=== block 1 ===
**Block 1: met2 routing**

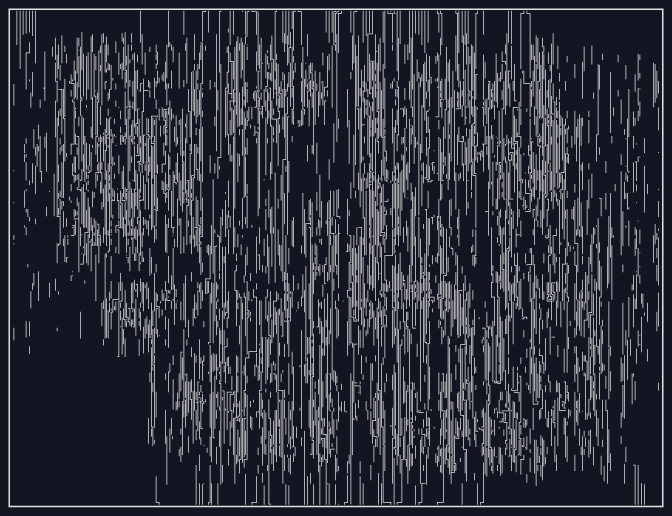

$ cat src/rtl/lsu_pkg.sv
// Shared types and helpers for the load/store unit: funct3 codes, FSM states,
// request payload and access-size/offset helpers.
package lsu_pkg;

    localparam int unsigned XLEN   = 32;
    localparam int unsigned NLANES = 4;
    localparam int unsigned OFF_W  = 2;
    localparam int unsigned SIZE_W = 3;

    typedef enum logic [2:0] {
        F3_B  = 3'b000,
        F3_H  = 3'b001,
        F3_W  = 3'b010,
        F3_BU = 3'b100,
        F3_HU = 3'b101
    } funct3_e;

    typedef enum logic [1:0] {
        IDLE = 2'd0,
        ACC0 = 2'd1,
        ACC1 = 2'd2,
        RESP = 2'd3
    } state_e;

    typedef struct packed {
        logic            store;
        logic [2:0]      funct3;
        logic [XLEN-1:0] addr;
        logic [XLEN-1:0] wdata;
    } lsu_req_t;

    // Access size in bytes; only meaningful for legal codes.
    function automatic logic [SIZE_W-1:0] access_bytes(input logic [2:0] funct3);
        logic [SIZE_W-1:0] n;
        case (funct3[1:0])
            2'b00:   n = SIZE_W'(1);
            2'b01:   n = SIZE_W'(2);
            default: n = SIZE_W'(4);
        endcase
        return n;
    endfunction

    function automatic logic funct3_legal(input logic store, input logic [2:0] funct3);
        logic legal;
        case (funct3)
            F3_B, F3_H, F3_W: legal = 1'b1;
            F3_BU, F3_HU:     legal = !store;
            default:          legal = 1'b0;
        endcase
        return legal;
    endfunction

    function automatic logic crosses_word(input logic [OFF_W-1:0] off,
                                          input logic [SIZE_W-1:0] nbytes);
        return (SIZE_W'(off) + nbytes) > SIZE_W'(NLANES);
    endfunction

endpackage

$ cat src/rtl/lsu_align.sv
// Combinational lane steering: byte enables and store shifting for both word
// halves of an access, plus load extraction with sign/zero extension.
module lsu_align
    import lsu_pkg::*;
(
    input  logic [OFF_W-1:0]  off,
    input  logic [SIZE_W-1:0] nbytes,
    input  logic              sign_ext,
    input  logic [XLEN-1:0]   wdata,
    input  logic [XLEN-1:0]   lo_word,
    input  logic [XLEN-1:0]   hi_word,
    output logic [NLANES-1:0] be_lo_c,
    output logic [NLANES-1:0] be_hi_c,
    output logic [XLEN-1:0]   wdata_lo_c,
    output logic [XLEN-1:0]   wdata_hi_c,
    output logic [XLEN-1:0]   rdata_c
);

    logic [2*NLANES-1:0] size_mask;
    logic [2*NLANES-1:0] lane_mask;
    logic [2*XLEN-1:0]   wdata_sh;
    logic [XLEN-1:0]     rdata_sh;
    logic [4:0]          bit_sh;

    assign bit_sh = {off, 3'b000};

    always_comb begin
        size_mask = 8'b0000_1111;
        case (nbytes)
            3'd1:    size_mask = 8'b0000_0001;
            3'd2:    size_mask = 8'b0000_0011;
            default: size_mask = 8'b0000_1111;
        endcase
    end

    // Lanes past byte 3 spill into the following word.
    assign lane_mask  = size_mask << off;
    assign be_lo_c    = lane_mask[NLANES-1:0];
    assign be_hi_c    = lane_mask[2*NLANES-1:NLANES];

    assign wdata_sh   = {{XLEN{1'b0}}, wdata} << bit_sh;
    assign wdata_lo_c = wdata_sh[XLEN-1:0];
    assign wdata_hi_c = wdata_sh[2*XLEN-1:XLEN];

    assign rdata_sh   = XLEN'({hi_word, lo_word} >> bit_sh);

    always_comb begin
        rdata_c = rdata_sh;
        case (nbytes)
            3'd1:    rdata_c = sign_ext ? {{24{rdata_sh[7]}}, rdata_sh[7:0]}
                                        : {24'd0, rdata_sh[7:0]};
            3'd2:    rdata_c = sign_ext ? {{16{rdata_sh[15]}}, rdata_sh[15:0]}
                                        : {16'd0, rdata_sh[15:0]};
            default: rdata_c = rdata_sh;
        endcase
    end

endmodule

$ cat src/rtl/load_store_unit.sv
// RV32I load/store unit: one outstanding request, misaligned accesses split
// into two word cycles, range/funct3 faults answered without a memory cycle.
module load_store_unit
    import lsu_pkg::*;
#(
    parameter int unsigned MEM_BYTES = 1024
) (
    input  logic              clk,
    input  logic              rst_n,
    input  logic              req_valid,
    output logic              req_ready,
    input  logic              req_store,
    input  logic [2:0]        req_funct3,
    input  logic [XLEN-1:0]   req_addr,
    input  logic [XLEN-1:0]   req_wdata,
    output logic              resp_valid,
    input  logic              resp_ready,
    output logic [XLEN-1:0]   resp_rdata,
    output logic              resp_fault,
    output logic              mem_write,
    output logic [XLEN-1:0]   mem_addr,
    output logic [XLEN-1:0]   mem_write_data,
    output logic [NLANES-1:0] mem_byte_enable,
    input  logic [XLEN-1:0]   mem_read_data
);

    localparam int unsigned AW = XLEN + 1;

    state_e            state_q, state_d;
    lsu_req_t          req_q, req_in, req_nxt;
    logic [XLEN-1:0]   lo_q;
    logic              accept_c, req_fault_c, cross_c;
    logic [AW-1:0]     last_byte_c;

    logic [NLANES-1:0] be_lo_c, be_hi_c;
    logic [XLEN-1:0]   wdata_lo_c, wdata_hi_c, rdata_c;

    logic              req_ready_d, resp_valid_d, resp_fault_d, mem_write_d;
    logic [XLEN-1:0]   resp_rdata_d, mem_addr_d, mem_write_data_d;
    logic [NLANES-1:0] mem_byte_enable_d;

    assign req_in = '{store: req_store, funct3: req_funct3, addr: req_addr, wdata: req_wdata};
    assign accept_c = (state_q == IDLE) && req_valid;
    assign req_nxt  = accept_c ? req_in : req_q;

    // 33-bit end address so a 32-bit wrap also lands above MEM_BYTES.
    assign last_byte_c = {1'b0, req_in.addr} + AW'(access_bytes(req_in.funct3)) - AW'(1);
    assign req_fault_c = !funct3_legal(req_in.store, req_in.funct3)
                      || (last_byte_c >= AW'(MEM_BYTES));
    assign cross_c     = crosses_word(req_q.addr[OFF_W-1:0], access_bytes(req_q.funct3));

    lsu_align u_align (
        .off        (req_nxt.addr[OFF_W-1:0]),
        .nbytes     (access_bytes(req_nxt.funct3)),
        .sign_ext   (!req_nxt.funct3[2]),
        .wdata      (req_nxt.wdata),
        .lo_word    ((state_q == ACC0) ? mem_read_data : lo_q),
        .hi_word    (mem_read_data),
        .be_lo_c    (be_lo_c),
        .be_hi_c    (be_hi_c),
        .wdata_lo_c (wdata_lo_c),
        .wdata_hi_c (wdata_hi_c),
        .rdata_c    (rdata_c)
    );

    always_ff @(posedge clk or negedge rst_n) begin
        if (!rst_n) state_q <= IDLE;
        else        state_q <= state_d;
    end

    always_comb begin
        state_d = state_q;
        case (state_q)
            IDLE:    if (req_valid) state_d = req_fault_c ? RESP : ACC0;
            ACC0:    state_d = cross_c ? ACC1 : RESP;
            ACC1:    state_d = RESP;
            RESP:    if (resp_ready) state_d = IDLE;
            default: state_d = IDLE;
        endcase
    end

    // Outputs are computed for the state being entered, then registered.
    always_comb begin
        req_ready_d       = 1'b0;
        resp_valid_d      = 1'b0;
        resp_fault_d      = 1'b0;
        resp_rdata_d      = '0;
        mem_write_d       = 1'b0;
        mem_addr_d        = '0;
        mem_write_data_d  = '0;
        mem_byte_enable_d = '0;
        case (state_d)
            IDLE: req_ready_d = 1'b1;
            ACC0: begin
                mem_write_d       = req_nxt.store;
                mem_addr_d        = {req_nxt.addr[XLEN-1:2], 2'b00};
                mem_write_data_d  = wdata_lo_c;
                mem_byte_enable_d = be_lo_c;
            end
            ACC1: begin
                mem_write_d       = req_nxt.store;
                mem_addr_d        = {req_nxt.addr[XLEN-1:2], 2'b00} + XLEN'(NLANES);
                mem_write_data_d  = wdata_hi_c;
                mem_byte_enable_d = be_hi_c;
            end
            RESP: begin
                resp_valid_d = 1'b1;
                if (state_q == RESP) begin
                    resp_fault_d = resp_fault;
                    resp_rdata_d = resp_rdata;
                end else if (state_q == IDLE) begin
                    resp_fault_d = 1'b1;
                end else if (!req_nxt.store) begin
                    resp_rdata_d = rdata_c;
                end
            end
            default: ;
        endcase
    end

    always_ff @(posedge clk or negedge rst_n) begin
        if (!rst_n) begin
            req_ready       <= 1'b1;
            resp_valid      <= 1'b0;
            resp_fault      <= 1'b0;
            resp_rdata      <= '0;
            mem_write       <= 1'b0;
            mem_addr        <= '0;
            mem_write_data  <= '0;
            mem_byte_enable <= '0;
        end else begin
            req_ready       <= req_ready_d;
            resp_valid      <= resp_valid_d;
            resp_fault      <= resp_fault_d;
            resp_rdata      <= resp_rdata_d;
            mem_write       <= mem_write_d;
            mem_addr        <= mem_addr_d;
            mem_write_data  <= mem_write_data_d;
            mem_byte_enable <= mem_byte_enable_d;
        end
    end

    // Request is held for the whole access; low word kept for split loads.
    always_ff @(posedge clk or negedge rst_n) begin
        if (!rst_n) begin
            req_q <= '0;
            lo_q  <= '0;
        end else begin
            if (accept_c)          req_q <= req_in;
            if (state_q == ACC0)   lo_q  <= mem_read_data;
        end
    end

endmodule
$ cat config.mk
export PLATFORM = sky130hd
export DESIGN_NAME = load_store_unit
export DESIGN_NICKNAME = d
export VERILOG_FILES = /design/src/rtl/lsu_pkg.sv /design/src/rtl/lsu_align.sv /design/src/rtl/load_store_unit.sv
export SDC_FILE = /design/constraint.sdc
export NUM_CORES = 1
export LEC_CHECK = 0
export CORE_ASPECT_RATIO = 0.75
export CORE_MARGIN = 4
export CORE_UTILIZATION = 45
export CTS_CLUSTER_SIZE = 10
export DETAILED_ROUTE_END_ITERATION = 12
export PLACE_DENSITY = 0.76
export SYNTH_ARGS = -nofsm -noshare
export SYNTH_HDL_FRONTEND = slang
export SYNTH_SLANG_ARGS = --single-unit
$ cat constraint.sdc
create_clock -name clk -period 3.6 [get_ports clk]
set_input_delay 0.72 -clock clk [delete_from_list [all_inputs] [get_ports clk]]
set_output_delay 0.72 -clock clk [all_outputs]
set_load 0.1 [all_outputs]
=== block 2 ===
### src/rtl/dec_sequencer.sv
// Transaction sequencer for the EncDec datapath: runs one encode strobe or a
// syndrome -> correction -> capture chain per start, and keeps error statistics.
module dec_sequencer #(
    parameter int AMBA_WORD = 32,
    parameter int TIMEOUT   = 15
) (
    input  logic       clk,
    input  logic       rst,
    input  logic       start,
    input  logic [1:0] ctrl,
    input  logic [1:0] data_width,
    input  logic       syn_valid,
    input  logic [1:0] nof_in,
    input  logic       clear_stats,
    output logic       busy,
    output logic       enc_go,
    output logic       syn_start,
    output logic       fix_en,
    output logic       fix_small,
    output logic       fix_medium,
    output logic       dec_valid,
    output logic       done,
    output logic [1:0] num_of_errors,
    output logic       cfg_err,
    output logic       timeout_err,
    output logic [7:0] corr_cnt,
    output logic [7:0] uncorr_cnt
);

    localparam logic [2:0] S_IDLE = 3'd0;
    localparam logic [2:0] S_ENC  = 3'd1;
    localparam logic [2:0] S_SYND = 3'd2;
    localparam logic [2:0] S_WAIT = 3'd3;
    localparam logic [2:0] S_FIX  = 3'd4;
    localparam logic [2:0] S_CAPT = 3'd5;
    localparam logic [2:0] S_DONE = 3'd6;

    localparam logic [7:0] WAIT_LAST = 8'(TIMEOUT - 1);

    if (TIMEOUT < 2 || TIMEOUT > 255 || AMBA_WORD < 1) begin : g_bad_param
        $error("dec_sequencer: TIMEOUT must be 2..255 and AMBA_WORD positive");
    end

    logic [2:0] state;
    logic [7:0] wait_cnt;
    logic [1:0] ctrl_q;
    logic [1:0] width_q;
    logic       stat_upd;

    // Strobes are pure state decodes so each lasts exactly one cycle.
    assign busy       = (state != S_IDLE);
    assign enc_go     = (state == S_ENC);
    assign syn_start  = (state == S_SYND);
    assign fix_en     = (state == S_FIX);
    assign dec_valid  = (state == S_CAPT);
    assign done       = (state == S_DONE);
    assign fix_small  = busy && (width_q == 2'b00);
    assign fix_medium = busy && (width_q == 2'b01);

    always_ff @(posedge clk or posedge rst) begin
        if (rst) begin
            state         <= S_IDLE;
            wait_cnt      <= '0;
            ctrl_q        <= '0;
            width_q       <= '0;
            num_of_errors <= '0;
            cfg_err       <= 1'b0;
            timeout_err   <= 1'b0;
        end else begin
            case (state)
                S_IDLE: if (start) begin
                    ctrl_q        <= ctrl;
                    width_q       <= data_width;
                    num_of_errors <= 2'b00;
                    timeout_err   <= 1'b0;
                    cfg_err       <= 1'b0;
                    if (ctrl == 2'b11 || data_width == 2'b11) begin
                        cfg_err <= 1'b1;
                        state   <= S_DONE;
                    end else if (ctrl == 2'b00) begin
                        state <= S_ENC;
                    end else begin
                        state <= S_SYND;
                    end
                end
                S_ENC:  state <= S_DONE;
                S_SYND: begin
                    wait_cnt <= '0;
                    state    <= S_WAIT;
                end
                // syn_valid is tested first so it beats the timeout on the last cycle
                S_WAIT: begin
                    if (syn_valid) begin
                        num_of_errors <= nof_in;
                        state         <= S_FIX;
                    end else if (wait_cnt == WAIT_LAST) begin
                        timeout_err   <= 1'b1;
                        num_of_errors <= 2'b11;
                        state         <= S_DONE;
                    end else begin
                        wait_cnt <= wait_cnt + 8'd1;
                    end
                end
                S_FIX:  state <= S_CAPT;
                S_CAPT: state <= S_DONE;
                S_DONE: state <= S_IDLE;
                default: state <= S_IDLE;
            endcase
        end
    end

    // Only completed decode-type transactions feed the statistics.
    assign stat_upd = done && !cfg_err && (ctrl_q != 2'b00);

    always_ff @(posedge clk or posedge rst) begin
        if (rst) begin
            corr_cnt   <= '0;
            uncorr_cnt <= '0;
        end else if (clear_stats) begin
            corr_cnt   <= '0;
            uncorr_cnt <= '0;
        end else if (stat_upd) begin
            if (num_of_errors == 2'b01 && corr_cnt != 8'hFF)
                corr_cnt <= corr_cnt + 8'd1;
            if (num_of_errors[1] && uncorr_cnt != 8'hFF)
                uncorr_cnt <= uncorr_cnt + 8'd1;
        end
    end

endmodule

### config.mk
export PLATFORM = sky130hd
export DESIGN_NAME = dec_sequencer
export DESIGN_NICKNAME = d
export VERILOG_FILES = /design/src/rtl/dec_sequencer.sv
export SDC_FILE = /design/constraint.sdc
export NUM_CORES = 1
export LEC_CHECK = 0
export CAP_MARGIN = 25
export CORE_ASPECT_RATIO = 0.7
export CORE_UTILIZATION = 51
export DETAILED_ROUTE_END_ITERATION = 12
export PLACE_DENSITY = 0.79
export SLEW_MARGIN = 0
export SYNTH_ARGS = -nofsm -noshare
export SYNTH_HDL_FRONTEND = slang
export SYNTH_SLANG_ARGS = --single-unit
### constraint.sdc
create_clock -name clk -period 2.42 [get_ports clk]
set_clock_uncertainty 0.15 [all_clocks]
set_input_delay 0.484 -clock clk [delete_from_list [all_inputs] [get_ports clk]]
set_output_delay 0.484 -clock clk [all_outputs]
set_load 0.02 [all_outputs]
=== block 3 ===
## src/rtl/full_subtractor_reg_if.sv

```systemverilog
// Operand/result bundle for the registered full subtractor.
// The master drives operands and the slave returns the registered result.
interface full_subtractor_reg_if #(
  parameter int WIDTH = 1
);
  logic             in_valid;
  logic [WIDTH-1:0] a;
  logic [WIDTH-1:0] b;
  logic             c;
  logic             out_valid;
  logic [WIDTH-1:0] difference;
  logic             borrow;

  modport master (
    output in_valid, a, b, c,
    input  out_valid, difference, borrow
  );

  modport slave (
    input  in_valid, a, b, c,
    output out_valid, difference, borrow
  );
endinterface

```

## src/rtl/full_subtractor_reg.sv

```systemverilog
// Ripple-borrow subtractor computing a - b - c across WIDTH 1-bit cells.
// The result passes through a single output register stage that carries a valid flag.
module full_subtractor_reg #(
  parameter int WIDTH = 1
) (
  input  logic                  clk,
  input  logic                  rst,
  full_subtractor_reg_if.slave  bus
);

  logic [WIDTH:0]   bin_chain;
  logic [WIDTH-1:0] diff_comb;

  logic             out_valid_reg;
  logic [WIDTH-1:0] difference_reg;
  logic             borrow_reg;

  assign bin_chain[0] = bus.c;

  // Each cell passes its borrow-out to the next more significant cell as that cell's borrow-in.
  genvar gi;
  generate
    for (gi = 0; gi < WIDTH; gi++) begin : g_cell
      assign diff_comb[gi]     = bus.a[gi] ^ bus.b[gi] ^ bin_chain[gi];
      assign bin_chain[gi + 1] = (~bus.a[gi] & bus.b[gi])
                               | (~bus.a[gi] & bin_chain[gi])
                               | (bus.b[gi] & bin_chain[gi]);
    end
  endgenerate

  // The result registers update only on valid input, so idle cycles hold the last value.
  always_ff @(posedge clk or posedge rst) begin
    if (rst) begin
      out_valid_reg  <= 1'b0;
      difference_reg <= '0;
      borrow_reg     <= 1'b0;
    end else begin
      out_valid_reg <= bus.in_valid;
      if (bus.in_valid) begin
        difference_reg <= diff_comb;
        borrow_reg     <= bin_chain[WIDTH];
      end
    end
  end

  assign bus.out_valid  = out_valid_reg;
  assign bus.difference = difference_reg;
  assign bus.borrow     = borrow_reg;

endmodule

```

## src/flat_wrapper.sv

```systemverilog
// flat-port wrapper written by rule: the top's interface ports become plain ports
module full_subtractor_reg_flat 
#(
  parameter int WIDTH = 1
)
  (clk, rst, bus_in_valid, bus_a, bus_b, bus_c, bus_out_valid, bus_difference, bus_borrow);
  full_subtractor_reg_if #(.WIDTH(WIDTH)) bus_i ();
  input  logic clk;
  input  logic rst;
  input wire logic [$bits(bus_i.in_valid)-1:0] bus_in_valid;
  input wire logic [$bits(bus_i.a)-1:0] bus_a;
  input wire logic [$bits(bus_i.b)-1:0] bus_b;
  input wire logic [$bits(bus_i.c)-1:0] bus_c;
  output wire logic [$bits(bus_i.out_valid)-1:0] bus_out_valid;
  output wire logic [$bits(bus_i.difference)-1:0] bus_difference;
  output wire logic [$bits(bus_i.borrow)-1:0] bus_borrow;
  assign bus_i.in_valid = bus_in_valid;
  assign bus_i.a = bus_a;
  assign bus_i.b = bus_b;
  assign bus_i.c = bus_c;
  assign bus_out_valid = bus_i.out_valid;
  assign bus_difference = bus_i.difference;
  assign bus_borrow = bus_i.borrow;
  full_subtractor_reg #(.WIDTH(WIDTH)) u_core (.clk(clk), .rst(rst), .bus(bus_i));
endmodule
```

## config.mk

```make
export PLATFORM = sky130hd
export DESIGN_NAME = full_subtractor_reg_flat
export DESIGN_NICKNAME = d
export VERILOG_FILES = /design/src/rtl/full_subtractor_reg_if.sv /design/src/rtl/full_subtractor_reg.sv /design/src/flat_wrapper.sv
export SDC_FILE = /design/constraint.sdc
export NUM_CORES = 1
export LEC_CHECK = 0
export CORE_AREA = 2 2 39 41
export DETAILED_ROUTE_END_ITERATION = 8
export DIE_AREA = 0 0 41 43
export PLACE_DENSITY = 0.33
export SETUP_SLACK_MARGIN = 0.02
export SYNTH_ARGS = -nofsm -noshare
export SYNTH_HDL_FRONTEND = slang
export SYNTH_SLANG_ARGS = --single-unit
```

## constraint.sdc

```tcl
create_clock -name clk -period 2.56 [get_ports clk]
set_clock_uncertainty 0.2 [all_clocks]
set_input_delay 0.384 -clock clk [delete_from_list [all_inputs] [get_ports clk]]
set_output_delay 0.384 -clock clk [all_outputs]
set_load 0.05 [all_outputs]
```

=== block 4 ===
**config.mk**
```make
export PLATFORM = sky130hd
export DESIGN_NAME = ex_rate_shaper
export DESIGN_NICKNAME = d
export VERILOG_FILES = /design/src/rtl/ex_shaper_pkg.sv /design/src/rtl/ex_sync_fifo.sv /design/src/rtl/ex_rate_shaper.sv
export SDC_FILE = /design/constraint.sdc
export NUM_CORES = 1
export LEC_CHECK = 0
export CORE_MARGIN = 4
export CORE_UTILIZATION = 25
export DETAILED_ROUTE_END_ITERATION = 8
export PLACE_DENSITY_LB_ADDON = 0.25
export SLEW_MARGIN = 20
export SYNTH_ARGS = -nofsm -noshare
export SYNTH_HDL_FRONTEND = slang
export SYNTH_SLANG_ARGS = --single-unit
```
**constraint.sdc**
```tcl
create_clock -name clk -period 7.3 [get_ports clk]
set_input_delay 1.46 -clock clk [delete_from_list [all_inputs] [get_ports clk]]
set_output_delay 1.46 -clock clk [all_outputs]
set_load 0.05 [all_outputs]
```
**src/rtl/ex_shaper_pkg.sv**
```systemverilog
// Shared types and defaults for the byte-stream rate shaper.
// The optional drop counter is enabled with the EX_SHAPER_STATS_EN macro.
package ex_shaper_pkg;

  typedef enum logic [1:0] {
    IDLE = 2'd0,
    EMIT = 2'd1,
    HOLD = 2'd2
  } state_t;

  localparam int DEF_DEPTH = 8;
  localparam int DEF_GAP   = 2;

  // Occupancy needs to represent 0..depth inclusive.
  function automatic int level_w(input int depth);
    return $clog2(depth + 1);
  endfunction

endpackage

```
**src/rtl/ex_sync_fifo.sv**
```systemverilog
// DEPTH x 8 synchronous FIFO with occupancy count; reset is synchronous, active-high.
// A push while full is accepted only if a pop happens at the same edge.
module ex_sync_fifo
  import ex_shaper_pkg::*;
#(
  parameter int DEPTH = DEF_DEPTH
) (
  input  logic                      clk,
  input  logic                      rst,
  input  logic                      push,
  input  logic                      pop,
  input  logic [7:0]                wdata,
  output logic [7:0]                rdata,
  output logic [level_w(DEPTH)-1:0] count,
  output logic                      full,
  output logic                      empty
);

  localparam int AW = $clog2(DEPTH);
  localparam int LW = level_w(DEPTH);

  logic [7:0]    mem [DEPTH];
  logic [AW-1:0] wr_ptr;
  logic [AW-1:0] rd_ptr;
  logic          do_push;
  logic          do_pop;

  assign full    = (count == LW'(DEPTH));
  assign empty   = (count == '0);
  assign do_pop  = pop && !empty;
  assign do_push = push && (!full || do_pop);
  assign rdata   = mem[rd_ptr];

  // Power-of-two depth lets the pointers wrap by plain overflow.
  always_ff @(posedge clk) begin
    if (rst) begin
      wr_ptr <= '0;
      rd_ptr <= '0;
      count  <= '0;
    end else begin
      if (do_push) wr_ptr <= wr_ptr + AW'(1);
      if (do_pop)  rd_ptr <= rd_ptr + AW'(1);
      if (do_push && !do_pop)      count <= count + LW'(1);
      else if (do_pop && !do_push) count <= count - LW'(1);
    end
  end

  always_ff @(posedge clk) begin
    if (do_push) mem[wr_ptr] <= wdata;
  end

endmodule

```
**src/rtl/ex_rate_shaper.sv**
```systemverilog
// Rate shaper: buffers incoming bytes and re-emits them with at least GAP idle cycles between pulses.
// Optional EX_SHAPER_STATS_EN adds o_drop_cnt, a saturating count of dropped bytes.
module ex_rate_shaper
  import ex_shaper_pkg::*;
#(
  parameter int DEPTH = DEF_DEPTH,
  parameter int GAP   = DEF_GAP
) (
  input  logic                      clk,
  input  logic                      rst_n,
  input  logic [7:0]                i_data,
  input  logic                      i_valid,
  output logic [7:0]                o_data,
  output logic                      o_valid,
  output logic [level_w(DEPTH)-1:0] o_level,
  output logic                      o_overflow,
`ifdef EX_SHAPER_STATS_EN
  output logic [7:0]                o_drop_cnt,
`endif
  output state_t                    o_dbg_state
);

  // Valid-only streams: a byte moves whenever its valid is high; there is no ready,
  // so an input byte that cannot be stored is dropped and o_overflow latches.
  // rst_n is asserted high despite its name.

  localparam logic [3:0] GAP_M1 = (GAP > 0) ? 4'(GAP - 1) : 4'd0;

  state_t     state;
  logic [3:0] gap_cnt;
  logic [7:0] head;
  logic       full;
  logic       empty;
  logic       pop;
  logic       push;
  logic       drop;

  always_comb begin
    pop = 1'b0;
    case (state)
      IDLE:    pop = !empty;
      EMIT:    pop = (GAP == 0) && !empty;
      HOLD:    pop = (gap_cnt == 4'd0) && !empty;
      default: pop = 1'b0;
    endcase
  end

  assign push        = i_valid && (!full || pop);
  assign drop        = i_valid && !push;
  assign o_dbg_state = state;

  ex_sync_fifo #(.DEPTH(DEPTH)) u_fifo (
    .clk   (clk),
    .rst   (rst_n),
    .push  (push),
    .pop   (pop),
    .wdata (i_data),
    .rdata (head),
    .count (o_level),
    .full  (full),
    .empty (empty)
  );

  always_ff @(posedge clk) begin
    if (rst_n) begin
      state      <= IDLE;
      gap_cnt    <= 4'd0;
      o_data     <= 8'h00;
      o_valid    <= 1'b0;
      o_overflow <= 1'b0;
    end else begin
      o_valid <= pop;
      if (pop) o_data <= head;
      if (drop) o_overflow <= 1'b1;
      case (state)
        IDLE: if (pop) state <= EMIT;
        EMIT: begin
          if (GAP > 0) begin
            state   <= HOLD;
            gap_cnt <= GAP_M1;
          end else if (!pop) begin
            state <= IDLE;
          end
        end
        HOLD: begin
          // Spacing between pops is one EMIT edge plus GAP HOLD edges.
          if (gap_cnt == 4'd0) state <= pop ? EMIT : IDLE;
          else                 gap_cnt <= gap_cnt - 4'd1;
        end
        default: state <= IDLE;
      endcase
    end
  end

`ifdef EX_SHAPER_STATS_EN
  always_ff @(posedge clk) begin
    if (rst_n)                          o_drop_cnt <= 8'd0;
    else if (drop && o_drop_cnt != 8'hFF) o_drop_cnt <= o_drop_cnt + 8'd1;
  end
`endif

endmodule

```
**Block 4: congestion heat map**

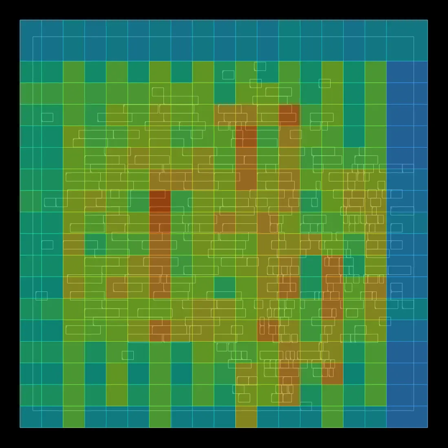
post-layout util: 30.8%
global routing met1 resource utilization: 12.9%
global-route usage over all layers: 9.86%
grt met3 use: 3.05%
GR peak layer: met2

==> qor.csv, block 4 <==
stage,metric,value,unit
final_layout,largest_register_ffs,64,
setup_path,critical_path.top_delay_family,buffers and inverters,
synthesis,cell_total_in_the_yosys_stat_output,251,
final_timing,hold_slack,0.493,ns
hold_path,min_delay_path_depth,2,
route,vias_per_cell,4.65,
final_layout,syn_to_final_growth,20.0,%
route,top_layer_used,met4,
power,seq_power_share,39.7,%
route,routed-wl-met2,3810,um
power,ir_drop,0.000132,V
cts,clock_sink_count,90,
final_timing,worst_slew_pin_slew,1.04,ns
cts,tritoncts,done,
synthesis,post-synth-top-count-cell,sky130_fd_sc_hd__edfxtp_1,
synthesis,synth_flops,90,
synthesis,ys.warnings.count,0,
outcome,status,"complete, no violations",
synthesis,synth.top_cells.by_area,"sky130_fd_sc_hd__edfxtp_1 (51%), sky130_fd_sc_hd__dfxtp_1 (14%), sky130_fd_sc_hd__mux4_2 (9.6%), sky130_fd_sc_hd__a21oi_1 (2.4%), sky130_fd_sc_hd__mux2i_1 (2.4%)",
route,m1WireLength,3600,um
floorplan,design.die.area,17000,um^2
## block 4: area by class of cell
type                       count  area, um^2  area share, %
sequential                    90        2440           54.3
multi-input combinational    139        1210           26.9
timing repair buffer          32         305           6.79
clock buffer                  10         239           5.31
tap                          184         230           5.12
clock inverter                 6        47.5           1.06
inverter                       7        26.3          0.584
## block 4: power groups by stage
stage               Clock, mW  Sequential (mW)  Combinational [mW]
finish                  0.441            0.704               0.629
detailed placement          0            0.716               0.640
CTS                     0.455            0.705               0.640
global route            0.480            0.716               0.697
floorplan                   0            0.787               0.395
global placement            0            0.714               0.631
## block 4: worst max path at each step
stage	start	to	slack, ns	depth (start not counted)
CTS	i_valid	u_fifo.count[3]	3.65	10
finish	i_valid	u_fifo.count[3]	3.62	10
global placement	i_valid	u_fifo.count[3]	3.35	10
detailed placement	i_valid	u_fifo.count[3]	3.29	10
global route	gap_cnt[0]	u_fifo.count[3]	3.40	13
floorplan	i_valid	u_fifo.count[3]	3.92	10
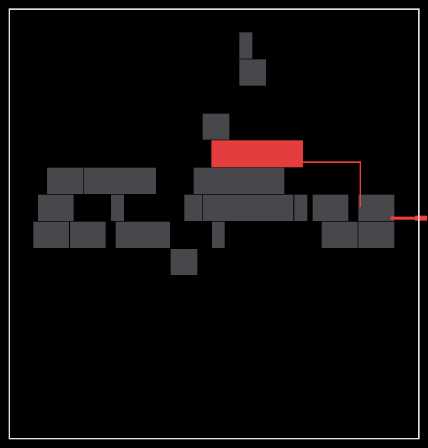
**Above:** block 3 (nets reached from selected ports).
| color | port | bits | direction | edge | end cells | buffers | wire |
|---|---|---|---|---|---|---|---|
| red | bus_out_valid | 1 | output | east | 1 | 1 | 12.8 um |

==> qor.csv, block 3 <==
stage,metric,value,unit
outcome,status,"complete, no violations",
floorplan,fp.coreArea,1380,um^2
setup_path,timing.critical_path.cells,clkdlybuf4s50_1,
final_timing,final_min_period_over_clock_period,77.0,%
final_layout,ff_count,3,
cts,post_cts_buffers,0,
final_layout,filler_cell_count,147,
route,drt-wirelength-per-cell,7.11,um
route,route.antenna.remaining_nets,0,
synthesis,chip_area_in_the_yosys_report,126,um^2
setup_path,cp_num_buf_inv,1,
power,p_per_area,732,nW/um^2
floorplan,floorplan.die.height,43,um
cts,clkTransAtPathRegs,0.04,ns
place,io_buffers,8,
final_layout,syn_to_final_growth,100,%
synthesis,synth.top_cell.area_share,59.4,%
job,warning_count,26,
synthesis,synth.net_count,16,
setup_path,path_max_fanout,2,
final_timing,setup_viol_count_final,0,
final_layout,layout.cells.non_filler,37,
## block 3: placed cells by master (no fill, tap or decap), drive strengths merged
master         netlist  routed
clkbuf               0       4
inv                  2       2
dfrtp                3       3
clkdlybuf4s50        0       8
a21oi                1       1
mux2                 1       1
fa                   1       1
nor2                 1       1
## block 3: worst paths after layout
kind / startpoint / to / slack [ns] / depth (start not counted)
hold reg to reg: u_core.bus.difference / u_core.bus.difference / 0.33 / 2
min in group clk: u_core.bus.difference / u_core.bus.difference / 0.33 / 2
setup / recovery: u_core.bus.borrow / bus_borrow / 0.59 / 1
max in group asynchronous: rst / u_core.bus.borrow / 1.91 / 2
hold / removal: rst / u_core.bus.out_valid / 0.13 / 2
setup reg to reg: u_core.bus.borrow / u_core.bus.borrow / 1.59 / 1
## block 3: layer usage
metal	wire, um	global-route usage [%]	vias to the layer above
met1	115	3.92	46
met2	100	4.69	9
li1	-	-	50
met3	47	4.71	0
met5	0	0	-
met4	0	8.00	0
## block 3: power by group
group          leakage, nW  total [mW]  switching, mW  internal [mW]
logic               0.0608      0.0473         0.0267         0.0206
registers           0.0345      0.0558        0.00286         0.0529
clock network       0.0150      0.0820         0.0236         0.0584
total                0.110       0.185         0.0532          0.132
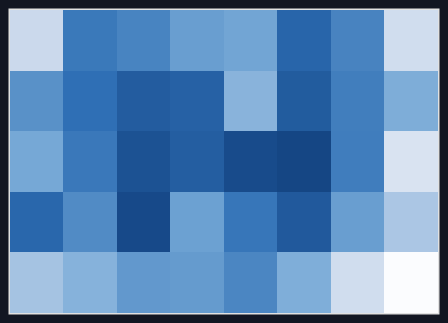
**Above:** block 2 (placement density heat map).
The die is cut into 8 by 5 equal tiles; white is low, dark blue is high, 0 to 100% covered.
fullest tile: 91%
densest ninth of the die: center
nearly empty tiles: 2.5%
tiles over 75% full: 28%
mean over tiles: 60%

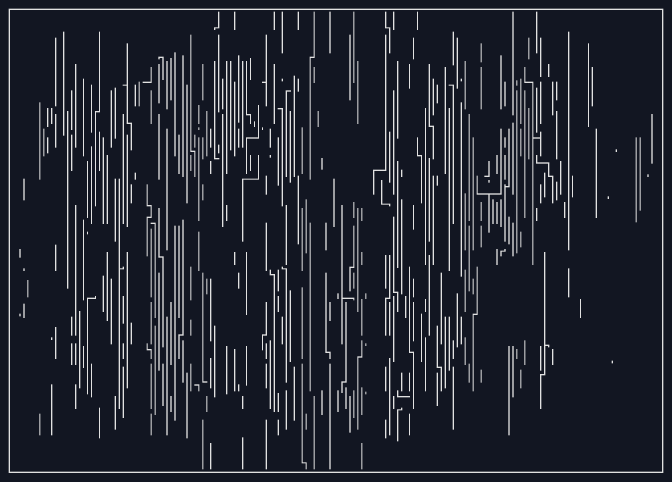
**Above:** block 2 (met2 routing).
main direction: vertical
longest straight run: 26.5 um
wire length on this layer: 2150 um
total length of routed wires: 4280 um
met2 GRT Util: 39.9%
via count: 1690

==> qor.csv, block 2 <==
stage,metric,value,unit
outcome,status,"complete, no violations",
final_timing,setup_viol_count_final,0,
final_layout,inverters_excl_clock,7,
hold_path,hold_path_class,reg -> reg,
power,seq_power_share,39.8,%
synthesis,synthesis.area,1930,um^2
synthesis,yosysSeqAreaShare,45.5,%
job,max-cap-violations,0,
place,place_area,2340,um^2
cts,cts_made_buffers,5,
floorplan,rows,18,
global_route,overflow,0,
final_layout,final_common_cell,sky130_fd_sc_hd__clkdlybuf4s50_1,
synthesis,synthesis.area_per_instance,9.73,um^2
synthesis,logic_family,simple AND/OR/NAND/NOR gates,
floorplan,tapcell_count,50,
synthesis,post-synth-top-count-cell,sky130_fd_sc_hd__dfrtp_1,
final_layout,syn_to_final_growth,28.2,%
[block 2: critical path, cell delays in order (launching register included)]
cell	delay, ns
sky130_fd_sc_hd__dfrtp_2	0.48
sky130_fd_sc_hd__and3b_4	0.36
sky130_fd_sc_hd__clkdlybuf4s50_1	0.61
[block 2: repair_timing]
item	in CTS	in global routing
setup buffers	0	0
cloned	0	0
endpoints found under the setup margin	3	5
gates resized	3	1
hold endpoints to repair	0	0
[block 2: layer usage]
metal,vias up,global-route usage (%),routed length [um]
li1,831,-,-
met1,817,30.7,1950
met2,40,39.9,2150
met3,2,5.33,171
met4,0,3.70,12
met5,-,0,0
[block 2: state kept, by name, indices dropped and copies added, names as in the netlist]
register / flops
cfg_err: 1
corr_cnt: 8
ctrl_q: 2
num_of_errors: 2
state: 3
timeout_err: 1
uncorr_cnt: 8
wait_cnt: 8
width_q: 2
[block 2: power by group through the flow]
stage | Clock, mW | Sequential [mW] | Combinational (mW)
floorplan | 0 | 0.786 | 0.496
global placement | 0 | 0.816 | 0.711
detailed placement | 0 | 0.830 | 0.724
CTS | 0.550 | 0.830 | 0.731
global route | 0.576 | 0.855 | 0.788
finish | 0.538 | 0.832 | 0.723
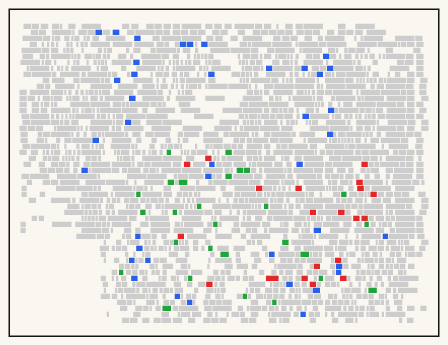
**Above:** block 1 (gate-type map).
| color | family | cells |
|---|---|---|
| red | xor and xnor cells | 20 |
| green | and/or cells | 27 |
| blue | non-inverting ao/oa cells | 40 |

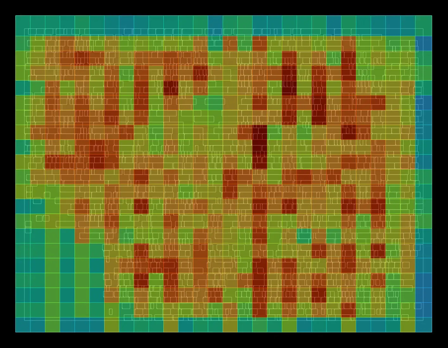
**Above:** block 1 (congestion heat map).
WL per Instance: 19.8 um
global routing met1 resource utilization: 40.1%

## Picture notes: 'met2 routing' of block 1
nets with wire on the layer: 1615
main direction: vertical
met2 GRT Util: 41.3%
total length of routed wires: 40800 um

==> qor.csv, block 1 <==
stage,metric,value,unit
outcome,status,"complete, but fails checks",
outcome,violations,negative setup slack,
power,power.share.combinational,66.4,%
synthesis,logic_family,AND-OR/OR-AND gates,
cts,tritoncts,done,
final_layout,finalInstanceArea,17700,um^2
synthesis,chip_area_in_the_yosys_report,11700,um^2
setup_path,regToRegStartpoint,state_q[0],
floorplan,fp.coreArea,25300,um^2
final_layout,drive_gt1_share,29.4,%
route,drc,0,
setup_path,setup.worst_path.end_class,register,
synthesis,synth_flops,204,
job,max-cap-violations,0,
setup_path,crit_slowest_cell,sky130_fd_sc_hd__or4_4,
final_timing,setup_ws,-0.854,ns
final_layout,logic_area,6700,um^2
final_layout,largest_register_ffs,68,
setup_path,path_max_fanout,8,
global_route,overflow,0,
cts,cts-resized-gates,141,
final_layout,inverters_excl_clock,123,
synthesis,cell_total_in_the_yosys_stat_output,1292,
final_timing,setup_viol_count_final,102,
synthesis,synth-async-reset-ratio,100,%
route,route.antenna.remaining_nets,0,
global_route,pin_count_of_the_biggest_net_entering_global_routing,107,
cts,clk-insertion-delay-late,0.50,ns
final_layout,max_flop_register,req_q,
==> block 1: cells in the mapped netlist, drive strengths merged, types with 3 or more instances <==
library cell	n
dfrtp	203
nand2	162
inv	123
a21oi	112
o21ai	94
mux2i	77
nor2	77
clkbuf	58
ha	40
mux2	39
nand3	39
a22o	24
nor2b	22
o211ai	22
nor3	17
a31oi	14
buf	14
o22ai	12
a211oi	11
a22oi	10
nand4	10
xnor2	10
xor2	10
o2bb2ai	8
or3	8
and2	7
and3	7
a21o	6
nor4	6
a21boi	5
o21a	5
nand2b	4
nor3b	3
o2111ai	3
o21bai	3
o31ai	3
==> block 1: routing by layer <==
layer	track usage (%)	part of all wire, %	vias to the layer above
met5	0	0	-
met1	40.1	45	5526
met2	41.3	45	510
met4	5.27	2.1	0
met3	5.63	8.6	67
li1	-	-	5349
==> block 1: power groups by stage <==
stage	logic (mW)	registers [mW]	clock network (mW)
5_1_grt	12.3	3.83	2.28
3_3_place_gp	9.96	3.72	0
4_1_cts	10.9	3.72	2.18
3_5_place_dp	10.2	3.73	0
6_report	11.6	3.74	2.15
2_1_floorplan	4.19	6.60	0

=== block 5 ===
**Block 5: placement density heat map**

The die is cut into 12 by 12 equal tiles; white is low, dark blue is high, 0 to 100% covered.
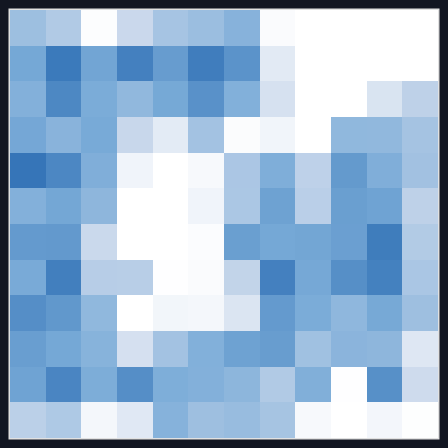

--- config.mk ---
export PLATFORM = sky130hd
export DESIGN_NAME = mem_port_arbiter
export DESIGN_NICKNAME = d
export VERILOG_FILES = /design/src/rtl/mem_arb_pkg.sv /design/src/rtl/mem_port_arbiter_rr_picker.sv /design/src/rtl/mem_port_arbiter.sv
export SDC_FILE = /design/constraint.sdc
export NUM_CORES = 1
export LEC_CHECK = 0
export CELL_PAD_IN_SITES_DETAIL_PLACEMENT = 1
export CELL_PAD_IN_SITES_GLOBAL_PLACEMENT = 2
export CORE_UTILIZATION = 22
export DETAILED_ROUTE_END_ITERATION = 16
export HOLD_SLACK_MARGIN = 0.05
export PLACE_DENSITY = 0.95
export SKIP_CTS_REPAIR_TIMING = 1
export SLEW_MARGIN = 20
export SYNTH_ARGS = -nofsm -noshare
export SYNTH_HDL_FRONTEND = slang
export SYNTH_HIERARCHICAL = 1
export SYNTH_SLANG_ARGS = --single-unit
--- constraint.sdc ---
create_clock -name clk -period 3.8 [get_ports clk]
set_input_delay 0.76 -clock clk [delete_from_list [all_inputs] [get_ports clk]]
set_output_delay 0.76 -clock clk [all_outputs]
set_load 0.03 [all_outputs]
--- src/rtl/mem_arb_pkg.sv ---
// Shared definitions for the data-memory port arbiter.
//
// Contents:
//   arb_state_e      - arbiter FSM states (idle, memory access, completion pulse)
//   *Default         - default width/size constants used by the top-level parameters
//   ptr_inc()        - round-robin pointer increment, wrapping modulo the core count
//
// Optional feature macro used by the files importing this package:
//   MEM_ARB_FIXED_PRIORITY_EN - lowest-index core always wins; no rotating pointer.

package mem_arb_pkg;

  typedef enum logic [1:0] {
    StIdle   = 2'd0,
    StAccess = 2'd1,
    StDone   = 2'd2
  } arb_state_e;

  localparam int unsigned NumCoresDefault     = 4;
  localparam int unsigned AddrWidthDefault    = 8;
  localparam int unsigned DataWidthDefault    = 16;
  localparam int unsigned AccessCyclesDefault = 2;

  // Next round-robin start position: one past the last winner, wrapping to 0.
  function automatic int unsigned ptr_inc(int unsigned ptr, int unsigned num_cores);
    return ((ptr + 1) >= num_cores) ? 0 : (ptr + 1);
  endfunction

endpackage

--- src/rtl/mem_port_arbiter_rr_picker.sv ---
// rr_picker: combinational winner selection for the memory port arbiter.
//
// Ports:
//   req_i   [NUM_CORES]       - per-core request vector
//   ptr_i   [clog2(NUM_CORES)] - round-robin start index (must be < NUM_CORES)
//   idx_o   [clog2(NUM_CORES)] - index of the winning core (0 when none)
//   valid_o                    - at least one request is present
//
// Default build: the winner is the first requesting index at or after ptr_i,
// wrapping modulo NUM_CORES.
// MEM_ARB_FIXED_PRIORITY_EN defined: the winner is the lowest requesting index
// and ptr_i is ignored.

module rr_picker #(
  parameter int unsigned NUM_CORES = 4
) (
  input  logic [NUM_CORES-1:0]         req_i,
  input  logic [$clog2(NUM_CORES)-1:0] ptr_i,
  output logic [$clog2(NUM_CORES)-1:0] idx_o,
  output logic                         valid_o
);

  localparam int unsigned IdxW = $clog2(NUM_CORES);

  int unsigned            cand;
  logic        [IdxW-1:0] cand_idx;

`ifdef MEM_ARB_FIXED_PRIORITY_EN
  logic unused_ptr;
  assign unused_ptr = ^ptr_i;
`endif

  // Scan NUM_CORES positions starting at the pointer; the first hit wins.
  always_comb begin
    idx_o    = '0;
    valid_o  = 1'b0;
    cand     = 0;
    cand_idx = '0;
    for (int unsigned k = 0; k < NUM_CORES; k++) begin
`ifdef MEM_ARB_FIXED_PRIORITY_EN
      cand = k;
`else
      cand = 32'(ptr_i) + k;
      if (cand >= NUM_CORES) begin
        cand = cand - NUM_CORES;
      end
`endif
      cand_idx = cand[IdxW-1:0];
      if (!valid_o && req_i[cand_idx]) begin
        valid_o = 1'b1;
        idx_o   = cand_idx;
      end
    end
  end

endmodule

--- src/rtl/mem_port_arbiter.sv ---
// mem_port_arbiter: shares one data-memory port among the cores' load/store units.
//
// One core is granted at a time. The granted request (index, we, addr, wdata) is
// latched in idle and replayed to memory for ACCESS_CYCLES cycles; afterwards a
// one-cycle coreDone pulse returns the captured load data. Each access occupies
// the port for ACCESS_CYCLES+2 cycles (grant, access, done).
//
// Ports:
//   clk, reset      - clock; synchronous active-high reset
//   coreReq/coreWe  - per-core request level and access type (1 = store)
//   coreAddr        - flat address bus, core i at slice i
//   coreWData       - flat write-data bus, core i at slice i
//   coreDone        - one-hot one-cycle completion pulse
//   coreRData       - broadcast load data, valid with coreDone
//   busy            - access or completion in progress
//   grantId         - index of the current/last granted core
//   memAddr/memWriteData/memWrite/memRead - memory request, active only in access
//   memReadData     - memory read data, captured on the last access cycle
//
// Build option: MEM_ARB_FIXED_PRIORITY_EN selects fixed lowest-index priority and
// removes the round-robin pointer register.

module mem_port_arbiter
  import mem_arb_pkg::*;
#(
  parameter int unsigned NUM_CORES     = NumCoresDefault,
  parameter int unsigned ADDR_WIDTH    = AddrWidthDefault,
  parameter int unsigned DATA_WIDTH    = DataWidthDefault,
  parameter int unsigned ACCESS_CYCLES = AccessCyclesDefault
) (
  input  logic                             clk,
  input  logic                             reset,
  input  logic [NUM_CORES-1:0]             coreReq,
  input  logic [NUM_CORES-1:0]             coreWe,
  input  logic [NUM_CORES*ADDR_WIDTH-1:0]  coreAddr,
  input  logic [NUM_CORES*DATA_WIDTH-1:0]  coreWData,
  output logic [NUM_CORES-1:0]             coreDone,
  output logic [DATA_WIDTH-1:0]            coreRData,
  output logic                             busy,
  output logic [$clog2(NUM_CORES)-1:0]     grantId,
  output logic [ADDR_WIDTH-1:0]            memAddr,
  output logic [DATA_WIDTH-1:0]            memWriteData,
  output logic                             memWrite,
  output logic                             memRead,
  input  logic [DATA_WIDTH-1:0]            memReadData
);

  localparam int unsigned IdxW = $clog2(NUM_CORES);
  localparam int unsigned CntW = $clog2(ACCESS_CYCLES) + 1;

  arb_state_e state_q, state_d;

  logic [IdxW-1:0]       grant_q, grant_d;
  logic                  we_q, we_d;
  logic [ADDR_WIDTH-1:0] addr_q, addr_d;
  logic [DATA_WIDTH-1:0] wdata_q, wdata_d;
  logic [CntW-1:0]       cyc_cnt_q, cyc_cnt_d;
  logic [DATA_WIDTH-1:0] rdata_q, rdata_d;

  logic [IdxW-1:0]       rr_ptr;
  logic [IdxW-1:0]       win_idx;
  logic                  win_valid;

  logic [ADDR_WIDTH-1:0] core_addr  [NUM_CORES];
  logic [DATA_WIDTH-1:0] core_wdata [NUM_CORES];

  for (genvar i = 0; i < NUM_CORES; i++) begin : g_unpack
    assign core_addr[i]  = coreAddr[i*ADDR_WIDTH +: ADDR_WIDTH];
    assign core_wdata[i] = coreWData[i*DATA_WIDTH +: DATA_WIDTH];
  end

  rr_picker #(
    .NUM_CORES (NUM_CORES)
  ) u_picker (
    .req_i   (coreReq),
    .ptr_i   (rr_ptr),
    .idx_o   (win_idx),
    .valid_o (win_valid)
  );

  // Round-robin pointer: advances past the winner when its access completes.
`ifdef MEM_ARB_FIXED_PRIORITY_EN
  assign rr_ptr = '0;
`else
  logic [IdxW-1:0] rr_ptr_q;

  always_ff @(posedge clk) begin
    if (reset) begin
      rr_ptr_q <= '0;
    end else if (state_q == StDone) begin
      rr_ptr_q <= IdxW'(ptr_inc(32'(grant_q), NUM_CORES));
    end
  end

  assign rr_ptr = rr_ptr_q;
`endif

  // State and latched-request registers.
  always_ff @(posedge clk) begin
    if (reset) begin
      state_q   <= StIdle;
      grant_q   <= '0;
      we_q      <= 1'b0;
      addr_q    <= '0;
      wdata_q   <= '0;
      cyc_cnt_q <= '0;
      rdata_q   <= '0;
    end else begin
      state_q   <= state_d;
      grant_q   <= grant_d;
      we_q      <= we_d;
      addr_q    <= addr_d;
      wdata_q   <= wdata_d;
      cyc_cnt_q <= cyc_cnt_d;
      rdata_q   <= rdata_d;
    end
  end

  // Next-state logic. Requester inputs are only sampled in idle, so changes
  // during an access cannot disturb the latched request.
  always_comb begin
    state_d   = state_q;
    grant_d   = grant_q;
    we_d      = we_q;
    addr_d    = addr_q;
    wdata_d   = wdata_q;
    cyc_cnt_d = cyc_cnt_q;
    rdata_d   = rdata_q;

    unique case (state_q)
      StIdle: begin
        if (win_valid) begin
          grant_d   = win_idx;
          we_d      = coreWe[win_idx];
          addr_d    = core_addr[win_idx];
          wdata_d   = core_wdata[win_idx];
          cyc_cnt_d = CntW'(ACCESS_CYCLES - 1);
          state_d   = StAccess;
        end
      end
      StAccess: begin
        if (cyc_cnt_q == '0) begin
          // Stores leave the last load data in place.
          if (!we_q) begin
            rdata_d = memReadData;
          end
          state_d = StDone;
        end else begin
          cyc_cnt_d = cyc_cnt_q - 1'b1;
        end
      end
      StDone: begin
        state_d = StIdle;
      end
      default: begin
        state_d = StIdle;
      end
    endcase
  end

  // Outputs are decoded from the state only, so all of them are glitch-free
  // registered-state functions and zero outside their active state.
  always_comb begin
    busy         = 1'b0;
    memAddr      = '0;
    memWriteData = '0;
    memWrite     = 1'b0;
    memRead      = 1'b0;
    coreDone     = '0;
    coreRData    = '0;

    unique case (state_q)
      StAccess: begin
        busy         = 1'b1;
        memAddr      = addr_q;
        memWriteData = wdata_q;
        memWrite     = we_q;
        memRead      = !we_q;
      end
      StDone: begin
        busy              = 1'b1;
        coreDone[grant_q] = 1'b1;
        coreRData         = rdata_q;
      end
      default: begin
      end
    endcase
  end

  assign grantId = grant_q;

endmodule

=== block 6 ===
===== config.mk =====
export PLATFORM = sky130hd
export DESIGN_NAME = bmp_stream_receiver
export DESIGN_NICKNAME = d
export VERILOG_FILES = /design/src/rtl/bmp_pkg.sv /design/src/rtl/word_to_byte_unpacker.sv /design/src/rtl/bmp_stream_receiver.sv
export SDC_FILE = /design/constraint.sdc
export NUM_CORES = 1
export LEC_CHECK = 0
export CAP_MARGIN = 20
export CORE_ASPECT_RATIO = 1.2
export CORE_MARGIN = 1.5
export CORE_UTILIZATION = 52
export DETAILED_ROUTE_END_ITERATION = 16
export GPL_ROUTABILITY_DRIVEN = 1
export GPL_TIMING_DRIVEN = 0
export PLACE_DENSITY = 0.77
export SLEW_MARGIN = 20
export SYNTH_ARGS = -nofsm -noshare
export SYNTH_HDL_FRONTEND = slang
export SYNTH_SLANG_ARGS = --single-unit

===== constraint.sdc =====
create_clock -name clk -period 13.8 [get_ports clk]
set_input_delay 1.38 -clock clk [delete_from_list [all_inputs] [get_ports clk]]
set_output_delay 1.38 -clock clk [all_outputs]
set_load 0.05 [all_outputs]

===== src/rtl/bmp_pkg.sv =====
`default_nettype none
// ============================================================================
// Module      : bmp_pkg
// Description : Shared constants, header byte offsets and receiver state type
//               for the word-packed BMP stream receiver.
// Revision    : 1.0 - initial release
// ============================================================================
package bmp_pkg;

    // Byte offsets of the parsed little-endian header fields
    localparam int OFS_SIG    = 0;
    localparam int OFS_SIZE   = 2;
    localparam int OFS_START  = 10;
    localparam int OFS_WIDTH  = 18;
    localparam int OFS_HEIGHT = 22;
    localparam int OFS_BITCNT = 28;

    // "BM" file signature
    localparam logic [7:0] BMP_SIG0 = 8'h42;
    localparam logic [7:0] BMP_SIG1 = 8'h4D;

    typedef enum logic [2:0] {
        HEADER = 3'd0,
        SKIP   = 3'd1,
        PIXEL  = 3'd2,
        DONE   = 3'd3,
        ERROR  = 3'd4
    } rx_state_t;

    // Replace byte 'sel' of a 32-bit little-endian field
    function automatic logic [31:0] put_byte(input logic [31:0] field,
                                             input logic [1:0]  sel,
                                             input logic [7:0]  b);
        logic [31:0] r;
        r = field;
        case (sel)
            2'd0:    r[7:0]   = b;
            2'd1:    r[15:8]  = b;
            2'd2:    r[23:16] = b;
            default: r[31:24] = b;
        endcase
        return r;
    endfunction

endpackage
`default_nettype wire


===== src/rtl/word_to_byte_unpacker.sv =====
`default_nettype none
// ============================================================================
// Module      : word_to_byte_unpacker
// Description : Single-word buffer that presents a packed input word one
//               byte lane at a time (lane 0 first). A new word is accepted
//               while the last lane is being consumed, so back-to-back words
//               flow without a bubble. 'byte_flush' drops the remaining lanes
//               with the current take; 'drain' discards everything.
// Revision    : 1.0 - initial release
// ============================================================================
module word_to_byte_unpacker #(
    parameter int DATA_WIDTH = 32,
    parameter int BYTE       = 8
) (
    input  logic                  clk,
    input  logic                  rst,
    input  logic [DATA_WIDTH-1:0] in_data,
    input  logic                  in_valid,
    output logic                  in_ready,
    input  logic                  drain,
    output logic [BYTE-1:0]       byte_data,
    output logic                  byte_valid,
    input  logic                  byte_take,
    input  logic                  byte_flush
);

    localparam int LANES = DATA_WIDTH / BYTE;
    localparam int LW    = (LANES > 1) ? $clog2(LANES) : 1;

    logic [DATA_WIDTH-1:0] r_word;
    logic                  r_full;
    logic [LW-1:0]         r_lane;

    logic [BYTE-1:0]       w_lanes [LANES];
    logic                  w_take;
    logic                  w_lane_last;
    logic                  w_accept;

    for (genvar gi = 0; gi < LANES; gi++) begin : g_lane
        assign w_lanes[gi] = r_word[gi*BYTE +: BYTE];
    end

    assign w_take      = r_full & byte_take;
    assign w_lane_last = (r_lane == LW'(LANES - 1));
    assign in_ready    = ~rst & (~r_full | (w_take & w_lane_last) | drain);
    assign w_accept    = in_valid & in_ready;

    assign byte_valid  = r_full;
    assign byte_data   = w_lanes[r_lane];

    // Word buffer and lane pointer
    always_ff @(posedge clk or posedge rst) begin
        if (rst) begin
            r_word <= '0;
            r_full <= 1'b0;
            r_lane <= '0;
        end else if (drain) begin
            r_full <= 1'b0;
            r_lane <= '0;
        end else if (w_accept) begin
            r_word <= in_data;
            r_full <= 1'b1;
            r_lane <= '0;
        end else if (w_take) begin
            if (byte_flush || w_lane_last) begin
                r_full <= 1'b0;
                r_lane <= '0;
            end else begin
                r_lane <= r_lane + LW'(1);
            end
        end
    end

endmodule
`default_nettype wire


===== src/rtl/bmp_stream_receiver.sv =====
`default_nettype none
// ============================================================================
// Module      : bmp_stream_receiver
// Description : Receives a word-packed BMP byte stream, parses the header,
//               skips the gap up to the pixel array and emits pixel bytes
//               one per cycle with a ready/valid handshake.
// Revision    : 1.0 - initial release
// ============================================================================
module bmp_stream_receiver
    import bmp_pkg::*;
#(
    parameter int DATA_WIDTH    = 32,
    parameter int BYTE          = 8,
    parameter int HDR_LEN       = 30,
    parameter int BMP_ARRAY_LEN = 1000000
) (
    input  logic                  clk,
    input  logic                  rst,
    input  logic [DATA_WIDTH-1:0] in_data,
    input  logic                  in_valid,
    output logic                  in_ready,
    input  logic                  in_cmplt,
    output logic [BYTE-1:0]       pix_data,
    output logic                  pix_valid,
    input  logic                  pix_ready,
    output logic                  pix_last,
    output logic [31:0]           file_size,
    output logic [31:0]           data_start_pos,
    output logic [31:0]           p_width,
    output logic [31:0]           p_height,
    output logic [15:0]           p_biBitCount,
    output logic                  hdr_valid,
    output logic                  done,
    output logic                  err_sig,
    output logic                  err_hdr,
    output logic                  err_short
);

    rx_state_t   r_state;
    logic [31:0] r_idx;
    logic [31:0] r_file_size;
    logic [31:0] r_start;
    logic [31:0] r_width;
    logic [31:0] r_height;
    logic [15:0] r_bitcnt;
    logic        r_hdr_valid;
    logic        r_done;
    logic        r_err_sig;
    logic        r_err_hdr;
    logic        r_err_short;
    logic        r_cmplt;

    logic [BYTE-1:0] w_byte;
    logic            w_byte_valid;
    logic            w_take;
    logic            w_flush;
    logic            w_drain;
    logic            w_is_last;
    logic            w_active;
    logic            w_short;
    logic            w_hdr_bad;
    logic [31:0]     w_rel_size;
    logic [31:0]     w_rel_start;
    logic [31:0]     w_rel_width;
    logic [31:0]     w_rel_height;

    word_to_byte_unpacker #(
        .DATA_WIDTH (DATA_WIDTH),
        .BYTE       (BYTE)
    ) u_unpack (
        .clk        (clk),
        .rst        (rst),
        .in_data    (in_data),
        .in_valid   (in_valid),
        .in_ready   (in_ready),
        .drain      (w_drain),
        .byte_data  (w_byte),
        .byte_valid (w_byte_valid),
        .byte_take  (w_take),
        .byte_flush (w_flush)
    );

    assign w_drain   = (r_state == DONE) || (r_state == ERROR);
    assign w_is_last = (r_idx == r_file_size - 32'd1);
    assign w_active  = (r_state == HEADER) || (r_state == SKIP) || (r_state == PIXEL);
    // Sender finished but the stream ran dry before the file completed
    assign w_short   = r_cmplt & ~w_byte_valid & w_active;
    assign w_hdr_bad = (r_start < 32'(HDR_LEN)) || (r_file_size <= r_start) ||
                       (r_file_size > 32'(BMP_ARRAY_LEN));

    // Position of the current byte inside each multi-byte field (wraps when outside)
    assign w_rel_size   = r_idx - 32'(OFS_SIZE);
    assign w_rel_start  = r_idx - 32'(OFS_START);
    assign w_rel_width  = r_idx - 32'(OFS_WIDTH);
    assign w_rel_height = r_idx - 32'(OFS_HEIGHT);

    // Byte consumption per state; the final pixel byte also drops the rest of its word
    always_comb begin
        w_take  = 1'b0;
        w_flush = 1'b0;
        case (r_state)
            HEADER: w_take = w_byte_valid & ~r_hdr_valid;
            SKIP:   w_take = w_byte_valid;
            PIXEL: begin
                w_take  = w_byte_valid & pix_ready;
                w_flush = w_is_last;
            end
            default: begin
                w_take  = 1'b0;
                w_flush = 1'b0;
            end
        endcase
    end

    // Receiver FSM, byte index, header fields and sticky status flags
    always_ff @(posedge clk or posedge rst) begin
        if (rst) begin
            r_state     <= HEADER;
            r_idx       <= '0;
            r_file_size <= '0;
            r_start     <= '0;
            r_width     <= '0;
            r_height    <= '0;
            r_bitcnt    <= '0;
            r_hdr_valid <= 1'b0;
            r_done      <= 1'b0;
            r_err_sig   <= 1'b0;
            r_err_hdr   <= 1'b0;
            r_err_short <= 1'b0;
            r_cmplt     <= 1'b0;
        end else begin
            if (in_cmplt) begin
                r_cmplt <= 1'b1;
            end
            if (w_short) begin
                r_state     <= ERROR;
                r_err_short <= 1'b1;
            end else begin
                case (r_state)
                    HEADER: begin
                        if (r_hdr_valid) begin
                            // All header bytes captured: validate once, then branch
                            if (w_hdr_bad) begin
                                r_state   <= ERROR;
                                r_err_hdr <= 1'b1;
                            end else if (r_start == 32'(HDR_LEN)) begin
                                r_state <= PIXEL;
                            end else begin
                                r_state <= SKIP;
                            end
                        end else if (w_take) begin
                            r_idx <= r_idx + 32'd1;
                            if (((r_idx == 32'(OFS_SIG))     && (w_byte[7:0] != BMP_SIG0)) ||
                                ((r_idx == 32'(OFS_SIG + 1)) && (w_byte[7:0] != BMP_SIG1))) begin
                                r_state   <= ERROR;
                                r_err_sig <= 1'b1;
                            end
                            if (w_rel_size < 32'd4) begin
                                r_file_size <= put_byte(r_file_size, w_rel_size[1:0], w_byte[7:0]);
                            end
                            if (w_rel_start < 32'd4) begin
                                r_start <= put_byte(r_start, w_rel_start[1:0], w_byte[7:0]);
                            end
                            if (w_rel_width < 32'd4) begin
                                r_width <= put_byte(r_width, w_rel_width[1:0], w_byte[7:0]);
                            end
                            if (w_rel_height < 32'd4) begin
                                r_height <= put_byte(r_height, w_rel_height[1:0], w_byte[7:0]);
                            end
                            if (r_idx == 32'(OFS_BITCNT)) begin
                                r_bitcnt[7:0] <= w_byte[7:0];
                            end
                            if (r_idx == 32'(OFS_BITCNT + 1)) begin
                                r_bitcnt[15:8] <= w_byte[7:0];
                            end
                            if (r_idx == 32'(HDR_LEN - 1)) begin
                                r_hdr_valid <= 1'b1;
                            end
                        end
                    end
                    SKIP: begin
                        if (w_take) begin
                            r_idx <= r_idx + 32'd1;
                            if (r_idx == r_start - 32'd1) begin
                                r_state <= PIXEL;
                            end
                        end
                    end
                    PIXEL: begin
                        if (w_take) begin
                            r_idx <= r_idx + 32'd1;
                            if (w_is_last) begin
                                r_state <= DONE;
                                r_done  <= 1'b1;
                            end
                        end
                    end
                    default: begin
                        r_state <= r_state;
                    end
                endcase
            end
        end
    end

    assign pix_valid      = (r_state == PIXEL) & w_byte_valid;
    assign pix_data       = w_byte;
    assign pix_last       = pix_valid & w_is_last;
    assign file_size      = r_file_size;
    assign data_start_pos = r_start;
    assign p_width        = r_width;
    assign p_height       = r_height;
    assign p_biBitCount   = r_bitcnt;
    assign hdr_valid      = r_hdr_valid;
    assign done           = r_done;
    assign err_sig        = r_err_sig;
    assign err_hdr        = r_err_hdr;
    assign err_short      = r_err_short;

endmodule
`default_nettype wire

=== block 7 ===
$ cat config.mk
export PLATFORM = sky130hd
export DESIGN_NAME = uart_rx_bus
export DESIGN_NICKNAME = d
export VERILOG_FILES = /design/src/rtl/uart_rx_bus.sv
export SDC_FILE = /design/constraint.sdc
export NUM_CORES = 1
export LEC_CHECK = 0
export CORE_ASPECT_RATIO = 1.25
export CORE_MARGIN = 2
export CORE_UTILIZATION = 38
export CTS_CLUSTER_DIAMETER = 150
export CTS_CLUSTER_SIZE = 30
export DETAILED_ROUTE_END_ITERATION = 8
export GPL_ROUTABILITY_DRIVEN = 0
export SLEW_MARGIN = 20
export SYNTH_ARGS = -nofsm -noshare
export SYNTH_HDL_FRONTEND = slang
export SYNTH_SLANG_ARGS = --single-unit
$ cat constraint.sdc
create_clock -name clk -period 4.4 [get_ports clk]
set_input_delay 0.66 -clock clk [delete_from_list [all_inputs] [get_ports clk]]
set_output_delay 0.66 -clock clk [all_outputs]
set_load 0.02 [all_outputs]
$ cat src/rtl/uart_rx_bus.sv
// uart_rx_bus: bus-mapped 8N1 UART receiver with a small byte FIFO.
// Serial input rx is double-flopped, then a four-state FSM samples mid-bit
// using a baud down-counter that fires on terminal count zero.
// Optional build macro UART_RX_IRQ_EN adds the irq port and the irq_en bit.
//
//   state   | meaning
//   --------+-----------------------------------------------------------
//   S_IDLE  | line idle, waiting for synced rx low
//   S_START | timing half a bit to re-check the start bit
//   S_DATA  | sampling 8 data bits, LSB first, one per DIV cycles
//   S_STOP  | sampling stop bit: high pushes the byte, low flags ferr
module uart_rx_bus #(
  parameter int CLK_MHZ = 25,
  parameter int BAUD    = 115200,
  parameter int FIFO_AW = 3
) (
  input  logic        clk,
  input  logic        rst,
  input  logic        ce,
  input  logic        we,
  input  logic [3:0]  addr,
  input  logic [31:0] din,
  output logic [31:0] dout,
  input  logic        rx
`ifdef UART_RX_IRQ_EN
  ,
  output logic        irq
`endif
);

  localparam int DIV   = (CLK_MHZ * 1000000) / BAUD;
  localparam int CNT_W = $clog2(DIV + 1);
  localparam int DEPTH = 2 ** FIFO_AW;

  localparam logic [CNT_W-1:0]   FULL_LD = CNT_W'(DIV - 1);
  localparam logic [CNT_W-1:0]   HALF_LD = CNT_W'(DIV / 2 - 1);
  localparam logic [FIFO_AW:0]   DEPTH_V = (FIFO_AW + 1)'(DEPTH);

  typedef enum logic [1:0] {
    S_IDLE  = 2'd0,
    S_START = 2'd1,
    S_DATA  = 2'd2,
    S_STOP  = 2'd3
  } state_t;

  logic               r_rx_meta;
  logic               r_rx_sync;
  state_t             r_state;
  logic [CNT_W-1:0]   r_baud_cnt;
  logic [2:0]         r_bit_idx;
  logic [7:0]         r_shift;

  logic [7:0]         r_mem [DEPTH];
  logic [FIFO_AW-1:0] r_rd_ptr;
  logic [FIFO_AW-1:0] r_wr_ptr;
  logic [FIFO_AW:0]   r_cnt;
  logic               r_ovr;
  logic               r_ferr;

  logic               w_tick;
  logic               w_push_req;
  logic               w_ferr_set;
  logic               w_empty;
  logic               w_full;
  logic               w_rd;
  logic               w_pop;
  logic               w_push;
  logic               w_ovr_set;
  logic               w_st_wr;
  logic               w_irq_en;
  logic [7:0]         w_head;
  logic [3:0]         w_cnt4;
  logic [31:0]        w_status;
  logic               w_unused_din;

  assign w_tick     = (r_baud_cnt == '0);
  assign w_push_req = (r_state == S_STOP) && w_tick && r_rx_sync;
  assign w_ferr_set = (r_state == S_STOP) && w_tick && !r_rx_sync;

  assign w_empty   = (r_cnt == '0);
  assign w_full    = (r_cnt == DEPTH_V);
  assign w_rd      = ce && !we;
  assign w_pop     = w_rd && (addr == 4'h8) && !w_empty;
  // A pop in the same cycle frees a slot, so a push into a full FIFO still lands.
  assign w_push    = w_push_req && (!w_full || w_pop);
  assign w_ovr_set = w_push_req && w_full && !w_pop;
  assign w_st_wr   = ce && we && (addr == 4'hC);

  assign w_head   = w_empty ? 8'h00 : r_mem[r_rd_ptr];
  assign w_cnt4   = 4'(r_cnt);
  assign w_status = {20'h0, w_irq_en, 3'b000, w_cnt4, r_ferr, r_ovr, 1'b0, !w_empty};

  // Only a few din bits are architecturally meaningful.
  assign w_unused_din = ^din;

  // Two-flop synchroniser for the asynchronous serial line, idle high.
  always_ff @(posedge clk or posedge rst) begin
    if (rst) begin
      r_rx_meta <= 1'b1;
      r_rx_sync <= 1'b1;
    end else begin
      r_rx_meta <= rx;
      r_rx_sync <= r_rx_meta;
    end
  end

  // Receive FSM: start detect, mid-bit sampling and byte assembly.
  always_ff @(posedge clk or posedge rst) begin
    if (rst) begin
      r_state    <= S_IDLE;
      r_baud_cnt <= '0;
      r_bit_idx  <= 3'd0;
      r_shift    <= 8'h00;
    end else begin
      case (r_state)
        S_IDLE: begin
          if (!r_rx_sync) begin
            r_state    <= S_START;
            r_baud_cnt <= HALF_LD;
          end
        end
        S_START: begin
          if (!w_tick) begin
            r_baud_cnt <= r_baud_cnt - 1'b1;
          end else if (!r_rx_sync) begin
            r_state    <= S_DATA;
            r_bit_idx  <= 3'd0;
            r_baud_cnt <= FULL_LD;
          end else begin
            r_state <= S_IDLE;
          end
        end
        S_DATA: begin
          if (!w_tick) begin
            r_baud_cnt <= r_baud_cnt - 1'b1;
          end else begin
            r_shift[r_bit_idx] <= r_rx_sync;
            r_baud_cnt         <= FULL_LD;
            if (r_bit_idx == 3'd7) begin
              r_state <= S_STOP;
            end else begin
              r_bit_idx <= r_bit_idx + 1'b1;
            end
          end
        end
        S_STOP: begin
          if (!w_tick) begin
            r_baud_cnt <= r_baud_cnt - 1'b1;
          end else begin
            r_state <= S_IDLE;
          end
        end
        default: r_state <= S_IDLE;
      endcase
    end
  end

  // FIFO storage; contents need no reset because pointers define validity.
  always_ff @(posedge clk) begin
    if (w_push) begin
      r_mem[r_wr_ptr] <= r_shift;
    end
  end

  // FIFO pointers and occupancy count.
  always_ff @(posedge clk or posedge rst) begin
    if (rst) begin
      r_rd_ptr <= '0;
      r_wr_ptr <= '0;
      r_cnt    <= '0;
    end else begin
      if (w_push) r_wr_ptr <= r_wr_ptr + 1'b1;
      if (w_pop)  r_rd_ptr <= r_rd_ptr + 1'b1;
      case ({w_push, w_pop})
        2'b10:   r_cnt <= r_cnt + 1'b1;
        2'b01:   r_cnt <= r_cnt - 1'b1;
        default: r_cnt <= r_cnt;
      endcase
    end
  end

  // Sticky error flags; a set in the same cycle as a clear wins.
  always_ff @(posedge clk or posedge rst) begin
    if (rst) begin
      r_ovr  <= 1'b0;
      r_ferr <= 1'b0;
    end else begin
      if (w_ovr_set)                r_ovr <= 1'b1;
      else if (w_st_wr && din[2])   r_ovr <= 1'b0;
      if (w_ferr_set)               r_ferr <= 1'b1;
      else if (w_st_wr && din[3])   r_ferr <= 1'b0;
    end
  end

`ifdef UART_RX_IRQ_EN
  logic r_irq_en;
  logic r_irq;

  assign w_irq_en = r_irq_en;
  assign irq      = r_irq;

  // Interrupt enable register and registered interrupt request.
  always_ff @(posedge clk or posedge rst) begin
    if (rst) begin
      r_irq_en <= 1'b0;
      r_irq    <= 1'b0;
    end else begin
      if (w_st_wr) r_irq_en <= din[11];
      r_irq <= r_irq_en && (!w_empty || r_ovr || r_ferr);
    end
  end
`else
  assign w_irq_en = 1'b0;
`endif

  // Combinational read mux; anything other than a mapped read returns zero.
  always_comb begin
    dout = 32'h0;
    if (w_rd) begin
      case (addr)
        4'h8:    dout = {23'h0, !w_empty, w_head};
        4'hC:    dout = w_status;
        default: dout = 32'h0;
      endcase
    end
  end

endmodule
**Block 5: congestion heat map**

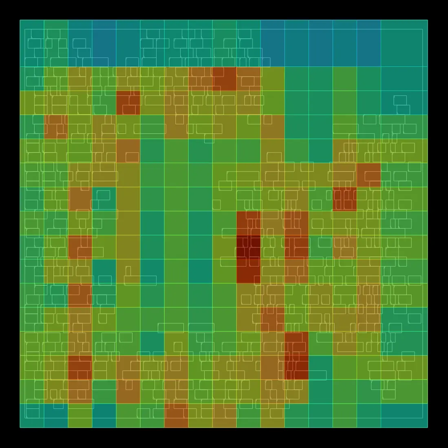
GR peak layer: met2
WL per Instance: 15.2 um

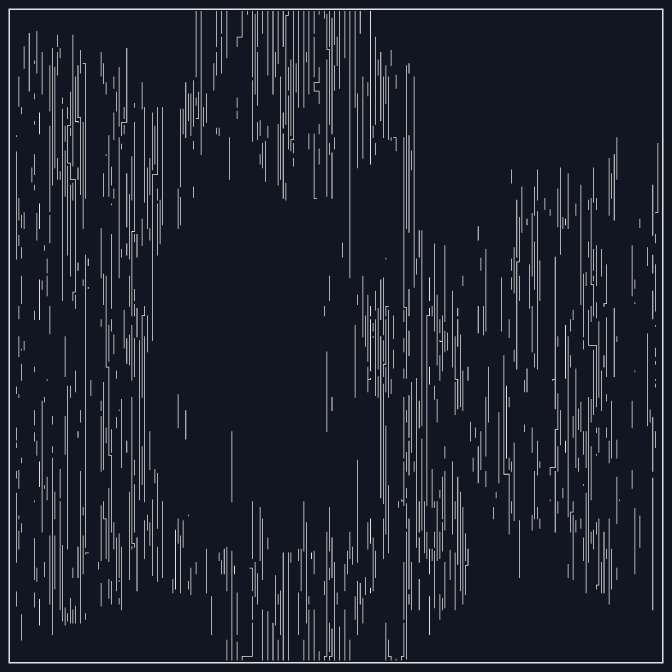
**Above:** block 5 (met2 routing).
nets with wire on the layer: 538
share of all routed wire: 50%

## Picture notes: 'placement density heat map' of block 5
emptiest ninth of the die: north-east
fullest tile: 72%
mean over tiles: 34%

==> qor.csv, block 5 <==
stage,metric,value,unit
outcome,status,"complete, no violations",
route,drc,0,
power,total_leakage_power,1.77,nW
power,power.clock.fraction,21.8,%
final_layout,drive_gt1_share,8.28,%
power,power_top_consumer,combinational cells,
setup_path,critPathCapture,coreRData[1],
place,gp_routability_congestion,0.722,
global_route,overflow,0,
floorplan,rows,41,
power,seq_power_share,34.4,%
cts,cts-htree-levels,2,
place,detailed_placer_s_ending_hpwl,7840,um
global_route,grt_use_met2,28.2,%
synthesis,yosysSeqAreaShare,33.8,%
floorplan,design.die.area,13700,um^2
route,m1WireLength,3900,um
final_layout,final_common_cell,sky130_fd_sc_hd__clkdlybuf4s50_1,
place,io_buffers,170,
final_timing,finalMaxSlewViolations,0,
synthesis,edf_count,0,
global_route,vias_in_the_first_global_route,3229,
setup_path,worstPathRequired,3.04,ns
setup_path,crit_slowest_cell,sky130_fd_sc_hd__clkdlybuf4s50_1,
setup_path,crit_path_start_kind,register,
synthesis,simple_gate_area_share,18.7,%
synthesis,netlist_instances,335,
power,p_clk,0.442,mW
-- block 5: sequential cells by signal, summed over array words and instances, names as in the netlist --
register   cells
we_q           1
cyc_cnt_q      2
state_q        2
rdata_q       16
addr_q         8
rr_ptr         2
grantId        2
wdata_q       16
-- block 5: critical path, delay by kind of cell, from the launching register on --
kind                     cells  cell delay [ns]
AND/OR/NAND/NOR              1             0.23
buffers and inverters        2             0.83
adder cells (fa/ha/maj)      1             0.56
flip-flops                   1             0.33
-- block 5: cell type report --
cell class | instances | area [um^2] | share of cell area, %
repair buffers | 177 | 1750 | 35.9
clock buffers | 8 | 136 | 2.79
flip-flops and latches | 49 | 981 | 20.1
multi-input cells | 249 | 1760 | 35.9
well taps | 172 | 215 | 4.40
inverters | 12 | 45.0 | 0.922
-- block 5: per-stage QoR --
stage          util [%]  cell area, um^2  setup slack [ns]  instances
2_1_floorplan         -             2900              1.68        335
3_3_place_gp       37.3             4750             0.878        659
3_5_place_dp       37.3             4750             0.772        659
4_1_cts            38.4             4890             0.759        667
5_1_grt            38.4             4890             0.664        667
6_report           38.4             4890             0.808        667
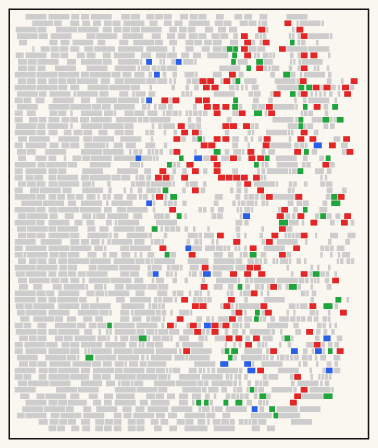
**Above:** block 6 (gate-type map).
| color | family | cells | most used |
|---|---|---|---|
| blue | non-inverting ao/oa cells | 21 | a21o_1 |
| green | and/or cells | 65 | or4_1 |
| red | xor and xnor cells | 148 | xnor2_1 |
most frequent standard cell in the layout excluding fill and tap cells: sky130_fd_sc_hd__dfrtp_1
multi-input gate share of the layout cell area: 45.7%
Post-Layout Cell Count: 1931

==> qor.csv, block 6 <==
stage,metric,value,unit
power,total_leakage_power,7.52,nW
setup_path,cp_num_buf_inv,2,
synthesis,synthesis.area,13700,um^2
route,routed-via-count,12000,
outcome,status,"complete, no violations",
floorplan,floorplan.die.height,181,um
final_layout,antenna-diode-count,0,
final_timing,setup_tns,0,ns
global_route,grt_antenna_before_repair,0,
final_timing,relSlewSlack,25.9,%
setup_path,timing.critical_path.cells,inv_1 -> ha_1 -> nor3b_1 -> nand2_1 -> o21ai_0 -> o2111ai_1 -> nor4_1 -> nand4_1 -> nor3b_1 -> clkdlybuf4s50_1,
place,place.detailed.instances,1891,
final_layout,filler_cell_count,2100,
synthesis,netlist_instances,1358,
route,drc,0,
cts,clkTransAtPathRegs,0.07,ns
synthesis,simple_gate_area_share,19.0,%
floorplan,design.die.area,27400,um^2
route,m1WireLength,18400,um
power,report.power.total,1.86,mW
synthesis,aoi_share,7.16,%
synthesis,synth.top_cell.area_share,40.1,%
final_layout,final_net_count,1660,
final_timing,worst_slew_pin_slew,1.10,ns
setup_path,reg2reg_slack,8.79,ns
## block 6: how the worst min path moves through the flow
stage / from / end / cells after the start
after CTS: err_short / err_short / 1
after global routing: done / done / 1
final: err_short / err_short / 1
after global placement: done / done / 1
after floorplan: r_cmplt / r_cmplt / 1
after detailed placement: err_short / err_short / 1
## block 6: power by group
group / internal (mW) / switching [mW]
Combinational: 0.170 / 0.334
Sequential: 0.703 / 0.0386
Clock: 0.350 / 0.266
Total: 1.22 / 0.638
## block 6: cell families (layout without fill, tap and decap cells)
| kind of cell | after synthesis | count (layout) |
|---|---|---|
| flip-flops | 220 | 220 |
| multiplexers | 198 | 198 |
| XOR/XNOR | 148 | 148 |
| adder cells (fa/ha/maj) | 42 | 42 |
| AND-OR/OR-AND | 147 | 147 |
| AND/OR/NAND/NOR | 469 | 469 |
| buffers and inverters | 134 | 372 |
## block 6: final cells by class
type / instances / area (um^2) / share of cell area [%]
clock inverters: 8 / 82.6 / 0.488
clock buffers: 32 / 649 / 3.84
inverters: 47 / 184 / 1.09
flip-flops and latches: 220 / 5510 / 32.5
multi-input cells: 1004 / 7730 / 45.7
repair buffers: 198 / 2020 / 11.9
well taps: 335 / 419 / 2.48
plain buffers: 87 / 330 / 1.95
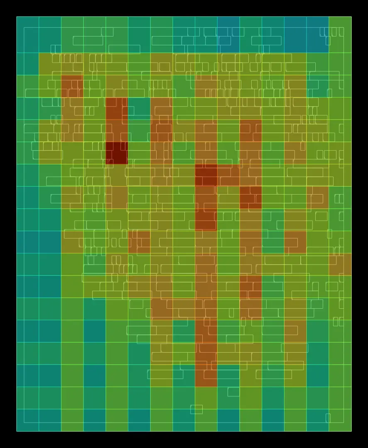
**Above:** block 7 (congestion heat map).
met2 GRT Util: 23.9%
WL per Instance: 16.4 um
GR peak layer: met2
global-route usage over all layers: 13.9%

==> qor.csv, block 7 <==
stage,metric,value,unit
synthesis,post_synth_most_frequent_cells,"sky130_fd_sc_hd__edfxtp_1 (64), sky130_fd_sc_hd__dfrtp_1 (33), sky130_fd_sc_hd__nand2_1 (31)",
power,ir_drop,0.000171,V
setup_path,slowest_delay,0.65,ns
floorplan,starting_density_of_the_core,38.9,%
floorplan,design.die.area,13300,um^2
final_timing,timing.clock.skew,0.00784,ns
final_timing,max_freq,285,MHz
outcome,status,"complete, no violations",
floorplan,floorplan.die.height,129,um
final_layout,comb.multi_input.count,215,
final_layout,final_net_count,415,
final_timing,setup_tns,0,ns
cts,ctsRootBufferMaster,sky130_fd_sc_hd__clkbuf_16,
job,warning_count,60,
setup_path,worst-path-stages,5,
route,drc,0,
synthesis,chip_area_in_the_yosys_report,4710,um^2
floorplan,die_w,104,um
## block 7: per-layer routing
layer	routed length, um	up-vias	track usage (%)
met5	0	-	0
met4	161	0	6.12
met3	275	10	2.03
met2	4520	45	23.9
met1	3760	1369	17.7
li1	-	1275	-
## block 7: where the power goes
group          total (mW)  leakage, nW  internal (mW)  switching (mW)
registers            1.07         1.11           1.00          0.0709
logic               0.271        0.777          0.159           0.112
clock network       0.685        0.125          0.378           0.307
total                2.03         2.01           1.54           0.490
## block 7: worst reg2reg max path, delay by kind of cell (launching register included)
family,cells,cell delay [ns]
simple gates,4,1.42
compound gates,1,0.34
flops,1,0.38
fa+ha+maj,1,0.23
buf+inv,1,0.09
## block 7: state kept, by name, indices dropped and copies added, names as in the netlist, named ones only
signal	flops
r_mem	64
r_baud_cnt	8
r_shift	8
r_cnt	4
r_bit_idx	3
r_rd_ptr	3
r_wr_ptr	3
r_ferr	1
r_ovr	1
r_rx_meta	1
r_rx_sync	1
r_state	1
## block 7: stage by stage
stage	util, %	instances	hold slack [ns]
2_1_floorplan	-	361	0.345
3_3_place_gp	41.5	516	0.348
3_5_place_dp	41.5	516	0.350
4_1_cts	43.6	532	0.360
5_1_grt	43.6	532	0.364
6_report	43.6	532	0.357

=== block 8 ===
**Block 8: met2 routing**

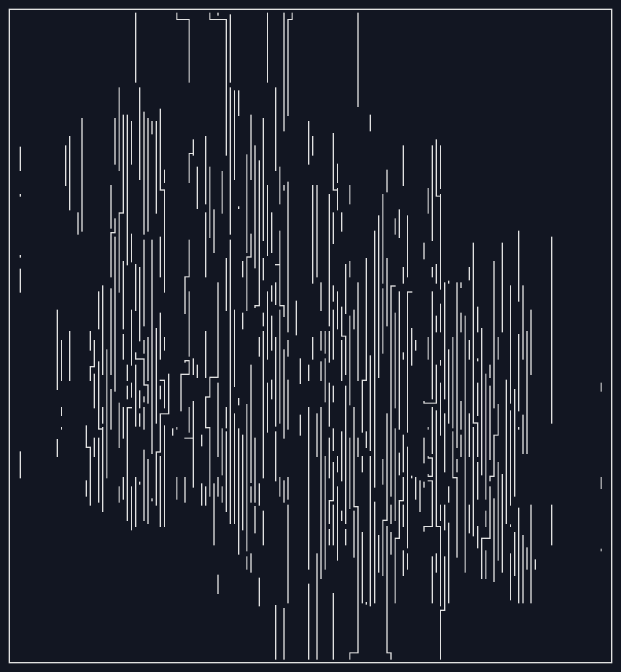

--- config.mk ---
export PLATFORM = sky130hd
export DESIGN_NAME = light_phase_arbiter
export DESIGN_NICKNAME = d
export VERILOG_FILES = /design/src/rtl/traffic_pkg.sv /design/src/rtl/rr_pick.sv /design/src/rtl/light_phase_arbiter.sv
export SDC_FILE = /design/constraint.sdc
export NUM_CORES = 1
export LEC_CHECK = 0
export ABC_AREA = 0
export CORE_ASPECT_RATIO = 1.1
export CORE_MARGIN = 5
export CORE_UTILIZATION = 47
export CTS_BUF_LIST = sky130_fd_sc_hd__clkbuf_4 sky130_fd_sc_hd__clkbuf_8
export CTS_CLUSTER_DIAMETER = 200
export DETAILED_ROUTE_END_ITERATION = 12
export PLACE_DENSITY = 0.88
export SLEW_MARGIN = 20
export SYNTH_ARGS = -nofsm -noshare
export SYNTH_HDL_FRONTEND = slang
export SYNTH_SLANG_ARGS = --single-unit
--- constraint.sdc ---
create_clock -name clk -period 3.1 [get_ports clk]
set_input_delay 0.465 -clock clk [delete_from_list [all_inputs] [get_ports clk]]
set_output_delay 0.465 -clock clk [all_outputs]
set_load 0.01 [all_outputs]
--- src/rtl/traffic_pkg.sv ---
// Shared encodings for the intersection controllers: per-road light code,
// phase state and the default timer width.
package traffic_pkg;
  typedef enum logic [1:0] {L_GREEN = 2'd0, L_YELLOW = 2'd1, L_RED = 2'd2} light_e;
  typedef enum logic [1:0] {S_ALL_RED = 2'd0, S_GREEN = 2'd1, S_YELLOW = 2'd2} phase_e;
  localparam int TIMER_WIDTH_DEF = 5;
endpackage

--- src/rtl/rr_pick.sv ---
// Combinational round-robin selector: first set request scanning upward from
// last_idx+1 with wrap, so the previously served index is considered last.
module rr_pick #(
  parameter  int N  = 4,
  localparam int IW = $clog2(N)
) (
  input  logic [N-1:0]  req,
  input  logic [IW-1:0] last_idx,
  output logic [IW-1:0] pick_idx,
  output logic          pick_valid
);
  int          w_j;
  logic [IW-1:0] w_cand;

  // Scan farthest-first so the nearest hit is the one left standing.
  always_comb begin
    pick_idx   = '0;
    pick_valid = 1'b0;
    w_j        = 0;
    w_cand     = '0;
    for (int k = N; k >= 1; k--) begin
      w_j    = (int'(last_idx) + k) % N;
      w_cand = IW'(w_j);
      if (req[w_cand]) begin
        pick_idx   = w_cand;
        pick_valid = 1'b1;
      end
    end
  end
endmodule

--- src/rtl/light_phase_arbiter.sv ---
// N-approach phase arbiter: one shared timer, round-robin GREEN grants with
// min/max green. Macro ALL_RED_CLEARANCE_EN enables the all-red clearance phase.
module light_phase_arbiter
  import traffic_pkg::*;
#(
  parameter  int N_APPROACH  = 4,
  parameter  int TIMER_WIDTH = TIMER_WIDTH_DEF,
  localparam int IW          = $clog2(N_APPROACH)
) (
  input  logic                    clk,
  input  logic                    reset,
  input  logic [N_APPROACH-1:0]   car_present,
  input  logic [TIMER_WIDTH-1:0]  min_green_value,
  input  logic [TIMER_WIDTH-1:0]  max_green_value,
  input  logic [TIMER_WIDTH-1:0]  yellow_value,
  input  logic [TIMER_WIDTH-1:0]  all_red_value,
  output logic [2*N_APPROACH-1:0] light,
  output logic [IW-1:0]           active_idx,
  output logic                    green_valid
);
  phase_e                  r_state;
  logic [TIMER_WIDTH-1:0]  r_timer;
  logic [IW-1:0]           r_last;

  phase_e                  w_nstate;
  logic [IW-1:0]           w_nact, w_nlast, w_pick;
  logic                    w_pick_valid, w_clear_done, w_other_req;
  logic [TIMER_WIDTH-1:0]  w_max_eff;
  logic [N_APPROACH-1:0]   w_act_oh;
  logic [2*N_APPROACH-1:0] w_light;

  rr_pick #(.N(N_APPROACH)) u_pick (
    .req        (car_present),
    .last_idx   (r_last),
    .pick_idx   (w_pick),
    .pick_valid (w_pick_valid)
  );

`ifdef ALL_RED_CLEARANCE_EN
  assign w_clear_done = (r_timer >= all_red_value);
`else
  logic w_unused_all_red;
  assign w_unused_all_red = ^all_red_value;
  assign w_clear_done     = 1'b1;
`endif

  assign w_max_eff   = (max_green_value < min_green_value) ? min_green_value : max_green_value;
  assign w_act_oh    = N_APPROACH'(1) << active_idx;
  assign w_other_req = |(car_present & ~w_act_oh);

  always_comb begin
    w_nstate = r_state;
    w_nact   = active_idx;
    w_nlast  = r_last;
    case (r_state)
      S_ALL_RED:
        if (w_clear_done && w_pick_valid) begin
          w_nstate = S_GREEN;
          w_nact   = w_pick;
          w_nlast  = w_pick;
        end
      S_GREEN:
        if (r_timer >= min_green_value &&
            (!car_present[active_idx] || (r_timer >= w_max_eff && w_other_req)))
          w_nstate = S_YELLOW;
      S_YELLOW:
        if (r_timer >= yellow_value) begin
`ifdef ALL_RED_CLEARANCE_EN
          w_nstate = S_ALL_RED;
`else
          if (w_pick_valid) begin
            w_nstate = S_GREEN;
            w_nact   = w_pick;
            w_nlast  = w_pick;
          end else begin
            w_nstate = S_ALL_RED;
          end
`endif
        end
      default: w_nstate = S_ALL_RED;
    endcase
  end

  // Lights are decoded from next-state so the registered copy tracks r_state.
  always_comb begin
    w_light = '0;
    for (int i = 0; i < N_APPROACH; i++) begin
      w_light[2*i +: 2] = L_RED;
      if (IW'(i) == w_nact) begin
        if (w_nstate == S_GREEN)  w_light[2*i +: 2] = L_GREEN;
        if (w_nstate == S_YELLOW) w_light[2*i +: 2] = L_YELLOW;
      end
    end
  end

  always_ff @(posedge clk) begin
    if (reset) begin
      r_state     <= S_ALL_RED;
      r_timer     <= '0;
      active_idx  <= '0;
      r_last      <= IW'(N_APPROACH - 1);
      light       <= {N_APPROACH{L_RED}};
      green_valid <= 1'b0;
    end else begin
      r_state     <= w_nstate;
      active_idx  <= w_nact;
      r_last      <= w_nlast;
      light       <= w_light;
      green_valid <= (w_nstate == S_GREEN);
      if (w_nstate != r_state) r_timer <= '0;
      else if (!(&r_timer))    r_timer <= r_timer + 1'b1;
    end
  end
endmodule

=== block 9 ===
<file path="src/rtl/trade_pkg.sv">
// Shared types for the trading pipeline: FSM states, order side and order payload.
package trade_pkg;

  localparam int OG_DATA_W = 8;
  localparam int OG_POS_W  = 16;
  localparam int OG_ID_W   = 8;

  typedef enum logic [1:0] {
    IDLE     = 2'd0,
    SEND     = 2'd1,
    COOLDOWN = 2'd2
  } og_state_t;

  typedef enum logic {
    SIDE_SELL = 1'b0,
    SIDE_BUY  = 1'b1
  } side_t;

  typedef struct packed {
    side_t                 side;
    logic [OG_POS_W-1:0]   qty;
    logic [OG_DATA_W-1:0]  price;
    logic [OG_ID_W-1:0]    id;
  } order_t;

endpackage

</file>
<file path="src/rtl/position_limit_check.sv">
// Combinational symmetric position-limit check: would a fill of qty on the
// given side keep |position| within MAX_POS? Uses one extra bit so the
// candidate position never wraps.
module position_limit_check
  import trade_pkg::*;
#(
  parameter int POS_WIDTH = 16,
  parameter int MAX_POS   = 8
) (
  input  logic signed [POS_WIDTH-1:0] position,
  input  side_t                       side,
  input  logic        [POS_WIDTH-1:0] qty,
  output logic                        ok
);

  localparam logic signed [POS_WIDTH:0] LIMIT = (POS_WIDTH+1)'(MAX_POS);

  logic signed [POS_WIDTH:0] pos_ext;
  logic signed [POS_WIDTH:0] qty_ext;
  logic signed [POS_WIDTH:0] after_buy;
  logic signed [POS_WIDTH:0] after_sell;

  assign pos_ext    = {position[POS_WIDTH-1], position};
  assign qty_ext    = {1'b0, qty};
  assign after_buy  = pos_ext + qty_ext;
  assign after_sell = pos_ext - qty_ext;
  assign ok         = (side == SIDE_BUY) ? (after_buy <= LIMIT) : (after_sell >= -LIMIT);

endmodule

</file>
<file path="src/rtl/order_gen.sv">
// Order generator: turns buy/sell decisions into single valid/ready order
// transactions, enforcing a position limit and a post-order cooldown while
// tracking net position and counting dropped decisions.
module order_gen
  import trade_pkg::*;
#(
  parameter int data_width      = 8,
  parameter int POS_WIDTH       = 16,
  parameter int ORDER_QTY       = 1,
  parameter int MAX_POS         = 8,
  parameter int COOLDOWN_CYCLES = 4,
  parameter int ID_WIDTH        = 8
) (
  input  logic                         clk,
  input  logic                         rst,
  input  logic                         enable,
  input  logic                         sig_valid,
  input  logic                         buy_in,
  input  logic                         sell_in,
  input  logic        [data_width-1:0] price_in,
  output logic                         order_valid,
  input  logic                         order_ready,
  output logic                         order_side,
  output logic        [POS_WIDTH-1:0]  order_qty,
  output logic        [data_width-1:0] order_price,
  output logic        [ID_WIDTH-1:0]   order_id,
  output logic signed [POS_WIDTH-1:0]  position,
  output logic        [15:0]           drop_count,
  output logic                         busy
);

  localparam int CNT_W = (COOLDOWN_CYCLES < 1) ? 1 : $clog2(COOLDOWN_CYCLES + 1);
  localparam logic [POS_WIDTH-1:0] QTY = POS_WIDTH'(ORDER_QTY);

  og_state_t              state;
  og_state_t              state_next;
  side_t                  side_q;
  side_t                  dec_side;
  logic [CNT_W-1:0]       cd_cnt;
  logic                   decision;
  logic                   request;
  logic                   limit_ok;
  logic                   take;
  logic                   fire;
  logic                   drop;

  assign decision    = sig_valid && enable && (buy_in ^ sell_in);
  assign request     = sig_valid && enable && (buy_in | sell_in);
  assign dec_side    = buy_in ? SIDE_BUY : SIDE_SELL;
  assign order_valid = (state == SEND);
  assign busy        = (state != IDLE);
  assign order_side  = side_q;

  position_limit_check #(
    .POS_WIDTH (POS_WIDTH),
    .MAX_POS   (MAX_POS)
  ) u_limit (
    .position (position),
    .side     (dec_side),
    .qty      (QTY),
    .ok       (limit_ok)
  );

  // Next-state logic plus the accept/handshake/drop strobes for this cycle
  always_comb begin
    state_next = state;
    take       = 1'b0;
    fire       = 1'b0;
    case (state)
      IDLE: begin
        if (decision && limit_ok) begin
          take       = 1'b1;
          state_next = SEND;
        end
      end
      SEND: begin
        if (order_ready) begin
          fire       = 1'b1;
          state_next = (COOLDOWN_CYCLES == 0) ? IDLE : COOLDOWN;
        end
      end
      COOLDOWN: begin
        if (cd_cnt == CNT_W'(1)) state_next = IDLE;
      end
      default: state_next = IDLE;
    endcase
    drop = request && ((state != IDLE) || (buy_in && sell_in) || !limit_ok);
  end

  // State register
  always_ff @(posedge clk) begin
    if (rst) state <= IDLE;
    else     state <= state_next;
  end

  // Payload latch, position/id update on handshake, cooldown counter and drop counter
  always_ff @(posedge clk) begin
    if (rst) begin
      side_q      <= SIDE_SELL;
      order_qty   <= '0;
      order_price <= '0;
      order_id    <= '0;
      position    <= '0;
      drop_count  <= '0;
      cd_cnt      <= '0;
    end else begin
      if (take) begin
        side_q      <= dec_side;
        order_qty   <= QTY;
        order_price <= price_in;
      end
      if (fire) begin
        position <= (side_q == SIDE_BUY) ? position + $signed(order_qty)
                                         : position - $signed(order_qty);
        order_id <= order_id + ID_WIDTH'(1);
        cd_cnt   <= CNT_W'(COOLDOWN_CYCLES);
      end else if (state == COOLDOWN) begin
        cd_cnt <= cd_cnt - CNT_W'(1);
      end
      if (drop && (drop_count != 16'hFFFF)) drop_count <= drop_count + 16'd1;
    end
  end

endmodule

</file>
<file path="config.mk">
export PLATFORM = sky130hd
export DESIGN_NAME = order_gen
export DESIGN_NICKNAME = d
export VERILOG_FILES = /design/src/rtl/trade_pkg.sv /design/src/rtl/position_limit_check.sv /design/src/rtl/order_gen.sv
export SDC_FILE = /design/constraint.sdc
export NUM_CORES = 1
export LEC_CHECK = 0
export ABC_AREA = 1
export ABC_CLOCK_PERIOD_IN_PS = 3400
export CAP_MARGIN = 10
export CORE_MARGIN = 2
export CORE_UTILIZATION = 52
export DETAILED_ROUTE_END_ITERATION = 12
export PLACE_DENSITY = 0.82
export SLEW_MARGIN = 20
export SYNTH_ARGS = -nofsm -noshare
export SYNTH_HDL_FRONTEND = slang
export SYNTH_SLANG_ARGS = --single-unit
</file>
<file path="constraint.sdc">
create_clock -name clk -period 3.4 [get_ports clk]
set_input_delay 0.68 -clock clk [delete_from_list [all_inputs] [get_ports clk]]
set_output_delay 0.68 -clock clk [all_outputs]
set_load 0.02 [all_outputs]
</file>
**Block 9: placement density heat map**

The die is cut into 9 by 9 equal tiles; white is low, dark blue is high, 0 to 100% covered.
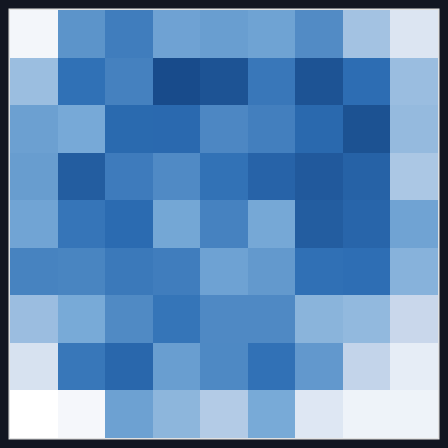
tiles over 75% full: 20%
mean over tiles: 56%
emptiest ninth of the die: south-east
fullest tile: 89%
starting density of the core: 52.9%
post-layout util: 64.2%
core area: 7140 um^2

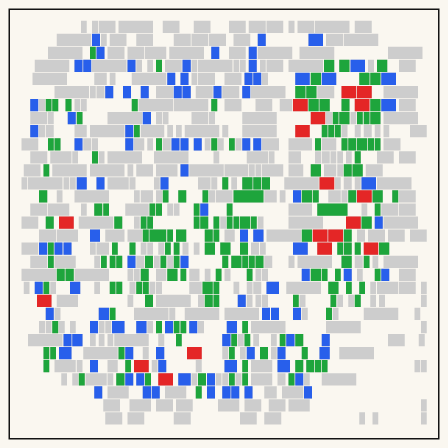
**Above:** block 9 (gate-type map).
| color | family | cells |
|---|---|---|
| blue | aoi and oai cells | 102 |
| red | xor and xnor cells | 18 |
| green | nand cells | 174 |

==> qor.csv, block 9 <==
stage,metric,value,unit
setup_path,critPathCapture,position[11],
hold_path,worstHoldEndpoint,order_price[7],
hold_path,hold_path_class,reg -> reg,
route,met3WireLength,537,um
route,route.antenna.remaining_nets,0,
outcome,status,"complete, no violations",
place,place_area,4490,um^2
final_timing,setup_viol_count_final,0,
synthesis,yosysSeqAreaShare,29.2,%
place,io_buffers,66,
power,ir_drop,0.000167,V
final_layout,finalInstanceArea,4580,um^2
synthesis,synth_flops,55,
route,drt-wirelength-per-cell,13.0,um
synthesis,chip_area_in_the_yosys_report,3770,um^2
setup_path,crit_slowest_cell,sky130_fd_sc_hd__dfxtp_1,
global_route,pin_count_of_the_biggest_net_entering_global_routing,21,
power,p_per_area,288,nW/um^2
cts,tritoncts,done,
setup_path,timing.critical_path.mode_cell,sky130_fd_sc_hd__nand2_1,
cts,clkTransAtPathRegs,0.11,ns
global_route,groute.usage.overall,24.4,%
setup_path,setup.worst_path.class,reg -> reg,
job,max-cap-violations,0,
final_timing,hold_slack,0.452,ns
final_layout,biggestRegsByFlops,"drop_count (16), position (16)",
setup_path,setup.worst_path.end_class,register,
floorplan,num_io_pins,82,
## block 9: power breakdown
group	internal (mW)	switching, mW	total (mW)	leakage (nW)
logic	0.0969	0.163	0.260	1.38
registers	0.662	0.0165	0.678	0.445
clock network	0.148	0.232	0.380	0.0443
total	0.907	0.411	1.32	1.87
## block 9: per-stage QoR
| step | util, % | setup slack [ns] |
|---|---|---|
| floorplan | - | 0.455 |
| global placement | 62.9 | 0.711 |
| detailed placement | 62.9 | 0.597 |
| CTS | 64.2 | 0.631 |
| global route | 64.2 | 0.331 |
| finish | 64.2 | 0.590 |
## block 9: logic make-up (layout without fill, tap and decap cells)
kind of cell,count (synthesis),after routing,synth area share (%)
AND/OR/NAND/NOR,259,259,31.3
adder cells (fa/ha/maj),22,22,7.50
buffers and inverters,105,160,12.5
flip-flops,55,55,29.2
other,1,15,0.0994
AND-OR/OR-AND,103,103,15.2
XOR/XNOR,18,18,4.18
## block 9: final cells by class
type	count	area [um^2]
fillers	651	2550
multi-input cells	417	2250
flip-flops and latches	55	1100
repair buffers	73	713
inverters	79	297
well taps	99	124
clock buffers	5	68.8
clock inverters	3	25.0
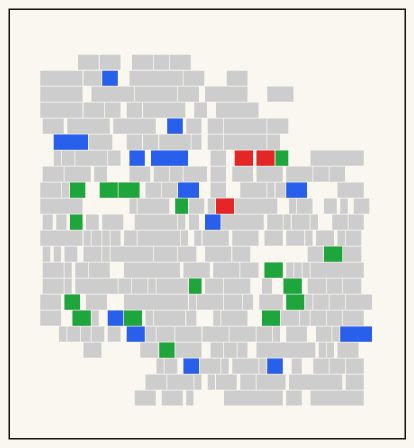
**Above:** block 8 (gate-type map).
| color | family | cells | most used |
|---|---|---|---|
| green | and/or cells | 16 | and4_1 |
| blue | non-inverting ao/oa cells | 13 | a21o_1 |
| red | xor and xnor cells | 3 | xor2_1 |
multi-input gate share of the layout cell area: 56.3%
most frequent standard cell in the layout excluding fill and tap cells: sky130_fd_sc_hd__buf_4
Post-Layout Cell Count: 299

Notes on 'met2 routing' of block 8 above:
nets with wire on the layer: 263
longest straight run: 31.6 um
share of all routed wire: 53%

==> qor.csv, block 8 <==
stage,metric,value,unit
outcome,status,"complete, no violations",
cts,clkTransAtPathRegs,0.11,ns
final_timing,hold_slack,0.563,ns
synthesis,synth-main-ff-cell,sky130_fd_sc_hd__dfxtp_1,
route,routed-wl-met2,2450,um
route,drt-wirelength-per-cell,15.5,um
setup_path,reg2reg_depth,8,
setup_path,timing.critical_path.from,min_green_value[1],
final_layout,final_net_count,301,
setup_path,setup.worst_path.class,in -> reg,
global_route,grt_antenna_before_repair,0,
synthesis,yosysSeqAreaShare,23.8,%
synthesis,synth.net_count,244,
final_timing,timing.clock.skew,0.00371,ns
synthesis,netlist-cell-type-count,52,
setup_path,path_max_fanout,7,
final_timing,setup_tns,0,ns
final_layout,drive_gt1_share,28.3,%
route,top_layer_used,met4,
synthesis,synth.top_cell.area_share,23.8,%
route,drt-initial-drc-count,75,
global_route,pin_count_of_the_biggest_net_entering_global_routing,17,
final_timing,min_period,3.02,ns
global_route,first_pass_grt_wire_length,7020,um
-- block 8: layout make-up --
type / count / share of cell area (%)
clock buffer: 3 / 0.917
clock inverter: 1 / 1.22
inverter: 11 / 1.68
multi-input combinational: 157 / 56.3
sequential: 20 / 16.3
tap: 48 / 2.45
timing repair buffer: 59 / 21.1
-- block 8: report_power, final --
| part | leakage (nW) | switching, mW | internal, mW |
|---|---|---|---|
| registers | 0.164 | 0.0176 | 0.273 |
| clock network | 0.0279 | 0.0787 | 0.131 |
| logic | 0.889 | 0.157 | 0.169 |
-- block 8: worst max-delay path, delay by kind of cell --
family	cells	cell delay, ns
AOI/OAI and AO/OA	7	1.54
and+or+nand+nor	1	0.19
buffers and inverters	3	0.30
adders and majority gates	3	0.72
-- block 8: layer usage --
metal	GRT usage [%]	vias to the layer above
li1	-	850
met1	21.1	796
met2	33.1	53
met3	2.00	12
met4	6.98	0
met5	0	-
-- block 8: through the flow --
stage,cells,total power [mW],utilization [%]
6_report,299,0.826,72.5
3_5_place_dp,289,0.571,65.9
4_1_cts,296,0.801,69.8
3_3_place_gp,289,0.562,65.9
5_1_grt,299,0.876,72.5
2_1_floorplan,195,0.461,-

==> layout pictures side by side <==
Congestion heat map.
image #1
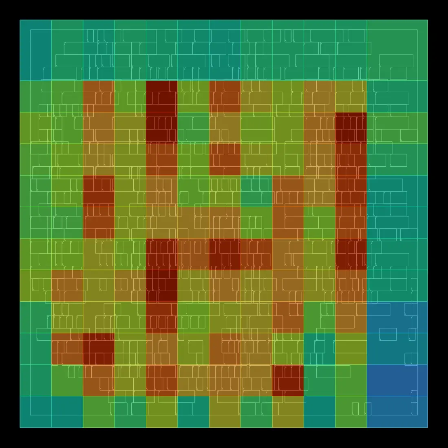
image #2
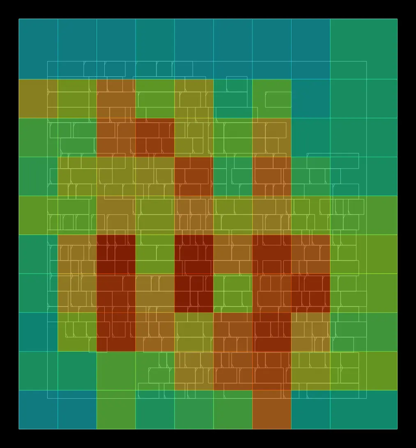
- block 9 = image #1
- block 8 = image #2


=== block 10 ===
**Block 10: wiring by layer**

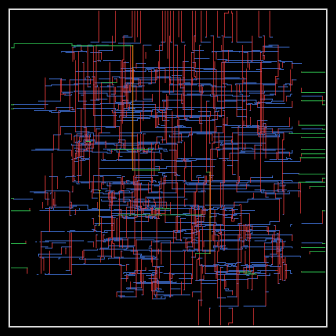

**src/rtl/pwm_cfg_ctrl.sv**
```systemverilog
`default_nettype none
// ============================================================================
// Module      : pwm_cfg_ctrl
// Description : SPI-slave (mode 0, write-only) front end that commits 16-bit
//               frames into the five PWM peripheral control registers.
// Revision    : 1.0 - initial release
// ============================================================================
module pwm_cfg_ctrl #(
  parameter int SYNC_STAGES = 2,
  parameter int MAX_ADDR    = 4
) (
  input  logic       clk,
  input  logic       rst,
  input  logic       sclk,
  input  logic       copi,
  input  logic       ncs,
  output logic [7:0] en_reg_out_7_0,
  output logic [7:0] en_reg_out_15_8,
  output logic [7:0] en_reg_pwm_7_0,
  output logic [7:0] en_reg_pwm_15_8,
  output logic [7:0] pwm_duty_cycle,
  output logic       frame_done,
  output logic       frame_err,
  output logic [7:0] wr_count
);

  localparam logic [1:0] c_st_idle   = 2'd0;
  localparam logic [1:0] c_st_shift  = 2'd1;
  localparam logic [1:0] c_st_commit = 2'd2;
  localparam logic [6:0] c_max_addr  = 7'(MAX_ADDR);
  localparam logic [4:0] c_frame_len = 5'd16;
  localparam logic [4:0] c_cnt_max   = 5'd31;

  logic [SYNC_STAGES-1:0] r_sclk_sync;
  logic [SYNC_STAGES-1:0] r_ncs_sync;
  logic [SYNC_STAGES-1:0] r_copi_sync;
  logic                   r_sclk_prev;
  logic                   r_ncs_prev;
  logic [SYNC_STAGES:0]   r_ncs_live;

  logic [1:0]  r_state;
  logic [1:0]  w_state_nxt;
  logic [15:0] r_shift;
  logic [4:0]  r_cnt;
  logic [7:0]  r_reg0, r_reg1, r_reg2, r_reg3, r_reg4;
  logic        r_frame_done;
  logic        r_frame_err;
  logic [7:0]  r_wr_count;

  logic w_sclk_s, w_ncs_s, w_copi_s;
  logic w_sclk_rise, w_ncs_fall, w_ncs_rise;
  logic w_clear, w_shift_en, w_valid, w_wr_en, w_reject;

  always_ff @(posedge clk) begin
    if (rst) begin
      r_sclk_sync <= '0;
      r_ncs_sync  <= '1;
      r_copi_sync <= '0;
      r_sclk_prev <= 1'b0;
      r_ncs_prev  <= 1'b1;
      r_ncs_live  <= '0;
    end else begin
      r_sclk_sync <= {r_sclk_sync[SYNC_STAGES-2:0], sclk};
      r_ncs_sync  <= {r_ncs_sync[SYNC_STAGES-2:0], ncs};
      r_copi_sync <= {r_copi_sync[SYNC_STAGES-2:0], copi};
      r_sclk_prev <= r_sclk_sync[SYNC_STAGES-1];
      r_ncs_prev  <= r_ncs_sync[SYNC_STAGES-1];
      r_ncs_live  <= {r_ncs_live[SYNC_STAGES-1:0], 1'b1};
    end
  end

  assign w_sclk_s    = r_sclk_sync[SYNC_STAGES-1];
  assign w_ncs_s     = r_ncs_sync[SYNC_STAGES-1];
  assign w_copi_s    = r_copi_sync[SYNC_STAGES-1];
  assign w_sclk_rise = w_sclk_s & ~r_sclk_prev;
  assign w_ncs_rise  = w_ncs_s & ~r_ncs_prev;
  // A fall only counts once the whole ncs chain holds real pin samples, so a
  // pin still held low across reset cannot look like a fresh frame start.
  assign w_ncs_fall  = r_ncs_live[SYNC_STAGES] & r_ncs_prev & ~w_ncs_s;

  always_ff @(posedge clk) begin
    if (rst) begin
      r_state <= c_st_idle;
    end else begin
      r_state <= w_state_nxt;
    end
  end

  always_comb begin
    w_state_nxt = r_state;
    case (r_state)
      c_st_idle:   if (w_ncs_fall) w_state_nxt = c_st_shift;
      c_st_shift:  if (w_ncs_rise) w_state_nxt = c_st_commit;
      c_st_commit: w_state_nxt = c_st_idle;
      default:     w_state_nxt = c_st_idle;
    endcase
  end

  always_comb begin
    w_clear    = (r_state == c_st_idle) & w_ncs_fall;
    w_shift_en = (r_state == c_st_shift) & w_sclk_rise & ~w_ncs_s & ~w_ncs_rise;
    w_valid    = (r_cnt == c_frame_len) & r_shift[15] & (r_shift[14:8] <= c_max_addr);
    w_wr_en    = (r_state == c_st_commit) & w_valid;
    w_reject   = (r_state == c_st_commit) & ~w_valid & (r_cnt != 5'd0);
  end

  always_ff @(posedge clk) begin
    if (rst) begin
      r_shift      <= '0;
      r_cnt        <= '0;
      r_reg0       <= '0;
      r_reg1       <= '0;
      r_reg2       <= '0;
      r_reg3       <= '0;
      r_reg4       <= '0;
      r_frame_done <= 1'b0;
      r_frame_err  <= 1'b0;
      r_wr_count   <= '0;
    end else begin
      r_frame_done <= w_wr_en;
      r_frame_err  <= w_reject;
      if (w_clear) begin
        r_shift <= '0;
        r_cnt   <= '0;
      end else if (w_shift_en) begin
        r_shift <= {r_shift[14:0], w_copi_s};
        if (r_cnt != c_cnt_max) r_cnt <= r_cnt + 5'd1;
      end
      if (w_wr_en) begin
        r_wr_count <= r_wr_count + 8'd1;
        case (r_shift[14:8])
          7'd0:    r_reg0 <= r_shift[7:0];
          7'd1:    r_reg1 <= r_shift[7:0];
          7'd2:    r_reg2 <= r_shift[7:0];
          7'd3:    r_reg3 <= r_shift[7:0];
          7'd4:    r_reg4 <= r_shift[7:0];
          default: ;
        endcase
      end
    end
  end

  assign en_reg_out_7_0  = r_reg0;
  assign en_reg_out_15_8 = r_reg1;
  assign en_reg_pwm_7_0  = r_reg2;
  assign en_reg_pwm_15_8 = r_reg3;
  assign pwm_duty_cycle  = r_reg4;
  assign frame_done      = r_frame_done;
  assign frame_err       = r_frame_err;
  assign wr_count        = r_wr_count;

endmodule
`default_nettype wire
```
**config.mk**
```make
export PLATFORM = sky130hd
export DESIGN_NAME = pwm_cfg_ctrl
export DESIGN_NICKNAME = d
export VERILOG_FILES = /design/src/rtl/pwm_cfg_ctrl.sv
export SDC_FILE = /design/constraint.sdc
export NUM_CORES = 1
export LEC_CHECK = 0
export ABC_AREA = 0
export CAP_MARGIN = 20
export CORE_MARGIN = 5
export CORE_UTILIZATION = 35
export CTS_CLUSTER_DIAMETER = 30
export DETAILED_ROUTE_END_ITERATION = 16
export GPL_TIMING_DRIVEN = 0
export HOLD_SLACK_MARGIN = 0.05
export PLACE_DENSITY = 0.53
export SKIP_LAST_GASP = 1
export SLEW_MARGIN = 0
export SYNTH_ARGS = -nofsm -noshare
export SYNTH_HDL_FRONTEND = slang
export SYNTH_SLANG_ARGS = --single-unit
```
**constraint.sdc**
```tcl
create_clock -name clk -period 4.2 [get_ports clk]
set_clock_uncertainty 0.05 [all_clocks]
set_input_delay 1.05 -clock clk [delete_from_list [all_inputs] [get_ports clk]]
set_output_delay 1.05 -clock clk [all_outputs]
set_load 0.03 [all_outputs]
```
=== block 11 ===
===== src/rtl/square_q8_16.sv =====
// -----------------------------------------------------------------------------
// square_q8_16
//
// Sequential shift-add squarer. Squares a 24-bit unsigned Q8.16 operand and
// returns a 32-bit unsigned Q16.16 result, rounded half up at bit 15.
// Handshake:
//   - A rising edge on Start, sampled in IDLE, is the accepting edge (E0).
//   - InpNum is captured on that edge and on no other.
//   - Start edges seen while Busy are dropped; they are not queued.
//   - Stop pulses high for exactly one cycle, 24 edges after E0.
//   - Result is valid from the Stop edge onward and holds until the next
//     completion.
//
// Ports:
//   clk       in   1   system clock, rising edge
//   Rst_n     in   1   asynchronous active-low reset
//   Start     in   1   request (rising edge only, via internal one-shot)
//   InpNum    in   24  operand, unsigned Q8.16
//   Result    out  32  square, unsigned Q16.16, registered
//   Busy      out  1   high from accepting edge until return to IDLE
//   Stop      out  1   single-cycle completion pulse
//   dbg_state out  2   current FSM state (IDLE=0, CALC=1, DONE=2)
// -----------------------------------------------------------------------------
module square_q8_16 (
    input  logic        clk,
    input  logic        Rst_n,
    input  logic        Start,
    input  logic [23:0] InpNum,
    output logic [31:0] Result,
    output logic        Busy,
    output logic        Stop,
    output logic [1:0]  dbg_state
);

    localparam logic [1:0] ST_IDLE = 2'd0;
    localparam logic [1:0] ST_CALC = 2'd1;
    localparam logic [1:0] ST_DONE = 2'd2;

    localparam logic [4:0]  LAST_CNT = 5'd23;
    localparam logic [47:0] ROUND_HALF = 48'h0000_0000_8000;

    logic [1:0]  state_q,      state_d;
    logic        start_prev_q, start_prev_d;
    logic [23:0] mplier_q,     mplier_d;
    logic [47:0] mcand_q,      mcand_d;
    logic [47:0] acc_q,        acc_d;
    logic [4:0]  cnt_q,        cnt_d;
    logic [31:0] result_q,     result_d;
    logic        busy_q,       busy_d;
    logic        stop_q,       stop_d;

    logic        start_rise;
    logic [47:0] acc_sum;
    logic [47:0] acc_rounded;

    // One-shot: a held Start only counts once. start_prev_q is cleared by
    // reset, so Start already high at release is treated as a rising edge.
    assign start_rise = Start & ~start_prev_q;

    // Partial product for the current multiplier bit, and the rounded full
    // product used on the last CALC edge. No overflow is possible:
    // (2^24-1)^2 + 2^15 < 2^48.
    assign acc_sum     = acc_q + (mplier_q[0] ? mcand_q : 48'd0);
    assign acc_rounded = acc_sum + ROUND_HALF;

    always_comb begin
        state_d      = state_q;
        start_prev_d = Start;
        mplier_d     = mplier_q;
        mcand_d      = mcand_q;
        acc_d        = acc_q;
        cnt_d        = cnt_q;
        result_d     = result_q;
        busy_d       = busy_q;
        stop_d       = 1'b0;

        case (state_q)
            ST_IDLE: begin
                if (start_rise) begin
                    mplier_d = InpNum;
                    mcand_d  = {24'd0, InpNum};
                    acc_d    = 48'd0;
                    cnt_d    = 5'd0;
                    busy_d   = 1'b1;
                    state_d  = ST_CALC;
                end
            end

            ST_CALC: begin
                acc_d    = acc_sum;
                mcand_d  = mcand_q << 1;
                mplier_d = mplier_q >> 1;
                cnt_d    = cnt_q + 5'd1;
                // Bit 23 is consumed on this edge, so acc_sum is the full
                // product; publish it directly rather than waiting a cycle.
                if (cnt_q == LAST_CNT) begin
                    result_d = acc_rounded[47:16];
                    stop_d   = 1'b1;
                    state_d  = ST_DONE;
                end
            end

            ST_DONE: begin
                busy_d  = 1'b0;
                state_d = ST_IDLE;
            end

            default: begin
                busy_d  = 1'b0;
                state_d = ST_IDLE;
            end
        endcase
    end

    always_ff @(posedge clk or negedge Rst_n) begin
        if (!Rst_n) begin
            state_q      <= ST_IDLE;
            start_prev_q <= 1'b0;
            mplier_q     <= 24'd0;
            mcand_q      <= 48'd0;
            acc_q        <= 48'd0;
            cnt_q        <= 5'd0;
            result_q     <= 32'd0;
            busy_q       <= 1'b0;
            stop_q       <= 1'b0;
        end else begin
            state_q      <= state_d;
            start_prev_q <= start_prev_d;
            mplier_q     <= mplier_d;
            mcand_q      <= mcand_d;
            acc_q        <= acc_d;
            cnt_q        <= cnt_d;
            result_q     <= result_d;
            busy_q       <= busy_d;
            stop_q       <= stop_d;
        end
    end

    assign Result    = result_q;
    assign Busy      = busy_q;
    assign Stop      = stop_q;
    assign dbg_state = state_q;

endmodule


===== config.mk =====
export PLATFORM = sky130hd
export DESIGN_NAME = square_q8_16
export DESIGN_NICKNAME = d
export VERILOG_FILES = /design/src/rtl/square_q8_16.sv
export SDC_FILE = /design/constraint.sdc
export NUM_CORES = 1
export LEC_CHECK = 0
export ABC_AREA = 1
export CAP_MARGIN = 15
export CORE_MARGIN = 8
export CORE_UTILIZATION = 50
export CTS_BUF_LIST = sky130_fd_sc_hd__clkbuf_8
export CTS_CLUSTER_DIAMETER = 60
export CTS_CLUSTER_SIZE = 8
export DETAILED_ROUTE_END_ITERATION = 16
export GPL_TIMING_DRIVEN = 0
export MAX_ROUTING_LAYER = met4
export PLACE_DENSITY = 0.68
export SYNTH_ARGS = -nofsm -noshare
export SYNTH_HDL_FRONTEND = slang
export SYNTH_SLANG_ARGS = --single-unit

===== constraint.sdc =====
create_clock -name clk -period 7.6 [get_ports clk]
set_input_delay 1.52 -clock clk [delete_from_list [all_inputs] [get_ports clk]]
set_output_delay 1.52 -clock clk [all_outputs]
set_load 0.005 [all_outputs]

**Block 10: congestion heat map**

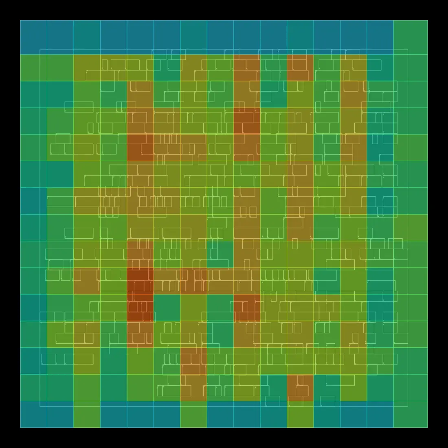
global-route usage over all layers: 13.5%
post-layout util: 45.9%
GR peak layer: met2
WL per Instance: 14.2 um
met2 GRT Util: 20.4%

About 'wiring by layer' of block 10:
| color | layer | wire length |
|---|---|---|
| red | M2 | 3280 um |
| blue | M1 | 3680 um |
| orange | M4 | 80.2 um |
| green | M3 | 259 um |
via count: 2498
total length of routed wires: 7290 um

==> qor.csv, block 10 <==
stage,metric,value,unit
outcome,status,"complete, no violations",
global_route,global_route.usage.met3,3.00,%
cts,post_cts_buffers,0,
final_layout,buf_share,15.6,%
setup_path,worst-path-stages,1,
cts,clkTransAtPathRegs,0.08,ns
setup_path,critPathCapture,wr_count[2],
synthesis,aoi_share,5.73,%
global_route,grt_use_met1,18.6,%
setup_path,cp.arrival,1.48,ns
final_layout,finalInstanceArea,4040,um^2
final_timing,hold_slack,0.379,ns
final_timing,final_min_period_over_clock_period,61.4,%
setup_path,crit-reg2reg-capture,en_reg_pwm_15_8[2],
final_layout,ff_count,84,
job,max-cap-violations,0,
final_timing,grt_setup_unrepaired,no,
floorplan,floorplan.die.height,105,um
cts,cts-htree-levels,3,
floorplan,fp.coreArea,8810,um^2
synthesis,netlist_instances,334,
cts,clock_sink_count,84,
setup_path,worstPathRequired,3.10,ns
final_timing,setup_tns,0,ns
hold_path,hold_path_class,reg -> reg,
final_layout,dominant_cells,registers,
synthesis,mux_share,13.5,%
cts,cts-resized-gates,0,
final_layout,combAreaFraction,34.7,%
setup_path,path_max_fanout,6,
[block 10: synth_stat cells, drive strengths merged]
cell type / instances
or2: 3
o21a: 1
nor2: 10
or4: 7
clkbuf: 20
a31o: 1
xor2: 2
nor3: 3
and2: 1
clkinv: 1
a21oi: 24
nand3b: 3
inv: 2
nand2: 70
mux2i: 43
ha: 4
and4: 1
nand2b: 2
nand3: 19
nor4b: 2
or3: 1
nand4b: 3
buf: 2
nor3b: 1
nor4: 3
xnor2: 2
dfxtp: 84
o41ai: 1
or3b: 2
and3: 2
o31ai: 5
nor2b: 7
nand4: 2
[block 10: state kept, by name, indices dropped and copies added (netlist names)]
register	count
r_shift	16
en_reg_pwm_7_0	8
en_reg_pwm_15_8	8
frame_err	1
frame_done	1
r_ncs_sync	2
en_reg_out_7_0	8
r_ncs_prev	1
r_state	2
en_reg_out_15_8	8
r_copi_sync	2
wr_count	8
r_cnt	5
r_ncs_live	3
r_sclk_prev	1
r_sclk_sync	2
pwm_duty_cycle	8
[block 10: power breakdown]
part | leakage, nW | switching [mW] | total (mW) | internal [mW]
clock network | 0.0779 | 0.298 | 0.515 | 0.216
logic | 0.791 | 0.0191 | 0.0274 | 0.00836
registers | 0.679 | 0.00148 | 0.802 | 0.800
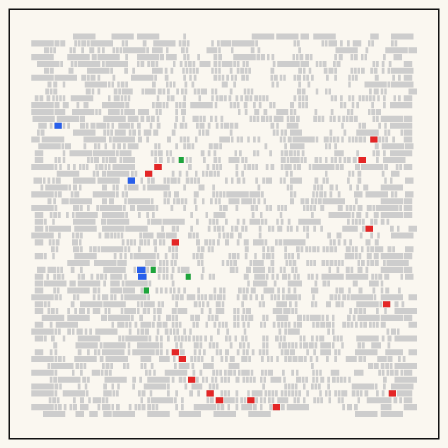
**Above:** block 11 (gate-type map).
| color | family | cells |
|---|---|---|
| blue | non-inverting ao/oa cells | 4 |
| green | and/or cells | 4 |
| red | xor and xnor cells | 15 |
most frequent standard cell in the layout excluding fill and tap cells: sky130_fd_sc_hd__nand2_1
Post-Layout Cell Count: 2280
multi-input gate share of the layout cell area: 48.3%

==> qor.csv, block 11 <==
stage,metric,value,unit
place,place_area,12900,um^2
global_route,grt_use_met1,36.6,%
cts,cts-resized-gates,0,
job,max-cap-violations,0,
outcome,status,"complete, no violations",
floorplan,die_w,170,um
synthesis,mux_share,0,%
synthesis,cell_total_in_the_yosys_stat_output,1866,
synthesis,yosysTopAreaCell,sky130_fd_sc_hd__dfrtp_1,
setup_path,worst-path-stages,18,
synthesis,aoi_share,8.16,%
route,m1WireLength,17800,um
synthesis,post_synth_most_frequent_cells,"sky130_fd_sc_hd__nand2_1 (758), sky130_fd_sc_hd__inv_1 (310), sky130_fd_sc_hd__dfrtp_1 (162)",
final_timing,relSlewSlack,33.7,%
synthesis,synth.top_cell.area_share,34.4,%
power,comb_cell_power,2.57,mW
setup_path,slowest_delay,0.46,ns
cts,clock_path_buffers,2,
route,drt-initial-drc-count,987,
power,intPower,2.31,mW
final_timing,setup_viol_count_final,0,
setup_path,timing.critical_path.cells,clkbuf_1 -> buf_1 -> nand2_1 -> inv_1 -> ha_1 -> nand2_1 -> nor2_1 -> inv_1 -> nor3_1 -> nand3_1 -> nand4_1 -> nand2_1 -> nor2_1 -> nand2_1 -> nor2_1 -> nand3_1 -> nand3_1 -> nand2_1,
setup_path,critPathCapture,Result[31],
route,total_length_of_routed_wires,38400,um
final_timing,worst_slew_pin_slew,0.991,ns
power,seq_power_share,30.6,%
final_layout,final_core_utilization,56.8,%
final_timing,hold_slack,0.489,ns
power,power.share.combinational,54.8,%
synthesis,simple_gate_area_share,39.6,%
block 11: layout make-up:
class | instances | area (um^2)
inverters | 320 | 1200
clock buffers | 17 | 234
multi-input cells | 1346 | 6400
plain buffers | 38 | 145
clock inverters | 15 | 163
well taps | 319 | 399
fillers | 2345 | 10100
repair buffers | 63 | 653
flip-flops and latches | 162 | 4050
block 11: layout by cell type (no fill, tap or decap), types with 26 or more instances in the layout:
cell                              netlist  layout
sky130_fd_sc_hd__clkbuf_1              33      33
sky130_fd_sc_hd__o21ai_0               63      63
sky130_fd_sc_hd__nand3_1              123     123
sky130_fd_sc_hd__nor2_1               131     131
sky130_fd_sc_hd__clkdlybuf4s50_1        0      61
sky130_fd_sc_hd__dfrtp_1              162     162
sky130_fd_sc_hd__inv_1                310     311
sky130_fd_sc_hd__nand2_1              758     758
sky130_fd_sc_hd__a21oi_1               47      47
sky130_fd_sc_hd__nor2_2                26      26
sky130_fd_sc_hd__ha_1                  49      49
block 11: registers in the layout (all words and copies together) (netlist names):
| signal | flops |
|---|---|
| start_prev_q | 1 |
| Busy | 1 |
| mcand_q | 48 |
| Stop | 1 |
| Result | 32 |
| mplier_q | 24 |
| cnt_q | 5 |
| dbg_state | 2 |
| acc_q | 48 |


==> screenshots <==
Met2 routing.
Plate I
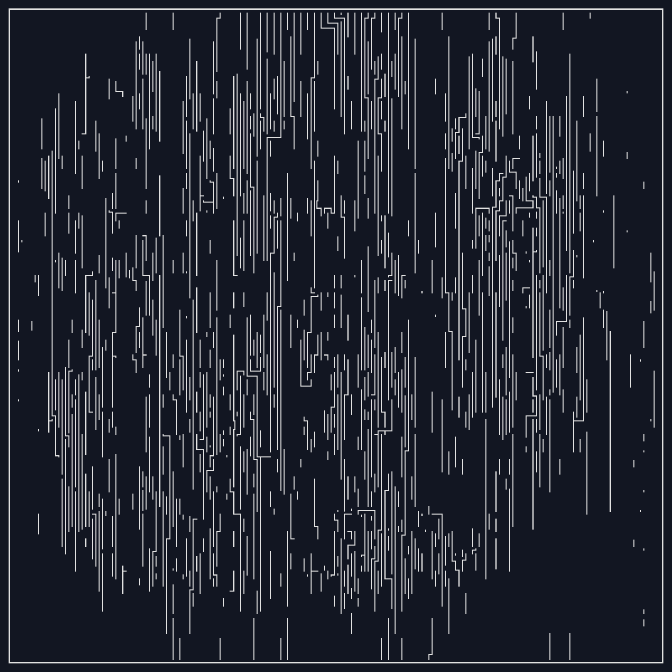
Plate II
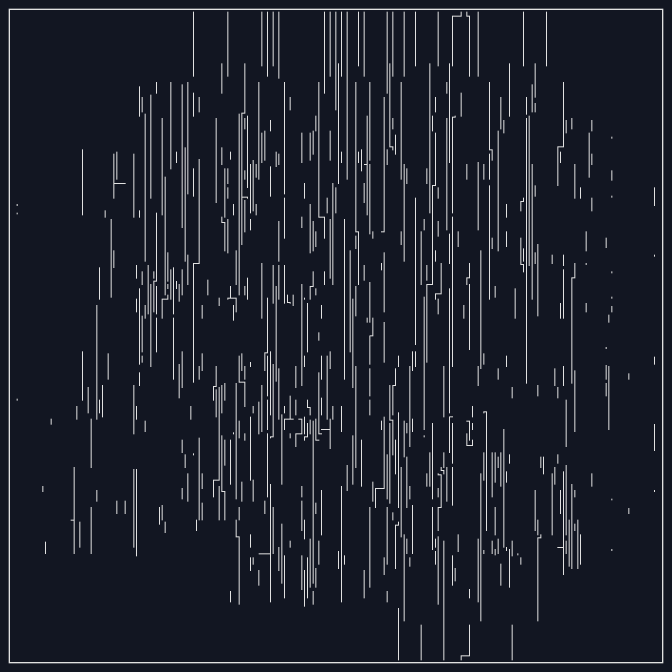
Plate III
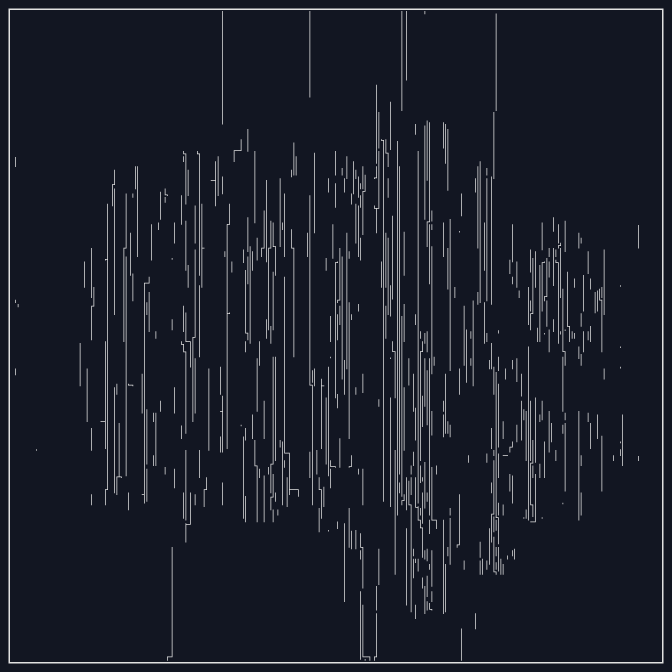
Plate IV
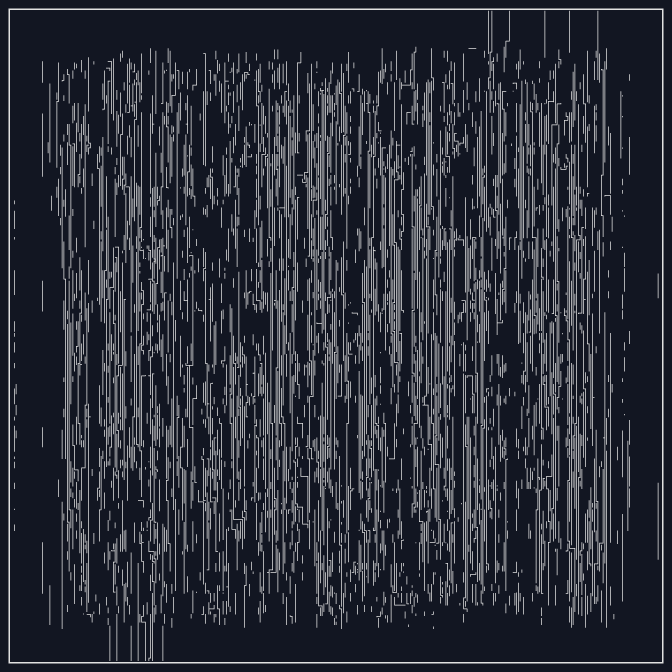
Plate V
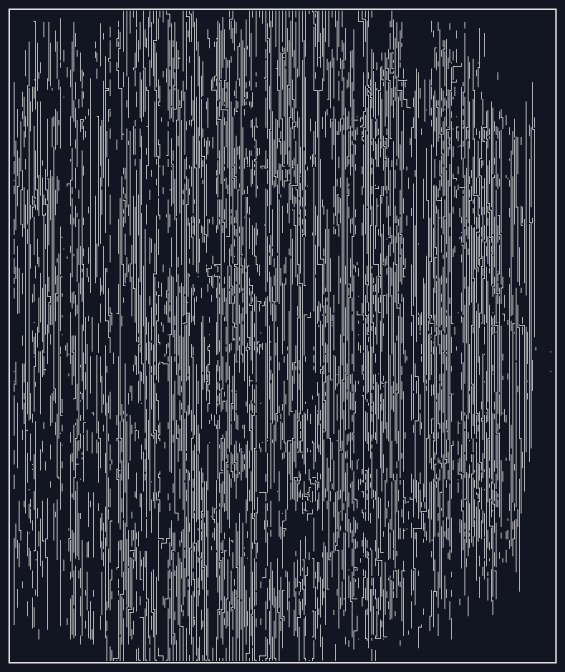
Plate VI
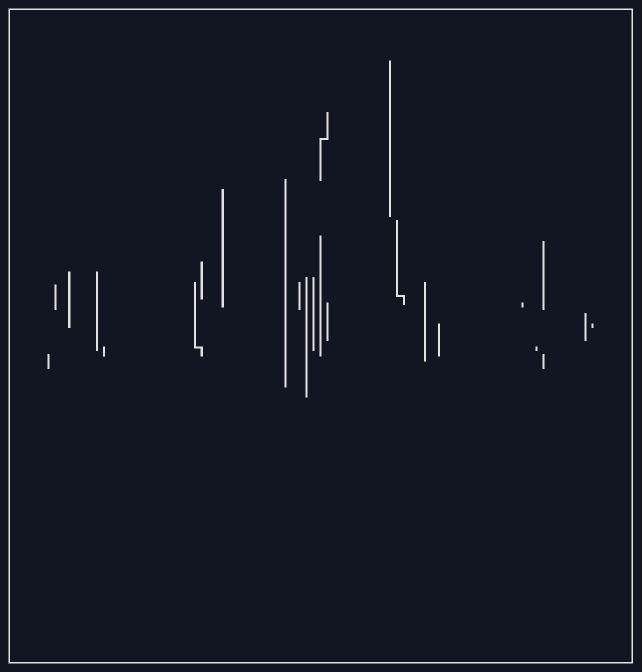
| from | picture |
|---|---|
| block 10 | Plate II |
| block 11 | Plate IV |
| block 9 | Plate I |
| block 6 | Plate V |
| block 3 | Plate VI |
| block 4 | Plate III |

Key to Plate III:
longest straight run: 74.8 um
nets with wire on the layer: 252


==> layout pictures side by side <==
Wiring by layer.
panel A
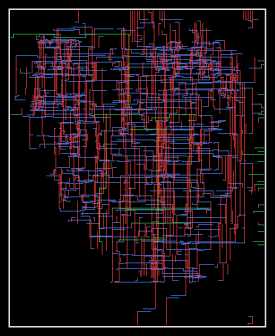
panel B
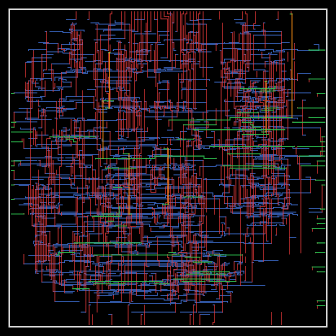
panel C
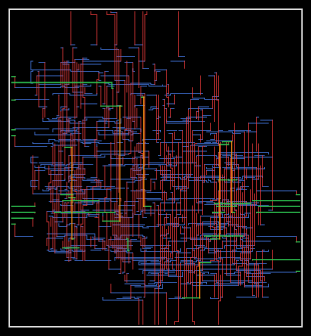
panel D
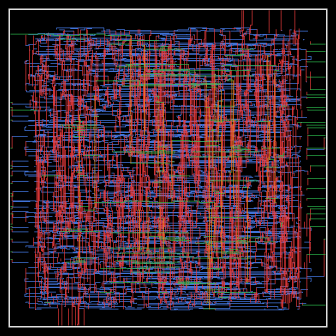
panel E
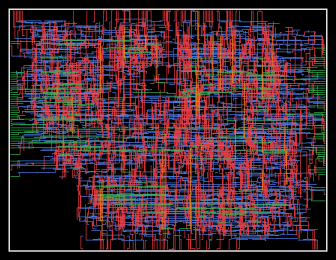
panel F
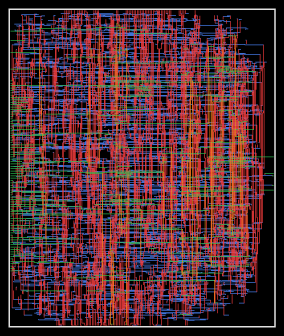
Of these, most wire: panel F
panel F: block 6
panel A: block 7
panel D: block 11
panel E: block 1
panel C: block 8
panel B: block 9

Power is estimated from default activity; no workload was simulated.
